==================== alu_cmd_sequencer
### src/rtl/alu_cmd_sequencer.sv
// rtl/alu_cmd_sequencer.sv - valid/ready command sequencer for the 16-bit ALU datapath
module alu_cmd_sequencer #(
  parameter int unsigned SETTLE_CYCLES = 2
) (
  input  logic        clk,
  input  logic        rst_n,
  input  logic        cmd_valid,
  output logic        cmd_ready,
  input  logic [3:0]  cmd_opcode,
  input  logic [15:0] cmd_a,
  input  logic [15:0] cmd_b,
  output logic [3:0]  alu_opcode,
  output logic [15:0] alu_a,
  output logic [15:0] alu_b,
  input  logic [15:0] alu_result,
  output logic        rsp_valid,
  input  logic        rsp_ready,
  output logic [15:0] rsp_data,
  output logic [3:0]  rsp_opcode,
  output logic        rsp_error,
  output logic        busy,
  output logic [15:0] op_count
);

  localparam logic [1:0] ST_IDLE = 2'd0;
  localparam logic [1:0] ST_WAIT = 2'd1;
  localparam logic [1:0] ST_RESP = 2'd2;

  localparam logic [3:0] CNT_LAST = 4'(SETTLE_CYCLES - 1);

  logic [1:0]  state_q, state_d;
  logic [3:0]  cnt_q, cnt_d;
  logic [3:0]  alu_opcode_q, alu_opcode_d;
  logic [15:0] alu_a_q, alu_a_d;
  logic [15:0] alu_b_q, alu_b_d;
  logic [15:0] rsp_data_q, rsp_data_d;
  logic [3:0]  rsp_opcode_q, rsp_opcode_d;
  logic        rsp_error_q, rsp_error_d;
  logic [15:0] op_count_q, op_count_d;
  logic        cmd_legal;

  // Holes in the ALU control encoding: 0111 and 1100..1110
  assign cmd_legal = !((cmd_opcode == 4'b0111) || (cmd_opcode == 4'b1100) ||
                       (cmd_opcode == 4'b1101) || (cmd_opcode == 4'b1110));

  assign cmd_ready  = (state_q == ST_IDLE) && rst_n;
  assign busy       = (state_q != ST_IDLE) && rst_n;
  assign rsp_valid  = (state_q == ST_RESP) && rst_n;
  assign alu_opcode = alu_opcode_q;
  assign alu_a      = alu_a_q;
  assign alu_b      = alu_b_q;
  assign rsp_data   = rsp_data_q;
  assign rsp_opcode = rsp_opcode_q;
  assign rsp_error  = rsp_error_q;
  assign op_count   = op_count_q;

  always_comb begin
    state_d      = state_q;
    cnt_d        = cnt_q;
    alu_opcode_d = alu_opcode_q;
    alu_a_d      = alu_a_q;
    alu_b_d      = alu_b_q;
    rsp_data_d   = rsp_data_q;
    rsp_opcode_d = rsp_opcode_q;
    rsp_error_d  = rsp_error_q;
    op_count_d   = op_count_q;
    case (state_q)
      ST_IDLE: begin
        if (cmd_valid && cmd_ready) begin
          rsp_opcode_d = cmd_opcode;
          if (cmd_legal) begin
            alu_opcode_d = cmd_opcode;
            alu_a_d      = cmd_a;
            alu_b_d      = cmd_b;
            cnt_d        = 4'd0;
            state_d      = ST_WAIT;
          end else begin
            rsp_error_d = 1'b1;
            rsp_data_d  = 16'h0000;
            state_d     = ST_RESP;
          end
        end
      end
      ST_WAIT: begin
        if (cnt_q == CNT_LAST) begin
          rsp_data_d  = alu_result;
          rsp_error_d = 1'b0;
          state_d     = ST_RESP;
        end else begin
          cnt_d = cnt_q + 4'd1;
        end
      end
      ST_RESP: begin
        if (rsp_ready) begin
          op_count_d = op_count_q + 16'd1;
          state_d    = ST_IDLE;
        end
      end
      default: state_d = ST_IDLE;
    endcase
  end

  always_ff @(posedge clk) begin
    if (!rst_n) begin
      state_q      <= ST_IDLE;
      cnt_q        <= 4'd0;
      alu_opcode_q <= 4'b1111;
      alu_a_q      <= 16'h0000;
      alu_b_q      <= 16'h0000;
      rsp_data_q   <= 16'h0000;
      rsp_opcode_q <= 4'd0;
      rsp_error_q  <= 1'b0;
      op_count_q   <= 16'h0000;
    end else begin
      state_q      <= state_d;
      cnt_q        <= cnt_d;
      alu_opcode_q <= alu_opcode_d;
      alu_a_q      <= alu_a_d;
      alu_b_q      <= alu_b_d;
      rsp_data_q   <= rsp_data_d;
      rsp_opcode_q <= rsp_opcode_d;
      rsp_error_q  <= rsp_error_d;
      op_count_q   <= op_count_d;
    end
  end

endmodule

### config.mk
export PLATFORM = sky130hd
export DESIGN_NAME = alu_cmd_sequencer
export DESIGN_NICKNAME = d
export VERILOG_FILES = /design/src/rtl/alu_cmd_sequencer.sv
export SDC_FILE = /design/constraint.sdc
export NUM_CORES = 1
export LEC_CHECK = 0
export ABC_CLOCK_PERIOD_IN_PS = 3350
export CAP_MARGIN = 20
export CORE_MARGIN = 3
export CORE_UTILIZATION = 35
export DETAILED_ROUTE_END_ITERATION = 10
export PLACE_DENSITY = 0.71
export SLEW_MARGIN = 20
export SYNTH_ARGS = -nofsm -noshare
export SYNTH_HDL_FRONTEND = slang
export SYNTH_SLANG_ARGS = --single-unit
### constraint.sdc
create_clock -name clk -period 3.35 [get_ports clk]
set_input_delay 0.8375 -clock clk [delete_from_list [all_inputs] [get_ports clk]]
set_output_delay 0.8375 -clock clk [all_outputs]
set_load 0.01 [all_outputs]
==================== fsk_frame_ctrl
<file path="src/rtl/fsk_frame_ctrl.sv">
// Frame sequencer for the 2FSK transmit path: preamble, sync word, PN payload
// and guard slots emitted as a baud-timed bit stream with registered outputs.
module fsk_frame_ctrl #(
    parameter int         CLK_PER_BIT   = 16,
    parameter int         PREAMBLE_BITS = 8,
    parameter logic [7:0] SYNC_WORD     = 8'hD3,
    parameter int         PAYLOAD_BITS  = 32,
    parameter int         GUARD_BITS    = 4
) (
    input  logic clk,
    input  logic rst,
    input  logic start,
    input  logic pn_bit,
    output logic pn_en,
    output logic bit_out,
    output logic bit_valid,
    output logic busy,
    output logic done
);

    localparam int CNT_W   = $clog2(CLK_PER_BIT);
    localparam int MAX_A   = (PREAMBLE_BITS > PAYLOAD_BITS) ? PREAMBLE_BITS : PAYLOAD_BITS;
    localparam int MAX_B   = (GUARD_BITS > 8) ? GUARD_BITS : 8;
    localparam int IDX_MAX = (MAX_A > MAX_B) ? MAX_A : MAX_B;
    localparam int IDX_W   = $clog2(IDX_MAX);

    localparam logic [CNT_W-1:0] CNT_LAST  = CNT_W'(CLK_PER_BIT - 1);
    localparam logic [CNT_W-1:0] CNT_PN    = CNT_W'(CLK_PER_BIT - 2);
    localparam logic [IDX_W-1:0] PRE_LAST  = IDX_W'(PREAMBLE_BITS - 1);
    localparam logic [IDX_W-1:0] SYNC_LAST = IDX_W'(7);
    localparam logic [IDX_W-1:0] PAY_LAST  = IDX_W'(PAYLOAD_BITS - 1);
    localparam logic [IDX_W-1:0] GRD_LAST  = IDX_W'(GUARD_BITS - 1);

    typedef enum logic [2:0] {IDLE, PREAMBLE, SYNC, PAYLOAD, GUARD} state_t;

    state_t           state, state_nxt;
    logic [CNT_W-1:0] cnt, cnt_nxt;
    logic [IDX_W-1:0] idx, idx_nxt;
    logic             bit_out_nxt, bit_valid_nxt, busy_nxt, done_nxt, pn_en_nxt;
    logic             wrap;
    logic [2:0]       sync_pos;

    assign wrap     = (cnt == CNT_LAST);
    assign sync_pos = idx[2:0];

    // NOTE: every always_comb output gets a default first so no path leaves it unassigned (no latch).
    always_comb begin
        state_nxt     = state;
        cnt_nxt       = cnt;
        idx_nxt       = idx;
        bit_out_nxt   = bit_out;
        bit_valid_nxt = bit_valid;
        busy_nxt      = busy;
        done_nxt      = 1'b0;

        if (state == IDLE) begin
            cnt_nxt       = '0;
            idx_nxt       = '0;
            bit_out_nxt   = 1'b1;
            bit_valid_nxt = 1'b0;
            busy_nxt      = 1'b0;
            if (start) begin
                state_nxt     = PREAMBLE;
                bit_valid_nxt = 1'b1;
                busy_nxt      = 1'b1;
            end
        end else begin
            cnt_nxt = wrap ? '0 : cnt + 1'b1;
            if (wrap) begin
                idx_nxt = idx + 1'b1;
                unique case (state)
                    PREAMBLE: begin
                        // Slot k+1 carries ~(k+1)[0], which equals k[0].
                        bit_out_nxt = idx[0];
                        if (idx == PRE_LAST) begin
                            state_nxt   = SYNC;
                            idx_nxt     = '0;
                            bit_out_nxt = SYNC_WORD[7];
                        end
                    end
                    SYNC: begin
                        bit_out_nxt = SYNC_WORD[3'd6 - sync_pos];
                        if (idx == SYNC_LAST) begin
                            state_nxt   = PAYLOAD;
                            idx_nxt     = '0;
                            bit_out_nxt = pn_bit;
                        end
                    end
                    PAYLOAD: begin
                        bit_out_nxt = pn_bit;
                        if (idx == PAY_LAST) begin
                            state_nxt     = GUARD;
                            idx_nxt       = '0;
                            bit_out_nxt   = 1'b1;
                            bit_valid_nxt = 1'b0;
                        end
                    end
                    GUARD: begin
                        if (idx == GRD_LAST) begin
                            state_nxt = IDLE;
                            idx_nxt   = '0;
                            busy_nxt  = 1'b0;
                            done_nxt  = 1'b1;
                        end
                    end
                    default: state_nxt = IDLE;
                endcase
            end
        end

        // Strobe the PN source two cycles before each boundary that loads a payload bit.
        pn_en_nxt = (cnt_nxt == CNT_PN) &&
                    (((state_nxt == SYNC) && (idx_nxt == SYNC_LAST)) ||
                     ((state_nxt == PAYLOAD) && (idx_nxt != PAY_LAST)));
    end

    // NOTE: sequential state uses non-blocking assignments so all registers update together.
    always_ff @(posedge clk) begin
        if (rst) begin
            state     <= IDLE;
            cnt       <= '0;
            idx       <= '0;
            pn_en     <= 1'b0;
            bit_out   <= 1'b1;
            bit_valid <= 1'b0;
            busy      <= 1'b0;
            done      <= 1'b0;
        end else begin
            state     <= state_nxt;
            cnt       <= cnt_nxt;
            idx       <= idx_nxt;
            pn_en     <= pn_en_nxt;
            bit_out   <= bit_out_nxt;
            bit_valid <= bit_valid_nxt;
            busy      <= busy_nxt;
            done      <= done_nxt;
        end
    end

endmodule

</file>
<file path="config.mk">
export PLATFORM = sky130hd
export DESIGN_NAME = fsk_frame_ctrl
export DESIGN_NICKNAME = d
export VERILOG_FILES = /design/src/rtl/fsk_frame_ctrl.sv
export SDC_FILE = /design/constraint.sdc
export NUM_CORES = 1
export LEC_CHECK = 0
export CORE_MARGIN = 5
export CORE_UTILIZATION = 39
export DETAILED_ROUTE_END_ITERATION = 8
export GPL_TIMING_DRIVEN = 0
export PLACE_DENSITY = 0.56
export SLEW_MARGIN = 20
export SYNTH_ARGS = -nofsm -noshare
export SYNTH_HDL_FRONTEND = slang
export SYNTH_SLANG_ARGS = --single-unit
</file>
<file path="constraint.sdc">
create_clock -name clk -period 2.99 [get_ports clk]
set_clock_uncertainty 0.05 [all_clocks]
set_input_delay 0.4485 -clock clk [delete_from_list [all_inputs] [get_ports clk]]
set_output_delay 0.4485 -clock clk [all_outputs]
set_load 0.05 [all_outputs]
</file>
==================== irq_ctrl
$ cat src/rtl/irq_ctrl.sv
// ----------------------------------------------------------------------------
// irq_ctrl -- memory-mapped interrupt controller feeding CP0 HWInt[5:0].
//
// Raw interrupt lines are synchronised, latched as edge- or level-triggered
// pending bits, masked by a per-source enable and presented to CP0. A
// claim/complete handshake lets the handler service one source at a time,
// chosen by fixed priority (source 0 highest).
//
// Register map (Addr[3:2]):
//   0 ENABLE  RW  per-source enable
//   1 MODE    RW  1 = edge-triggered, 0 = level
//   2 PENDING R   pending bits; write-1-to-clear (edge sources only)
//   3 CLAIM   read claims the winning source, write completes it
//
// Ports:
//   clk    in   system clock, rising edge
//   reset  in   asynchronous active-high reset
//   IrqIn  in   raw interrupt lines [NSRC-1:0]
//   Sel    in   Bridge chip-select
//   Addr   in   byte address, only [3:2] decoded
//   WE     in   write strobe (qualified by Sel)
//   RE     in   read strobe (qualified by Sel), triggers claim
//   WData  in   write data
//   RData  out  read data, combinational from Addr
//   HWInt  out  request vector to CP0 (bits >= NSRC tied to 0)
//   Busy   out  high while a claimed source is in service
// ----------------------------------------------------------------------------
module irq_ctrl #(
    parameter int NSRC        = 6,
    parameter int SYNC_STAGES = 2
) (
    input  logic            clk,
    input  logic            reset,
    input  logic [NSRC-1:0] IrqIn,
    input  logic            Sel,
    input  logic [31:0]     Addr,
    input  logic            WE,
    input  logic            RE,
    input  logic [31:0]     WData,
    output logic [31:0]     RData,
    output logic [5:0]      HWInt,
    output logic            Busy
);

    typedef enum logic {
        IDLE      = 1'b0,
        SERVICING = 1'b1
    } state_e;

    // Lowest set index of v (0 when v is empty; callers qualify with |v).
    function automatic logic [2:0] prio_enc(input logic [NSRC-1:0] v);
        logic [2:0] r;
        r = 3'd0;
        for (int i = NSRC - 1; i >= 0; i--) begin
            if (v[i]) begin
                r = 3'(i);
            end else begin
                r = r;
            end
        end
        return r;
    endfunction

    logic [SYNC_STAGES-1:0][NSRC-1:0] sync_q, sync_d;
    logic [NSRC-1:0] hist_q;
    logic [NSRC-1:0] enable_q, enable_d;
    logic [NSRC-1:0] mode_q, mode_d;
    logic [NSRC-1:0] pending_q, pending_d;
    logic [2:0]      cur_id_q, cur_id_d;
    state_e          state_q, state_d;

    logic [NSRC-1:0] s_s;
    logic [NSRC-1:0] rise_s;
    logic [NSRC-1:0] req_s;
    logic [2:0]      win_s;
    logic [1:0]      reg_sel_s;
    logic            wr_s;
    logic            claim_rd_s;
    logic            claim_fire_s;
    logic            complete_s;
    logic [NSRC-1:0] clr_s;
    logic [31:0]     rdata_s;
    logic [5:0]      hwint_s;
    logic            unused_s;

    assign reg_sel_s = Addr[3:2];
    assign wr_s      = Sel & WE;
    // A simultaneous write wins over the read, so the claim needs ~WE.
    assign claim_rd_s   = Sel & RE & ~WE & (reg_sel_s == 2'd3);
    assign s_s          = sync_q[SYNC_STAGES-1];
    assign rise_s       = s_s & ~hist_q;
    assign req_s        = pending_q & enable_q;
    assign win_s        = prio_enc(req_s);
    assign claim_fire_s = claim_rd_s & (state_q == IDLE) & (|req_s);
    assign complete_s   = wr_s & (reg_sel_s == 2'd3) & (state_q == SERVICING)
                          & (WData[2:0] == cur_id_q);
    assign unused_s     = ^{Addr[31:4], Addr[1:0], WData[31:NSRC]};

    // Synchroniser shift chain: stage 0 samples the raw lines.
    always_comb begin
        sync_d    = sync_q;
        sync_d[0] = IrqIn;
        for (int k = 1; k < SYNC_STAGES; k++) begin
            sync_d[k] = sync_q[k-1];
        end
    end

    // Edge-source clear requests from W1C and from a claim of the winner.
    always_comb begin
        clr_s = {NSRC{1'b0}};
        if (wr_s && (reg_sel_s == 2'd2)) begin
            clr_s = WData[NSRC-1:0];
        end else begin
            clr_s = {NSRC{1'b0}};
        end
        if (claim_fire_s) begin
            clr_s = clr_s | (NSRC'(1'b1) << win_s);
        end else begin
            clr_s = clr_s;
        end
    end

    // Pending update: edge sources set-wins-over-clear, level sources follow s.
    always_comb begin
        pending_d = pending_q;
        for (int i = 0; i < NSRC; i++) begin
            if (mode_q[i]) begin
                pending_d[i] = rise_s[i] | (pending_q[i] & ~clr_s[i]);
            end else begin
                pending_d[i] = s_s[i];
            end
        end
    end

    // ENABLE and MODE register writes.
    always_comb begin
        enable_d = enable_q;
        mode_d   = mode_q;
        if (wr_s && (reg_sel_s == 2'd0)) begin
            enable_d = WData[NSRC-1:0];
        end else begin
            enable_d = enable_q;
        end
        if (wr_s && (reg_sel_s == 2'd1)) begin
            mode_d = WData[NSRC-1:0];
        end else begin
            mode_d = mode_q;
        end
    end

    // Claim/complete state machine: next state and captured id.
    always_comb begin
        state_d  = state_q;
        cur_id_d = cur_id_q;
        case (state_q)
            IDLE: begin
                if (claim_fire_s) begin
                    state_d  = SERVICING;
                    cur_id_d = win_s;
                end else begin
                    state_d = IDLE;
                end
            end
            SERVICING: begin
                // Only a matching COMPLETE ends service; disabling does not.
                if (complete_s) begin
                    state_d = IDLE;
                end else begin
                    state_d = SERVICING;
                end
            end
            default: begin
                state_d = IDLE;
            end
        endcase
    end

    // Read mux; CLAIM data is only non-zero when a claim would succeed.
    always_comb begin
        rdata_s = 32'd0;
        case (reg_sel_s)
            2'd0: rdata_s[NSRC-1:0] = enable_q;
            2'd1: rdata_s[NSRC-1:0] = mode_q;
            2'd2: rdata_s[NSRC-1:0] = pending_q;
            2'd3: begin
                if ((state_q == IDLE) && (|req_s)) begin
                    rdata_s[31]  = 1'b1;
                    rdata_s[2:0] = win_s;
                end else begin
                    rdata_s = 32'd0;
                end
            end
            default: rdata_s = 32'd0;
        endcase
    end

    // CP0 request vector, masked off while a source is in service.
    always_comb begin
        hwint_s = 6'd0;
        if (state_q == IDLE) begin
            hwint_s[NSRC-1:0] = req_s;
        end else begin
            hwint_s = 6'd0;
        end
    end

    // State registers with asynchronous reset.
    always_ff @(posedge clk or posedge reset) begin
        if (reset) begin
            sync_q    <= '{default: {NSRC{1'b0}}};
            hist_q    <= {NSRC{1'b0}};
            enable_q  <= {NSRC{1'b0}};
            mode_q    <= {NSRC{1'b0}};
            pending_q <= {NSRC{1'b0}};
            cur_id_q  <= 3'd0;
            state_q   <= IDLE;
        end else begin
            sync_q    <= sync_d;
            hist_q    <= s_s;
            enable_q  <= enable_d;
            mode_q    <= mode_d;
            pending_q <= pending_d;
            cur_id_q  <= cur_id_d;
            state_q   <= state_d;
        end
    end

    assign RData = rdata_s;
    assign HWInt = hwint_s;
    assign Busy  = (state_q == SERVICING);

endmodule

$ cat config.mk
export PLATFORM = sky130hd
export DESIGN_NAME = irq_ctrl
export DESIGN_NICKNAME = d
export VERILOG_FILES = /design/src/rtl/irq_ctrl.sv
export SDC_FILE = /design/constraint.sdc
export NUM_CORES = 1
export LEC_CHECK = 0
export CAP_MARGIN = 25
export CORE_UTILIZATION = 34
export DETAILED_ROUTE_END_ITERATION = 6
export GPL_TIMING_DRIVEN = 0
export PLACE_DENSITY = 0.76
export SLEW_MARGIN = 10
export SYNTH_ARGS = -nofsm -noshare
export SYNTH_HDL_FRONTEND = slang
export SYNTH_SLANG_ARGS = --single-unit
$ cat constraint.sdc
create_clock -name clk -period 1.45 [get_ports clk]
set_clock_uncertainty 0.1 [all_clocks]
set_input_delay 0.29 -clock clk [delete_from_list [all_inputs] [get_ports clk]]
set_output_delay 0.29 -clock clk [all_outputs]
set_load 0.005 [all_outputs]
Figure 1. Cells by drive strength (irq_ctrl).
Bar = 20 µm.
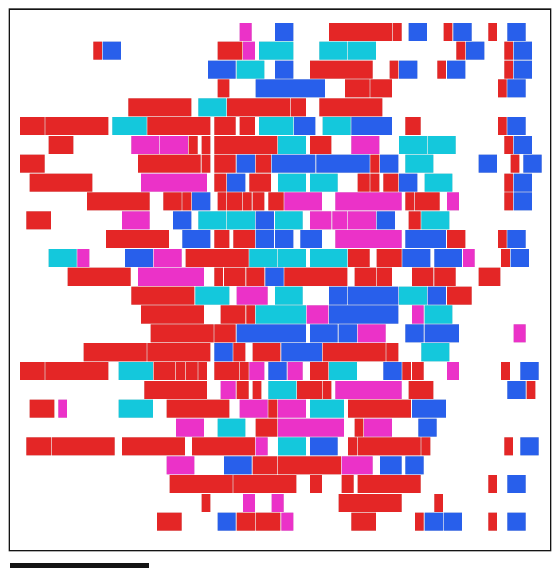
colour	size	cells	share
red	_0 and _1 cells	142	49%
blue	_3 and _4 cells	70	24%
cyan	_6 and larger	36	13%
magenta	_2 cells	40	14%
Final Worst Setup Slack: -0.6189 ns
Layout area overhead: 62.05%
Post-Layout Inst Area: 3179 µm²
bufs w/o clock: 104

==> results.txt, irq_ctrl <==
fresh numbers from the pnr run: DR WL/cell=16.38 µm, DR iter-0 viols=79, Critical Path Sink Type=output port, status=finished, violations left, yosys warns=0, path depth of the worst reg2reg path=5, Hold Violations, Final=0, root buf cell=clkbuf_8, Worst Path Buf+Inv=1, WHS=between 0.2 and 0.3 ns, DRT Wirelength=about 5.9 mm, hold crit path type=reg -> reg, global-route wire length before repair=8.466 mm, most common logic cells in the final layout=buf_4, dfrtp_1, buf_6, conb_1, nand2_1, failing checks=setup timing, power density over the cells=1334 nW/µm², core area=5540 µm², Synth Instances=181, Hold Crit Endpoint=s_s[5], # Taps=72, Cell Rows=27, final period utilization=1.427, H-tree Lvls=2, Max Cap Violations=0, M2 GR Usage=0.2973, placed cell count=308, clock tree sinks=approximately 40, P_leak=1.494 nW, final setup fails=24, Final Worst Setup Slack=-0.6189 ns
[irq_ctrl: synthesized netlist by cell type, types with 3 or more instances]
cell      number  area [µm²]
a21oi_1        7       35.03
a22o_1         4       35.03
buf_4         25       187.7
dfrtp_1       40        1001
inv_1          3       11.26
mux2_2        12       135.1
mux2i_1        4       40.04
nand2_1       24       90.09
nand2b_1       3       18.77
nand3_1        3       15.01
nor2_1         7       26.28
nor2b_1        5       31.28
o21ai_0        3       15.01
xor2_1         3       26.28
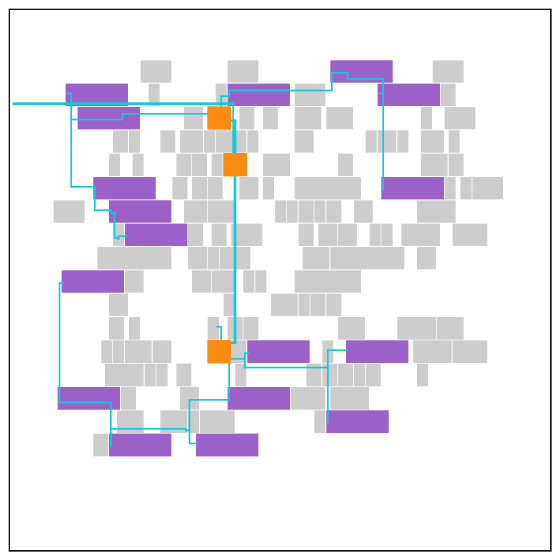
Figure 2: fsk_frame_ctrl, clock wires, drivers and flops.
[purple] flip-flops | count: 17
[orange] clock drivers | count: 3
[cyan] clock wires | length: 227 µm
routed clock nets	4
clock power share: 0.289
Late-Pin Clk Latency: 0.29 ns
P_clk: 0.000126 W

==> results.txt, fsk_frame_ctrl <==
fresh numbers from the pnr run: clock tree sinks=17, Layout area overhead=12.37%, Simple-Gate Area Share=0.3116, max layer used=met4, Num CTS Buffers=3, DR WL met3=60 µm, status=finished, final reports clean, Synth Instances=131, bufs w/o clock=16, P_leak=approximately 0.45 nW, H-tree Lvls=1, leading area contributor after synthesis=dfxtp_1, Reg-to-Reg End=pn_en, CP max stage delay=0.43 ns, global route overflow=0, FP Util=0.4030, Detail Placement HPWL=1.783 mm, Max-area cell share=0.3116, largest net degree at the start of global routing=11
[fsk_frame_ctrl: layer usage]
metal  up-vias  GRT usage
met5         -          0
met4         0    0.03979
met3         3    0.01619
met2        17     0.2051
met1       457     0.1786
li1        497          -
[fsk_frame_ctrl: registers in the layout (all words and copies together), names as in the netlist]
| signal | flops |
|---|---|
| bit_out | 1 |
| busy | 1 |
| pn_en | 1 |
| idx | 5 |
| state | 3 |
| done | 1 |
| cnt | 4 |
| bit_valid | 1 |
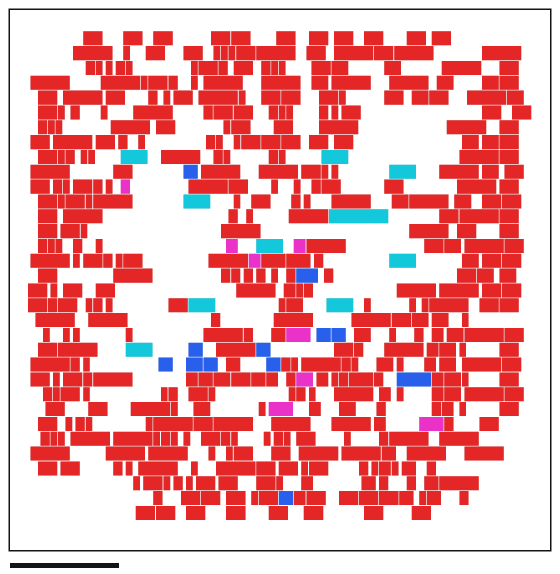
Figure 3: alu_cmd_sequencer, cells by drive strength.
Bar = 20 µm.
colour	size	cells	share
blue	_3 and _4 cells	12	2.5%
red	_0 and _1 cells	445	94%
magenta	_2 cells	8	1.7%
cyan	_6 and larger	10	2.1%
Final Worst Setup Slack: 0.2513 ns
bufs w/o clock: 138

==> results.txt, alu_cmd_sequencer <==
fresh numbers from the pnr run: largest net degree at the start of global routing=38, Chip Area, Yosys=3029 µm², crit path max fanout=4, hold path start=alu_a[0], Synth Instances=341, clock tree sinks=79, DR WL/cell=13.22 µm, max layer used=met4, Reg-to-Reg End=rsp_data[2], Max Cap Violations=0, DIE HEIGHT=between 90 and 100 µm, leading area contributor after synthesis=dfxtp_1, status=finished, final reports clean, Hold Violations, Final=0, Inverters excl. clock=5, MUX area fraction=0.009913, clk cell area share=0.04132, DR WL met3=505 µm, fmax=0.3227 GHz, Worst Path Arrival=~2.3 ns, clock input transition at the sequential cells of the worst setup and hold paths=0.07 ns, DR vias/cell=between 4 and 5, WHS=0.4549 ns, RSZ-0062 raised after global routing=no, total tool warning count=27, Cell Rows=33, Complex Gates by Area=0.1499, DR iter-0 viols=between 60 and 70, Tightest Pin Transition=0.7315 ns
-- alu_cmd_sequencer: sequential cells by signal, summed over array words and instances, names as in the netlist --
name and flops:
rsp_data 16, rsp_opcode 4, state_q 2, alu_a 16, op_count 16, alu_b 16
cnt_q 4, alu_opcode 4, rsp_error 1
-- alu_cmd_sequencer: power by group --
part / switching [W] / leakage [nW] / internal, W
clock: 0.000333 / 0.0895 / 0.000345
sequential: 0.0000177 / 0.641 / 0.000969
combinational: 0.000106 / 0.939 / 0.000139

==================== shift_reg_n
### src/rtl/shift_reg_pkg.sv
// Shared types for the shift_reg_n universal shift register: operating modes
// and burst controller states.
package shift_reg_pkg;

  typedef enum logic [1:0] {
    SHREG_HOLD = 2'd0,
    SHREG_SHL  = 2'd1,
    SHREG_SHR  = 2'd2,
    SHREG_LOAD = 2'd3
  } shreg_mode_e;

  typedef enum logic {
    SHREG_IDLE  = 1'b0,
    SHREG_BURST = 1'b1
  } shreg_state_e;

endpackage

### src/rtl/shift_reg_ctrl.sv
// Burst controller for shift_reg_n: IDLE/BURST FSM with a down-counter.
// Decides each cycle whether the datapath shifts and in which direction.
module shift_reg_ctrl
  import shift_reg_pkg::*;
#(
  parameter int WIDTH = 8,
  parameter int CNT_W = $clog2(WIDTH + 1)
) (
  input  logic             clk,
  input  logic             rst_n,
  input  logic             en,
  input  logic [1:0]       mode,
  input  logic             start,
  input  logic [CNT_W-1:0] shift_len,
  output logic             busy,
  output logic             done,
  output logic             shift_en,
  output logic             shift_right
);

  shreg_state_e     state, state_next;
  logic [CNT_W-1:0] count, count_next;
  logic             dir_q, dir_next;
  logic             done_next;
  logic [CNT_W-1:0] len_sat;
  shreg_mode_e      mode_e;
  logic             is_shift;

  assign mode_e   = shreg_mode_e'(mode);
  assign is_shift = (mode_e == SHREG_SHL) || (mode_e == SHREG_SHR);
  assign len_sat  = (shift_len > CNT_W'(WIDTH)) ? CNT_W'(WIDTH) : shift_len;
  assign busy     = (state == SHREG_BURST);

  always_comb begin
    state_next  = state;
    count_next  = count;
    dir_next    = dir_q;
    done_next   = 1'b0;
    shift_en    = 1'b0;
    shift_right = dir_q;
    case (state)
      SHREG_IDLE: begin
        shift_right = (mode_e == SHREG_SHR);
        if (start && is_shift) begin
          // A zero-length burst only reports completion.
          if (len_sat == '0) begin
            done_next = 1'b1;
          end else begin
            shift_en   = 1'b1;
            dir_next   = (mode_e == SHREG_SHR);
            count_next = len_sat - 1'b1;
            if (len_sat == CNT_W'(1)) begin
              done_next = 1'b1;
            end else begin
              state_next = SHREG_BURST;
            end
          end
        end else begin
          shift_en = is_shift;
        end
      end
      SHREG_BURST: begin
        shift_en   = 1'b1;
        count_next = count - 1'b1;
        if (count == CNT_W'(1)) begin
          state_next = SHREG_IDLE;
          done_next  = 1'b1;
        end
      end
      default: state_next = SHREG_IDLE;
    endcase
  end

  always_ff @(posedge clk) begin
    if (!rst_n) begin
      state <= SHREG_IDLE;
      count <= '0;
      dir_q <= 1'b0;
      done  <= 1'b0;
    end else if (en) begin
      state <= state_next;
      count <= count_next;
      dir_q <= dir_next;
      done  <= done_next;
    end
  end

endmodule

### src/rtl/shift_reg_n.sv
// Parametrised universal shift register with hold/load/shift and autonomous
// shift bursts. Optional feature macro: SHREG_ROTATE_EN (rotate instead of serial fill).
module shift_reg_n
  import shift_reg_pkg::*;
#(
  parameter int WIDTH = 8,
  parameter int CNT_W = $clog2(WIDTH + 1)
) (
  input  logic             clk,
  input  logic             rst_n,
  input  logic             en,
  input  logic [1:0]       mode,
  input  logic [WIDTH-1:0] din,
  input  logic             sin_l,
  input  logic             sin_r,
  input  logic             rotate,
  input  logic             start,
  input  logic [CNT_W-1:0] shift_len,
  output logic [WIDTH-1:0] q,
  output logic             sout_l,
  output logic             sout_r,
  output logic             busy,
  output logic             done
);

  logic shift_en;
  logic shift_right;
  logic load_en;
  logic fill_l;
  logic fill_r;

  shift_reg_ctrl #(
    .WIDTH (WIDTH),
    .CNT_W (CNT_W)
  ) u_ctrl (
    .clk         (clk),
    .rst_n       (rst_n),
    .en          (en),
    .mode        (mode),
    .start       (start),
    .shift_len   (shift_len),
    .busy        (busy),
    .done        (done),
    .shift_en    (shift_en),
    .shift_right (shift_right)
  );

`ifdef SHREG_ROTATE_EN
  assign fill_l = rotate ? q[0]       : sin_l;
  assign fill_r = rotate ? q[WIDTH-1] : sin_r;
`else
  logic unused_rotate;
  assign unused_rotate = rotate;
  assign fill_l = sin_l;
  assign fill_r = sin_r;
`endif

  // Manual loads are blocked while a burst owns the register.
  assign load_en = !busy && (shreg_mode_e'(mode) == SHREG_LOAD);

  always_ff @(posedge clk) begin
    if (!rst_n) begin
      q <= '0;
    end else if (en) begin
      if (shift_en) begin
        q <= shift_right ? {fill_l, q[WIDTH-1:1]} : {q[WIDTH-2:0], fill_r};
      end else if (load_en) begin
        q <= din;
      end
    end
  end

  assign sout_l = q[WIDTH-1];
  assign sout_r = q[0];

endmodule

### config.mk
export PLATFORM = sky130hd
export DESIGN_NAME = shift_reg_n
export DESIGN_NICKNAME = d
export VERILOG_FILES = /design/src/rtl/shift_reg_pkg.sv /design/src/rtl/shift_reg_ctrl.sv /design/src/rtl/shift_reg_n.sv
export SDC_FILE = /design/constraint.sdc
export NUM_CORES = 1
export LEC_CHECK = 0
export CAP_MARGIN = 5
export CORE_MARGIN = 4
export CORE_UTILIZATION = 46
export DETAILED_ROUTE_END_ITERATION = 8
export GPL_ROUTABILITY_DRIVEN = 0
export PLACE_DENSITY = 0.79
export RECOVER_POWER = 100
export SYNTH_ARGS = -nofsm -noshare
export SYNTH_HDL_FRONTEND = slang
export SYNTH_SLANG_ARGS = --single-unit
export TNS_END_PERCENT = 10
### constraint.sdc
create_clock -name clk -period 2 [get_ports clk]
set_input_delay 0.2 -clock clk [delete_from_list [all_inputs] [get_ports clk]]
set_output_delay 0.2 -clock clk [all_outputs]
set_load 0.02 [all_outputs]
==================== hd44780_blink_controller
$ cat src/rtl/hd44780_blink_controller.sv
// Board bring-up UI: button latches an active-low DIP pattern as a blink mask, walked MSB first on the_led.
// Latency: accept lands 3 edges after the button rises; status LEDs are register outputs or simple reductions.
module hd44780_blink_controller #(
    parameter int NEWMASK_CLK_BITS     = 26,
    parameter int BLINKY_MASK_CLK_BITS = 19
) (
    input  logic       i_clk,
    input  logic       i_reset,
    input  logic       button_internal,
    input  logic [7:0] dip_switch,
    output logic       the_led,
    output logic       o_led0,
    output logic       o_led1,
    output logic       o_led2,
    output logic       o_led3
);

    logic                            btn_s1;
    logic                            btn_s2;
    logic                            btn_p;
    logic                            press_event;
    logic                            accept;

    logic                            lock_flag;
    logic [NEWMASK_CLK_BITS-1:0]     lock_cnt;

    logic [7:0]                      mask;
    logic [2:0]                      step_idx;
    logic [BLINKY_MASK_CLK_BITS-1:0] prescaler;

    logic [NEWMASK_CLK_BITS-1:0]     hb_cnt;

    // The button is asynchronous to i_clk; only s2 onwards is safe to use.
    always_ff @(posedge i_clk) begin
        if (i_reset) begin
            btn_s1 <= 1'b0;
            btn_s2 <= 1'b0;
            btn_p  <= 1'b0;
        end else begin
            btn_s1 <= button_internal;
            btn_s2 <= btn_s1;
            btn_p  <= btn_s2;
        end
    end

    assign press_event = btn_s2 & ~btn_p;
    assign accept      = press_event & ~lock_flag;

    // The flag is still set in the cycle it clears, so a press landing there is rejected.
    always_ff @(posedge i_clk) begin
        if (i_reset) begin
            lock_flag <= 1'b0;
            lock_cnt  <= '0;
        end else if (accept) begin
            lock_flag <= 1'b1;
            lock_cnt  <= '0;
        end else if (lock_flag) begin
            lock_cnt <= lock_cnt + 1'b1;
            if (&lock_cnt) begin
                lock_flag <= 1'b0;
            end
        end
    end

    // Accept restarts the blink sequence at mask[7] and beats a coincident prescaler wrap.
    always_ff @(posedge i_clk) begin
        if (i_reset) begin
            mask      <= 8'h00;
            step_idx  <= 3'd0;
            prescaler <= '0;
        end else if (accept) begin
            mask      <= ~dip_switch;
            step_idx  <= 3'd0;
            prescaler <= '0;
        end else begin
            prescaler <= prescaler + 1'b1;
            if (&prescaler) begin
                step_idx <= step_idx + 3'd1;
            end
        end
    end

    always_ff @(posedge i_clk) begin
        if (i_reset) begin
            hb_cnt <= '0;
        end else begin
            hb_cnt <= hb_cnt + 1'b1;
        end
    end

    assign the_led = mask[3'd7 - step_idx];
    assign o_led0  = lock_flag;
    assign o_led1  = btn_s2;
    assign o_led2  = |mask;
    assign o_led3  = hb_cnt[NEWMASK_CLK_BITS-1];

endmodule

$ cat config.mk
export PLATFORM = sky130hd
export DESIGN_NAME = hd44780_blink_controller
export DESIGN_NICKNAME = d
export VERILOG_FILES = /design/src/rtl/hd44780_blink_controller.sv
export SDC_FILE = /design/constraint.sdc
export NUM_CORES = 1
export LEC_CHECK = 0
export ABC_AREA = 1
export CORE_UTILIZATION = 40
export DETAILED_ROUTE_END_ITERATION = 12
export PLACE_DENSITY = 0.67
export SLEW_MARGIN = 20
export SYNTH_ARGS = -nofsm -noshare
export SYNTH_HDL_FRONTEND = slang
export SYNTH_SLANG_ARGS = --single-unit
$ cat constraint.sdc
create_clock -name i_clk -period 2 [get_ports i_clk]
set_input_delay 0.5 -clock i_clk [delete_from_list [all_inputs] [get_ports i_clk]]
set_output_delay 0.5 -clock i_clk [all_outputs]
set_load 0.05 [all_outputs]
==================== traceback_ctrl_flat
File: src/rtl/traceback_if.sv
// traceback_if: stream/control bundle between the Needleman-Wunsch traceback
// sequencer, the direction RAM read port and the alignment-string builder.
// master = sequencer side, slave = environment side (RAM + consumer + host).
interface traceback_if #(
    parameter int N = 128
);
    localparam int BitAddr = $clog2(N + 1);

    logic                 start;
    logic [BitAddr:0]     len_a;
    logic [BitAddr:0]     len_b;
    logic [2:0]           symbol_in;
    logic                 en_traceB;
    logic [BitAddr:0]     i_t;
    logic [BitAddr:0]     j_t;
    logic [2:0]           move_out;
    logic                 move_valid;
    logic                 move_ready;
    logic                 busy;
    logic                 done;
    logic                 err;
    logic [BitAddr+1:0]   path_len;

    modport master (
        input  start, len_a, len_b, symbol_in, move_ready,
        output en_traceB, i_t, j_t, move_out, move_valid, busy, done, err, path_len
    );

    modport slave (
        output start, len_a, len_b, symbol_in, move_ready,
        input  en_traceB, i_t, j_t, move_out, move_valid, busy, done, err, path_len
    );
endinterface

File: src/rtl/traceback_ctrl.sv
// traceback_ctrl: walks the Needleman-Wunsch arrow matrix from (len_a,len_b)
// back to (0,0), one RAM read per cell, emitting one move per cell on a
// valid/ready stream.
// Optional feature macro: TRACEBACK_BOUND_CHECK_EN
//   defined   -> malformed symbols / out-of-range moves raise err and stop
//   undefined -> symbols decoded by priority, moves clamped at the borders
module traceback_ctrl #(
    parameter int N = 128
) (
    input  logic         clk,
    input  logic         rst_n,
    traceback_if.master  tb_if
);
    localparam int BitAddr = $clog2(N + 1);
    localparam int AW      = BitAddr + 1;
    localparam int PW      = BitAddr + 2;

    localparam logic [2:0] S_IDLE = 3'd0;
    localparam logic [2:0] S_READ = 3'd1;
    localparam logic [2:0] S_WAIT = 3'd2;
    localparam logic [2:0] S_EMIT = 3'd3;
    localparam logic [2:0] S_FIN  = 3'd4;

    localparam logic [2:0] MV_DIAG = 3'b001;
    localparam logic [2:0] MV_UP   = 3'b010;
    localparam logic [2:0] MV_LEFT = 3'b100;

    logic [2:0]    state_q, state_d;
    logic [AW-1:0] i_q, i_d;
    logic [AW-1:0] j_q, j_d;
    logic [2:0]    move_q, move_d;
    logic [PW-1:0] plen_q, plen_d;
    logic          err_q, err_d;

    logic [AW-1:0] len_a_clamp;
    logic [AW-1:0] len_b_clamp;
    logic [2:0]    dec_move;
    logic          dec_err;
    logic          step_i;
    logic          step_j;
    logic [AW-1:0] i_next;
    logic [AW-1:0] j_next;

    // Lengths beyond the matrix size are clamped so the walk never leaves the RAM.
    assign len_a_clamp = (tb_if.len_a > AW'(N)) ? AW'(N) : tb_if.len_a;
    assign len_b_clamp = (tb_if.len_b > AW'(N)) ? AW'(N) : tb_if.len_b;

    // Column moves on DIAG/LEFT, row moves on DIAG/UP; never step below zero.
    assign step_i = (move_q[0] | move_q[2]) & (i_q != '0);
    assign step_j = (move_q[0] | move_q[1]) & (j_q != '0);
    assign i_next = i_q - {{(AW-1){1'b0}}, step_i};
    assign j_next = j_q - {{(AW-1){1'b0}}, step_j};

    // Decode the RAM symbol for the current cell into a legal move (or an error).
    always_comb begin
        dec_move = MV_DIAG;
        dec_err  = 1'b0;
`ifdef TRACEBACK_BOUND_CHECK_EN
        dec_move = tb_if.symbol_in;
        if (!(tb_if.symbol_in == MV_DIAG || tb_if.symbol_in == MV_UP ||
              tb_if.symbol_in == MV_LEFT)) begin
            dec_err = 1'b1;
        end else if ((tb_if.symbol_in[0] | tb_if.symbol_in[2]) && (i_q == '0)) begin
            dec_err = 1'b1;
        end else if ((tb_if.symbol_in[0] | tb_if.symbol_in[1]) && (j_q == '0)) begin
            dec_err = 1'b1;
        end
`else
        if (i_q == '0) begin
            dec_move = MV_UP;
        end else if (j_q == '0) begin
            dec_move = MV_LEFT;
        end else if (tb_if.symbol_in[0] || (tb_if.symbol_in == 3'b000)) begin
            dec_move = MV_DIAG;
        end else if (tb_if.symbol_in[1]) begin
            dec_move = MV_UP;
        end else begin
            dec_move = MV_LEFT;
        end
`endif
    end

    // Sequencer next-state: IDLE -> READ -> WAIT -> EMIT -> (READ | FIN) -> IDLE.
    always_comb begin
        state_d = state_q;
        i_d     = i_q;
        j_d     = j_q;
        move_d  = move_q;
        plen_d  = plen_q;
        err_d   = err_q;
        case (state_q)
            S_IDLE: begin
                if (tb_if.start) begin
                    i_d    = len_a_clamp;
                    j_d    = len_b_clamp;
                    plen_d = '0;
                    err_d  = 1'b0;
                    if (len_a_clamp == '0 && len_b_clamp == '0) begin
                        state_d = S_FIN;
                    end else begin
                        state_d = S_READ;
                    end
                end
            end
            S_READ: begin
                state_d = S_WAIT;
            end
            S_WAIT: begin
                if (dec_err) begin
                    err_d   = 1'b1;
                    state_d = S_FIN;
                end else begin
                    move_d  = dec_move;
                    state_d = S_EMIT;
                end
            end
            S_EMIT: begin
                if (tb_if.move_ready) begin
                    plen_d = plen_q + PW'(1);
                    i_d    = i_next;
                    j_d    = j_next;
                    if (i_next == '0 && j_next == '0) begin
                        state_d = S_FIN;
                    end else begin
                        state_d = S_READ;
                    end
                end
            end
            S_FIN: begin
                state_d = S_IDLE;
            end
            default: begin
                state_d = S_IDLE;
            end
        endcase
    end

    // State registers; reset aborts any run immediately without a done pulse.
    always_ff @(posedge clk or negedge rst_n) begin
        if (!rst_n) begin
            state_q <= S_IDLE;
            i_q     <= '0;
            j_q     <= '0;
            move_q  <= '0;
            plen_q  <= '0;
            err_q   <= 1'b0;
        end else begin
            state_q <= state_d;
            i_q     <= i_d;
            j_q     <= j_d;
            move_q  <= move_d;
            plen_q  <= plen_d;
            err_q   <= err_d;
        end
    end

    assign tb_if.en_traceB  = (state_q == S_READ);
    assign tb_if.move_valid = (state_q == S_EMIT);
    assign tb_if.busy       = (state_q == S_READ) || (state_q == S_WAIT) || (state_q == S_EMIT);
    assign tb_if.done       = (state_q == S_FIN);
    assign tb_if.i_t        = i_q;
    assign tb_if.j_t        = j_q;
    assign tb_if.move_out   = move_q;
    assign tb_if.path_len   = plen_q;
    assign tb_if.err        = err_q;
endmodule

File: src/flat_wrapper.sv
// flat-port wrapper written by rule: the top's interface ports become plain ports
module traceback_ctrl_flat 
#(
    parameter int N = 128
)
  (clk, rst_n, tb_if_start, tb_if_len_a, tb_if_len_b, tb_if_symbol_in, tb_if_move_ready, tb_if_en_traceB, tb_if_i_t, tb_if_j_t, tb_if_move_out, tb_if_move_valid, tb_if_busy, tb_if_done, tb_if_err, tb_if_path_len);
  traceback_if #(.N(N)) tb_if_i ();
  input  logic clk;
  input  logic rst_n;
  input wire logic [$bits(tb_if_i.start)-1:0] tb_if_start;
  input wire logic [$bits(tb_if_i.len_a)-1:0] tb_if_len_a;
  input wire logic [$bits(tb_if_i.len_b)-1:0] tb_if_len_b;
  input wire logic [$bits(tb_if_i.symbol_in)-1:0] tb_if_symbol_in;
  input wire logic [$bits(tb_if_i.move_ready)-1:0] tb_if_move_ready;
  output wire logic [$bits(tb_if_i.en_traceB)-1:0] tb_if_en_traceB;
  output wire logic [$bits(tb_if_i.i_t)-1:0] tb_if_i_t;
  output wire logic [$bits(tb_if_i.j_t)-1:0] tb_if_j_t;
  output wire logic [$bits(tb_if_i.move_out)-1:0] tb_if_move_out;
  output wire logic [$bits(tb_if_i.move_valid)-1:0] tb_if_move_valid;
  output wire logic [$bits(tb_if_i.busy)-1:0] tb_if_busy;
  output wire logic [$bits(tb_if_i.done)-1:0] tb_if_done;
  output wire logic [$bits(tb_if_i.err)-1:0] tb_if_err;
  output wire logic [$bits(tb_if_i.path_len)-1:0] tb_if_path_len;
  assign tb_if_i.start = tb_if_start;
  assign tb_if_i.len_a = tb_if_len_a;
  assign tb_if_i.len_b = tb_if_len_b;
  assign tb_if_i.symbol_in = tb_if_symbol_in;
  assign tb_if_i.move_ready = tb_if_move_ready;
  assign tb_if_en_traceB = tb_if_i.en_traceB;
  assign tb_if_i_t = tb_if_i.i_t;
  assign tb_if_j_t = tb_if_i.j_t;
  assign tb_if_move_out = tb_if_i.move_out;
  assign tb_if_move_valid = tb_if_i.move_valid;
  assign tb_if_busy = tb_if_i.busy;
  assign tb_if_done = tb_if_i.done;
  assign tb_if_err = tb_if_i.err;
  assign tb_if_path_len = tb_if_i.path_len;
  traceback_ctrl #(.N(N)) u_core (.clk(clk), .rst_n(rst_n), .tb_if(tb_if_i));
endmodule
File: config.mk
export PLATFORM = sky130hd
export DESIGN_NAME = traceback_ctrl_flat
export DESIGN_NICKNAME = d
export VERILOG_FILES = /design/src/rtl/traceback_if.sv /design/src/rtl/traceback_ctrl.sv /design/src/flat_wrapper.sv
export SDC_FILE = /design/constraint.sdc
export NUM_CORES = 1
export LEC_CHECK = 0
export CORE_MARGIN = 4
export CORE_UTILIZATION = 23
export CTS_CLUSTER_DIAMETER = 50
export DETAILED_ROUTE_END_ITERATION = 8
export GPL_TIMING_DRIVEN = 0
export SLEW_MARGIN = 10
export SYNTH_ARGS = -nofsm -noshare
export SYNTH_HDL_FRONTEND = slang
export SYNTH_SLANG_ARGS = --single-unit
File: constraint.sdc
create_clock -name clk -period 4.07 [get_ports clk]
set_input_delay 0.407 -clock clk [delete_from_list [all_inputs] [get_ports clk]]
set_output_delay 0.407 -clock clk [all_outputs]
set_load 0.01 [all_outputs]
==================== fpu_exception_collector
$ cat config.mk
export PLATFORM = sky130hd
export DESIGN_NAME = fpu_exception_collector
export DESIGN_NICKNAME = d
export VERILOG_FILES = /design/src/rtl/fpu_pkg.sv /design/src/rtl/fpu_exc_prio_enc.sv /design/src/rtl/fpu_exception_collector.sv
export SDC_FILE = /design/constraint.sdc
export NUM_CORES = 1
export LEC_CHECK = 0
export CORE_UTILIZATION = 43
export CTS_CLUSTER_SIZE = 16
export DETAILED_ROUTE_END_ITERATION = 8
export GPL_TIMING_DRIVEN = 1
export PLACE_DENSITY_LB_ADDON = 0.3
export SLEW_MARGIN = 20
export SYNTH_ARGS = -nofsm -noshare
export SYNTH_HDL_FRONTEND = slang
export SYNTH_SLANG_ARGS = --single-unit
$ cat constraint.sdc
create_clock -name clk -period 3.74 [get_ports clk]
set_clock_uncertainty 0.1 [all_clocks]
set_input_delay 0.748 -clock clk [delete_from_list [all_inputs] [get_ports clk]]
set_output_delay 0.748 -clock clk [all_outputs]
set_load 0.01 [all_outputs]
$ cat src/rtl/fpu_pkg.sv
`default_nettype none
// ============================================================================
// Package : fpu_pkg
// Purpose : Constants and types shared by the FPU datapath and the exception
//           collector. It holds the exception bit positions, the "no trap"
//           code, the collector state encoding and the exponent/sign field
//           widths derived from the result width.
// Ports   : none (package)
// Rev     : 1.0  initial release
// ============================================================================
package fpu_pkg;

  // Bit positions in the 5-bit exception vector
  localparam int EXC_INEXACT   = 0;
  localparam int EXC_INVALID   = 1;
  localparam int EXC_DIV0      = 2;
  localparam int EXC_UNDERFLOW = 3;
  localparam int EXC_OVERFLOW  = 4;
  localparam int EXC_WIDTH     = 5;

  localparam logic [2:0] TRAP_CODE_NONE = 3'd7;

  // Collector state encoding
  typedef enum logic [1:0] {
    RUN    = 2'd0,
    TRAP   = 2'd1,
    RESUME = 2'd2
  } coll_state_e;

  // IEEE-754 field widths derived from the result width
  localparam int SGN_WIDTH = 1;

  function automatic int exp_width(input int bit_width);
    case (bit_width)
      16:      return 5;
      64:      return 11;
      128:     return 15;
      default: return 8;
    endcase
  endfunction

  function automatic int man_width(input int bit_width);
    return bit_width - exp_width(bit_width) - SGN_WIDTH;
  endfunction

endpackage : fpu_pkg
`default_nettype wire

$ cat src/rtl/fpu_exc_prio_enc.sv
`default_nettype none
// ============================================================================
// Module  : fpu_exc_prio_enc
// Purpose : Combinational priority encoder. It turns an exception cause
//           vector into a trap code. Priority, highest first: invalid, div0,
//           overflow, underflow, inexact. An empty cause gives TRAP_CODE_NONE.
// Ports   : i_cause [4:0]  enabled exception cause vector
//           o_code  [2:0]  bit index of the winning cause, 3'd7 if none
// Rev     : 1.0  initial release
// ============================================================================
module fpu_exc_prio_enc
  import fpu_pkg::*;
(
  input  logic [EXC_WIDTH-1:0] i_cause,
  output logic [2:0]           o_code
);

  // The checks run from lowest to highest priority. The last match wins.
  always_comb begin
    o_code = TRAP_CODE_NONE;
    if (i_cause[EXC_INEXACT])   o_code = 3'(EXC_INEXACT);
    if (i_cause[EXC_UNDERFLOW]) o_code = 3'(EXC_UNDERFLOW);
    if (i_cause[EXC_OVERFLOW])  o_code = 3'(EXC_OVERFLOW);
    if (i_cause[EXC_DIV0])      o_code = 3'(EXC_DIV0);
    if (i_cause[EXC_INVALID])   o_code = 3'(EXC_INVALID);
  end

endmodule : fpu_exc_prio_enc
`default_nettype wire

$ cat src/rtl/fpu_exception_collector.sv
`default_nettype none
// ============================================================================
// Module  : fpu_exception_collector
// Purpose : Receives FPU result beats with their exception vectors. It keeps
//           sticky flags and a saturating exception-event counter. It raises
//           a trap request when an enabled exception is accepted, and holds
//           off further beats until the sequencer acknowledges the trap.
// Ports   : clk, rst_n (async, active-low)
//           i_valid/o_ready           beat handshake
//           i_result, i_exception     beat payload
//           i_trap_en                 per-flag trap enable mask
//           i_clear                   clear sticky flags and counter
//           i_trap_ack                trap acknowledge from sequencer
//           o_sticky, o_exc_count     accumulated status
//           o_trap_req, o_trap_cause, o_trap_code, o_trap_result  trap info
// Rev     : 1.0  initial release
// ============================================================================
module fpu_exception_collector
  import fpu_pkg::*;
#(
  parameter int BIT_WIDTH   = 32,
  parameter int COUNT_WIDTH = 16
) (
  input  logic                   clk,
  input  logic                   rst_n,
  input  logic                   i_valid,
  output logic                   o_ready,
  input  logic [BIT_WIDTH-1:0]   i_result,
  input  logic [EXC_WIDTH-1:0]   i_exception,
  input  logic [EXC_WIDTH-1:0]   i_trap_en,
  input  logic                   i_clear,
  input  logic                   i_trap_ack,
  output logic [EXC_WIDTH-1:0]   o_sticky,
  output logic [COUNT_WIDTH-1:0] o_exc_count,
  output logic                   o_trap_req,
  output logic [EXC_WIDTH-1:0]   o_trap_cause,
  output logic [2:0]             o_trap_code,
  output logic [BIT_WIDTH-1:0]   o_trap_result
);

  localparam logic [COUNT_WIDTH-1:0] C_CNT_MAX = '1;

  coll_state_e              r_state;
  coll_state_e              w_state_nxt;
  logic [EXC_WIDTH-1:0]     r_sticky;
  logic [EXC_WIDTH-1:0]     w_sticky_nxt;
  logic [COUNT_WIDTH-1:0]   r_count;
  logic [COUNT_WIDTH-1:0]   w_count_nxt;
  logic [EXC_WIDTH-1:0]     r_trap_cause;
  logic [2:0]               r_trap_code;
  logic [BIT_WIDTH-1:0]     r_trap_result;

  logic                     w_accept;
  logic                     w_trap_hit;
  logic [EXC_WIDTH-1:0]     w_cause;
  logic [2:0]               w_code;

  // Gating with rst_n keeps o_ready low while reset is held.
  assign o_ready    = (r_state == RUN) && rst_n;
  assign w_accept   = i_valid && o_ready;
  assign w_cause    = i_exception & i_trap_en;
  assign w_trap_hit = w_accept && (|w_cause);

  fpu_exc_prio_enc u_prio_enc (
    .i_cause (w_cause),
    .o_code  (w_code)
  );

  // Next-state logic. o_ready follows r_state, so the handshake needs no
  // extra outputs from this process.
  always_comb begin
    w_state_nxt = r_state;
    case (r_state)
      RUN:     if (w_trap_hit) w_state_nxt = TRAP;
      TRAP:    if (i_trap_ack) w_state_nxt = RESUME;
      RESUME:  w_state_nxt = RUN;
      default: w_state_nxt = RUN;
    endcase
  end

  always_ff @(posedge clk or negedge rst_n) begin
    if (!rst_n) r_state <= RUN;
    else        r_state <= w_state_nxt;
  end

  // Clear is applied first, then the accepted beat is folded in. A beat that
  // arrives together with a clear therefore starts a new accumulation.
  always_comb begin
    w_sticky_nxt = i_clear ? '0 : r_sticky;
    w_count_nxt  = i_clear ? '0 : r_count;
    if (w_accept) begin
      w_sticky_nxt = w_sticky_nxt | i_exception;
      if ((|i_exception) && (w_count_nxt != C_CNT_MAX))
        w_count_nxt = w_count_nxt + 1'b1;
    end
  end

  always_ff @(posedge clk or negedge rst_n) begin
    if (!rst_n) begin
      r_sticky <= '0;
      r_count  <= '0;
    end else begin
      r_sticky <= w_sticky_nxt;
      r_count  <= w_count_nxt;
    end
  end

  // The trap registers change only when a new trap is latched. They keep
  // their values through TRAP, RESUME and RUN so the sequencer can read them.
  always_ff @(posedge clk or negedge rst_n) begin
    if (!rst_n) begin
      r_trap_cause  <= '0;
      r_trap_code   <= TRAP_CODE_NONE;
      r_trap_result <= '0;
    end else if (w_trap_hit) begin
      r_trap_cause  <= w_cause;
      r_trap_code   <= w_code;
      r_trap_result <= i_result;
    end
  end

  assign o_sticky      = r_sticky;
  assign o_exc_count   = r_count;
  assign o_trap_req    = (r_state == TRAP);
  assign o_trap_cause  = r_trap_cause;
  assign o_trap_code   = r_trap_code;
  assign o_trap_result = r_trap_result;

endmodule : fpu_exception_collector
`default_nettype wire

Figure 4. Sequential cells coloured by netlist name (hd44780_blink_controller).
Bar = 20 µm.
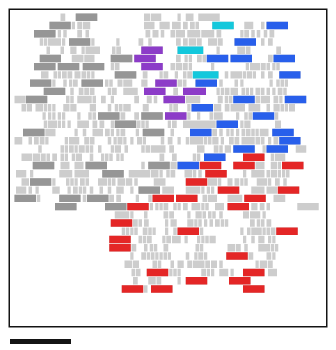
colour	signal	placed flops
red	`lock_cnt`	26
cyan	`step_idx`	3
purple	`mask`	8
blue	`prescaler`	19
not coloured	30
sequential cell area: 1730 µm²
Seq/total area: 0.3642
Final Core Density: 0.4644
sequential cell power: 0.00175 W

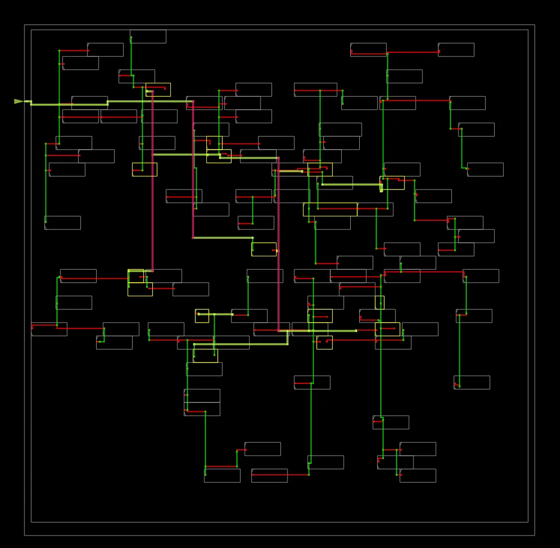
Figure 5: hd44780_blink_controller, clock wiring as the flow saved it.
Seq cells: 86
Late-Pin Clk Latency: 0.36 ns
clock tree sinks: 86
clock skew: 0.01928 ns
P_clk: 0.00126 W

==> results.txt, hd44780_blink_controller <==
fresh numbers from the pnr run: post-synth cell types=35, Largest regs=hb_cnt (26), lock_cnt (26), prescaler (19), DR WL/cell=roughly 11 µm, core area=roughly 10000 µm², failing checks=setup timing, global route overflow=0, status=finished, violations left, fin nets=631, IO Count=16, initial antenna violation count=0, yosys warns=0, Max clock buf depth=2, EDFF count, synth=0, Reg-to-Reg End=prescaler[16], Final Worst Setup Slack=-0.01182 ns, # Taps=136, Comb gates=approximately 430, clock input transition at the sequential cells of the worst setup and hold paths=approximately 0.080 ns, M2 GR Usage=0.2966, GR peak layer=met2, final setup fails=1, met2 wire len=4.182 mm, P_leak=between 1.5 and 2 nW, Hold Violations, Final=0, Hold Path Depth=2, DR WL met3=256 µm, syn avg cell area=7.049 µm²
## hd44780_blink_controller: power breakdown
part | switching [W] | leakage (nW) | internal, W
Combinational | 0.000109 | 0.837 | 0.0000679
Sequential | 0.0000173 | 0.697 | 0.00173
Clock | 0.000638 | 0.103 | 0.000618
Total | 0.000764 | 1.64 | 0.00242
## hd44780_blink_controller: repair_timing
| item | 4_1_cts | 5_1_grt |
|---|---|---|
| hold buffers | 0 | 0 |
| buffers inserted | 0 | 1 |
| setup endpoints to repair | 1 | 1 |
| gates resized | 4 | 5 |
| endpoints found under the hold margin | 0 | 0 |
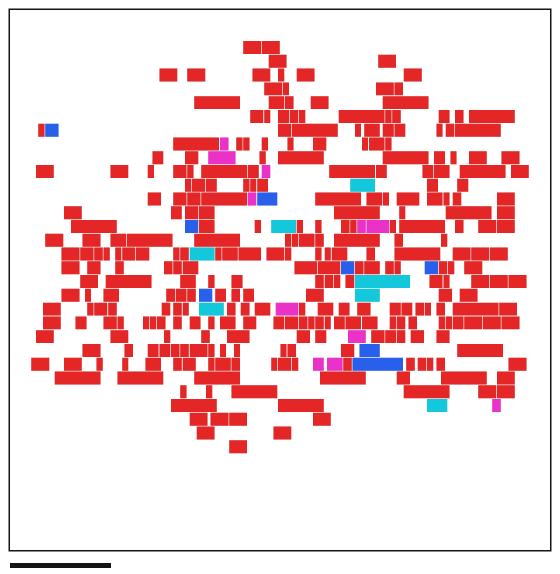
Figure 6: traceback_ctrl_flat, cells by drive strength.
Bar = 20 µm.
colour	size	cells	share
red	_0 and _1 cells	304	92%
magenta	_2 cells	11	3.3%
blue	_3 and _4 cells	8	2.4%
cyan	_6 and larger	7	2.1%
bufs w/o clock: 75
Post-Layout Inst Area: 3102 µm²
Layout area overhead: 38.41%
Final Worst Setup Slack: 0.6752 ns

==> results.txt, traceback_ctrl_flat <==
fresh numbers from the pnr run: status=finished, final reports clean, CP max stage delay=0.50 ns, Area-dominant class=multi-input combinational cells, DR vias/cell=4.963, Synth Instances=around 260, vias in the first global route=2171, Post-synth ARST share=1.000, Detail Placement HPWL=5.252 mm, GRT Overall Usage=0.1211, Final min period=3.395 ns, non-clk buf share=0.2158, Simple-Gate Area Share=0.2842, via count=2278, combinational share of power=0.564, Worst Path Buf+Inv=2, cell with the most instances after synthesis=dfrtp_1, Max Cap Violations=0, Reg-to-Reg End=u_core.state_q[2], # diodes=0, slowest cell on the critical path=nor4_1, Chip Area, Yosys=~2200 µm², fin cells=459, Slew Limit Fails=0
==> traceback_ctrl_flat: layer usage <==
metal / global-route usage / part of all wire
met3: 0.03251 / 0.083
met4: 0.01918 / 0.0056
met5: 0 / 0
met2: 0.1790 / 0.43
met1: 0.1790 / 0.49
==> traceback_ctrl_flat: metrics by stage <==
stage,setup WS (ns),total power (W)
after global routing,0.3325,0.002319
after CTS,0.6765,0.002151
after floorplan,1.186,0.001321
after detailed placement,0.7258,0.001819
after global placement,0.7119,0.001799
final,0.6752,0.002141
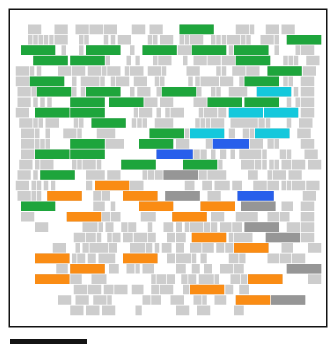
Figure 7: fpu_exception_collector, sequential cells coloured by netlist name.
Bar = 20 µm.
colour	signal	placed flops
orange	`o_exc_count`	16
green	`o_trap_result`	32
blue	`o_trap_code`	3
cyan	`o_trap_cause`	5
sequential cell area: 1580 µm²
Final Core Density: 0.6812
Seq/total area: 0.3805
sequential cell power: 0.000884 W

==> results.txt, fpu_exception_collector <==
fresh numbers from the pnr run: GRT Overall Usage=0.2308, Tightest Pin Transition=0.6006 ns, CTS tree=yes, RD Place Congestion=0.8492, Reg-to-Reg End=o_exc_count[12], worst vdd ir=338.6 µV, Final min period=2.768 ns, via count=2522, initial antenna violation count=0, DR WL met3=475 µm, Post-Layout Inst Area=4153 µm², status=finished, final reports clean, RR Startpoint=o_exc_count[0], Crit. Startpoint=i_clear, top_reg_cell synth=dfrtp_1, Synth Register Bits=63, adder and majority gate portion of the synthesized area=0.004482, WHS=approximately 0.35 ns, biggest area cells=dfrtp_1, nand2_1, dfstp_2, mux2_1, or4_1, switching pwr=0.0005680 W, P_clk=0.000504 W
-- fpu_exception_collector: worst max-delay path: cells and delay by family --
family        cells  cell delay [ns]
fa+ha+maj         1             0.23
simple gates      4             1.10
mux               1             0.35
buf+inv           1             0.45
-- fpu_exception_collector: cell type report --
class	instances	area (µm²)
timing repair buffer	116	1151
tap	75	93.84
fill	502	1943
clock buffer	11	141.4
multi-input combinational	216	1149
inverter	4	15.01
clock inverter	4	22.52
sequential	63	1580
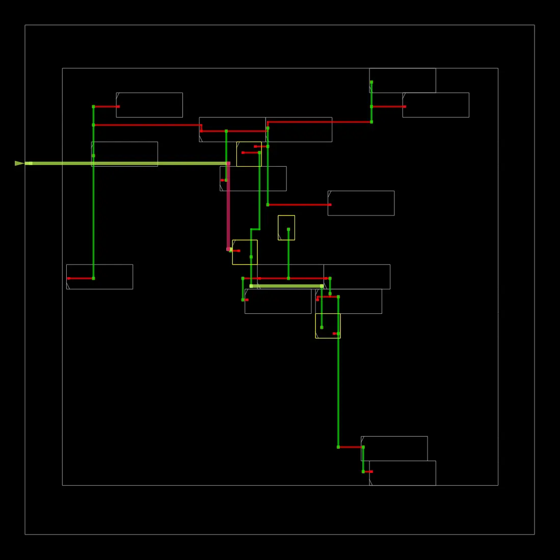
Figure 8: shift_reg_n, clock wiring as the flow saved it.
P_clk: 0.000173 W
Seq cells: 15
clock skew: 0.01239 ns

==> results.txt, shift_reg_n <==
fresh numbers from the pnr run: crit path max fanout=8, path depth of the worst reg2reg path=5, most common logic cells in the final layout=clkdlybuf4s50_1, dfxtp_1, a21oi_1, o21ai_0, nand2_1, Tightest Pin Transition=0.4012 ns, Seq/total area=0.1992, Critical Path End=q[3], status=finished, final reports clean, # Taps=28, Post-Syn Area=roughly 1100 µm², Synth Register Bits=15, Crit. path cell count=7, Hold Violations, Final=0, RR Startpoint=u_ctrl.busy, CP delay by family, top=AND-OR/OR-AND gates, CTS resizes=0, slowest cell on the critical path=clkdlybuf4s50_1, non-clk buf share=0.2705, fin cells=202, crit-path cells=clkdlybuf4s50_1, nand2b_1, ha_1, or3b_1, o211a_1, o211ai_1, a21oi_1, logic share of the area=0.4739, clk cell area share=0.01826, H-tree Lvls=1, Slew Limit Fails=0, footprint of the multi-input gates=714.4 µm², Area-dominant class=multi-input combinational cells, Final min period=1.833 ns
==> shift_reg_n: synth_stat cells, types with 3 or more instances <==
library cell,instances,area (µm²)
o211ai_1,8,60.06
ha_1,7,87.58
or3b_1,3,26.28
o21ai_0,13,65.06
nand2_1,13,48.80
a21oi_1,14,70.07
mux2_2,9,101.4
inv_1,6,22.52
dfxtp_1,15,300.3
nand2b_1,3,18.77
clkbuf_2,3,15.01
nor2_1,11,41.29
==> shift_reg_n: sequential cells by signal (all words and copies together), names as in the netlist <==
signal,flops
u_ctrl.dir_q,1
q,8
u_ctrl.busy,1
u_ctrl.count,4
u_ctrl.done,1

==> gallery <==
Placed cells, one colour a class.
Plate I
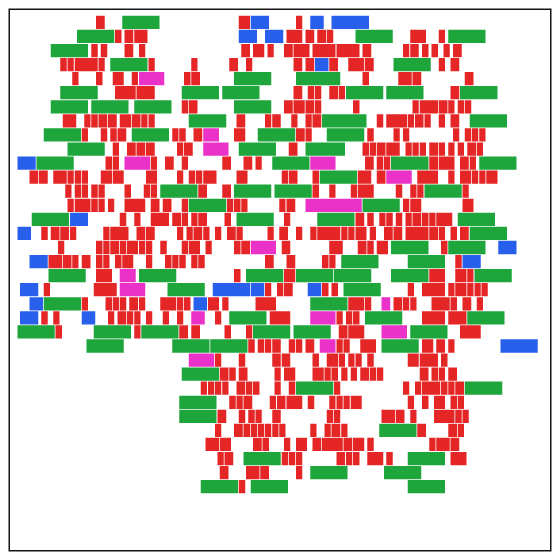
Plate II
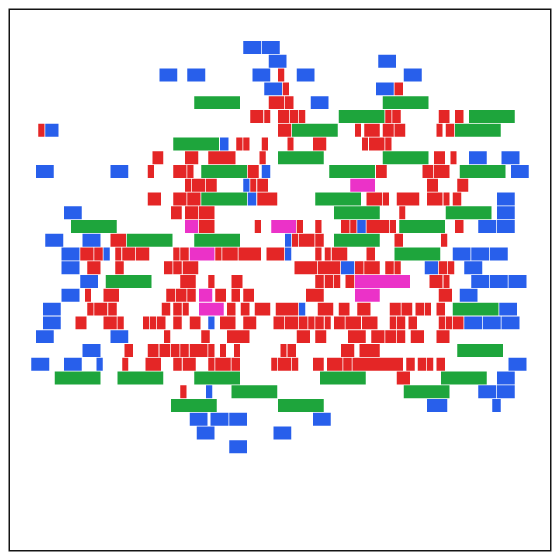
Plate III
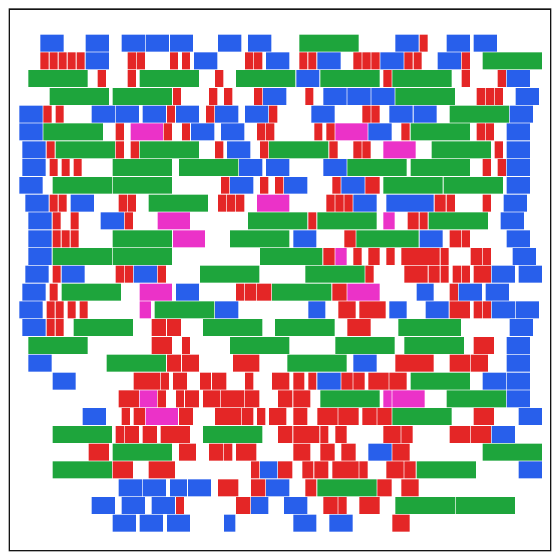
Plate IV
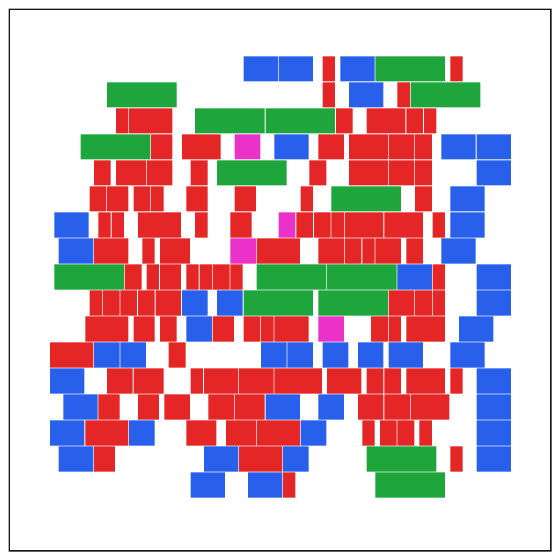
- fewest cells: Plate IV
- fewest sequential cells: Plate IV
Plate III is fpu_exception_collector.
Plate I is hd44780_blink_controller.
Plate II is traceback_ctrl_flat.
Plate IV is shift_reg_n.



==> layout pictures side by side <==
Cells by drive strength.
Bar = 20 µm.
(a)
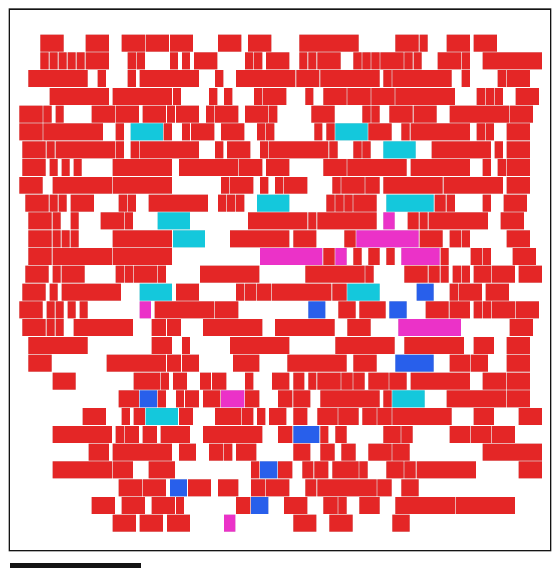
(b)
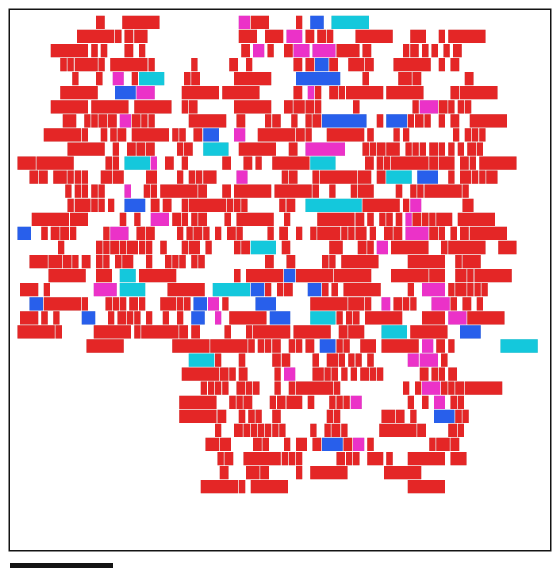
(c)
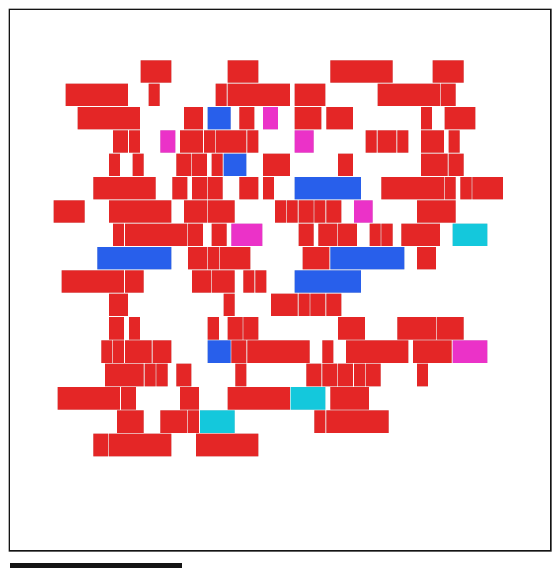
(d)
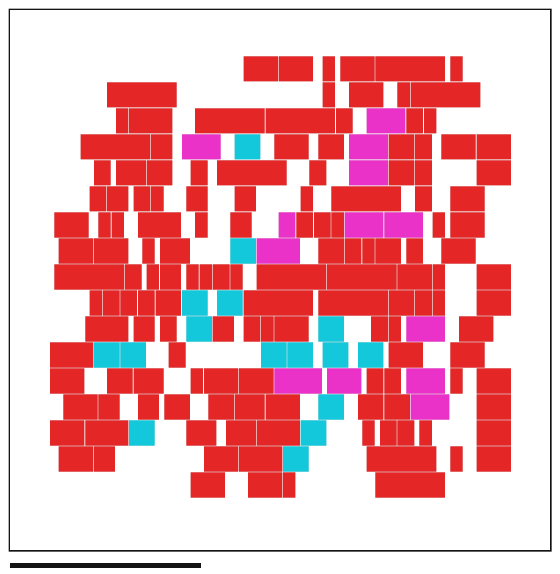
(a) -> fpu_exception_collector
(d) -> shift_reg_n
(c) -> fsk_frame_ctrl
(b) -> hd44780_blink_controller
The one with the most cells is (b).


## Gallery

Clock wires, drivers and flops.
shot_01.png
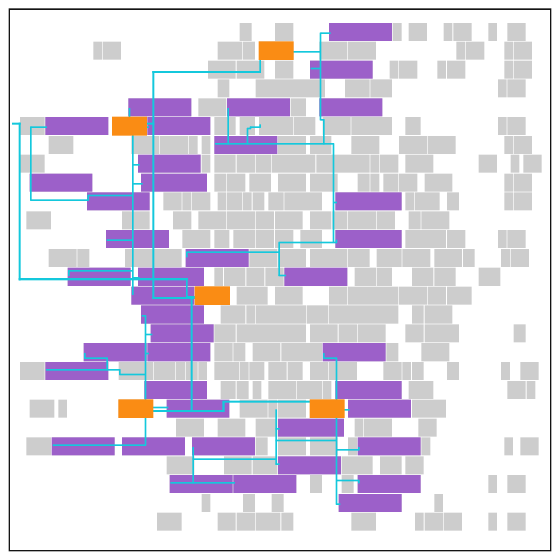
shot_02.png
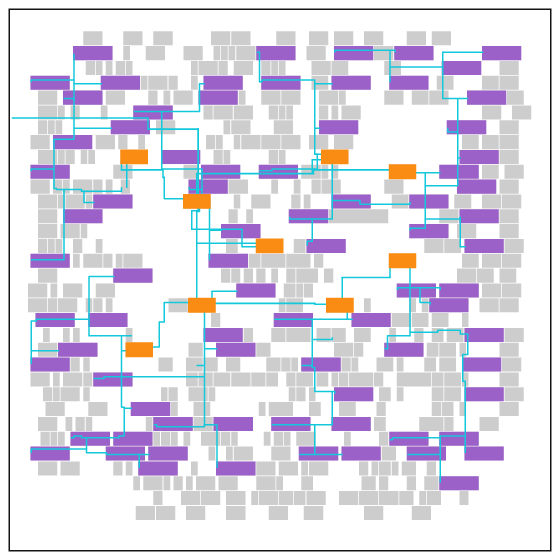
shot_03.png
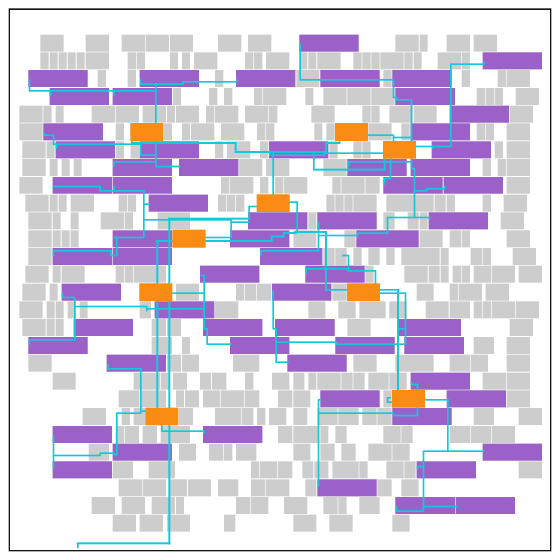
shot_04.png
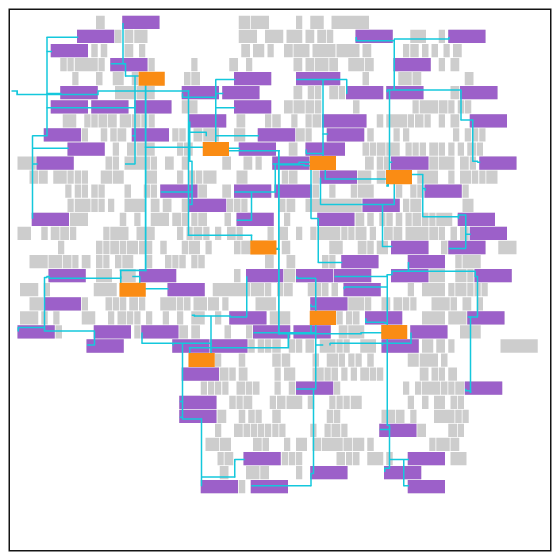
shot_05.png
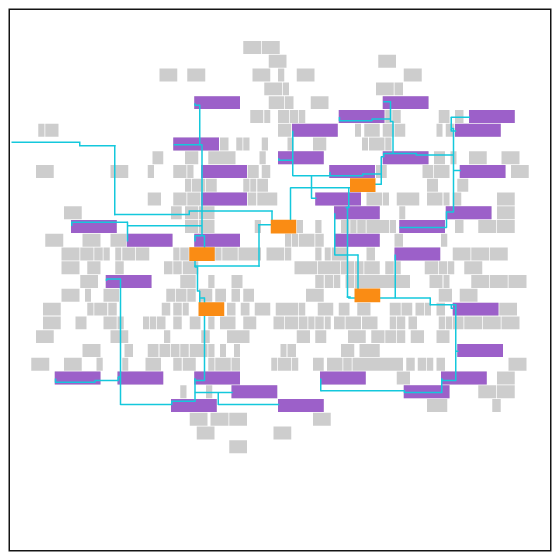
shot_06.png
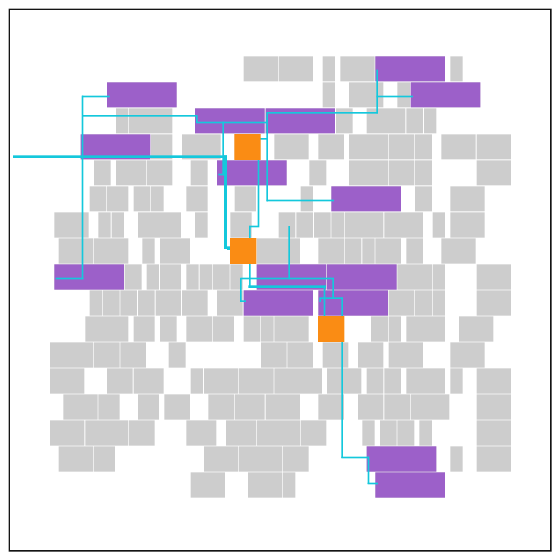
| picture | from |
|---|---|
| shot_06.png | shift_reg_n |
| shot_02.png | alu_cmd_sequencer |
| shot_01.png | irq_ctrl |
| shot_05.png | traceback_ctrl_flat |
| shot_03.png | fpu_exception_collector |
| shot_04.png | hd44780_blink_controller |
The one with the fewest sequential cells is shot_06.png.

Key to shot_01.png:
[purple] flip-flops | count: 40
[orange] clock drivers | count: 5
[cyan] clock wires | length: 467 µm
routed clock nets	6

Power and IR drop assume default switching activity.
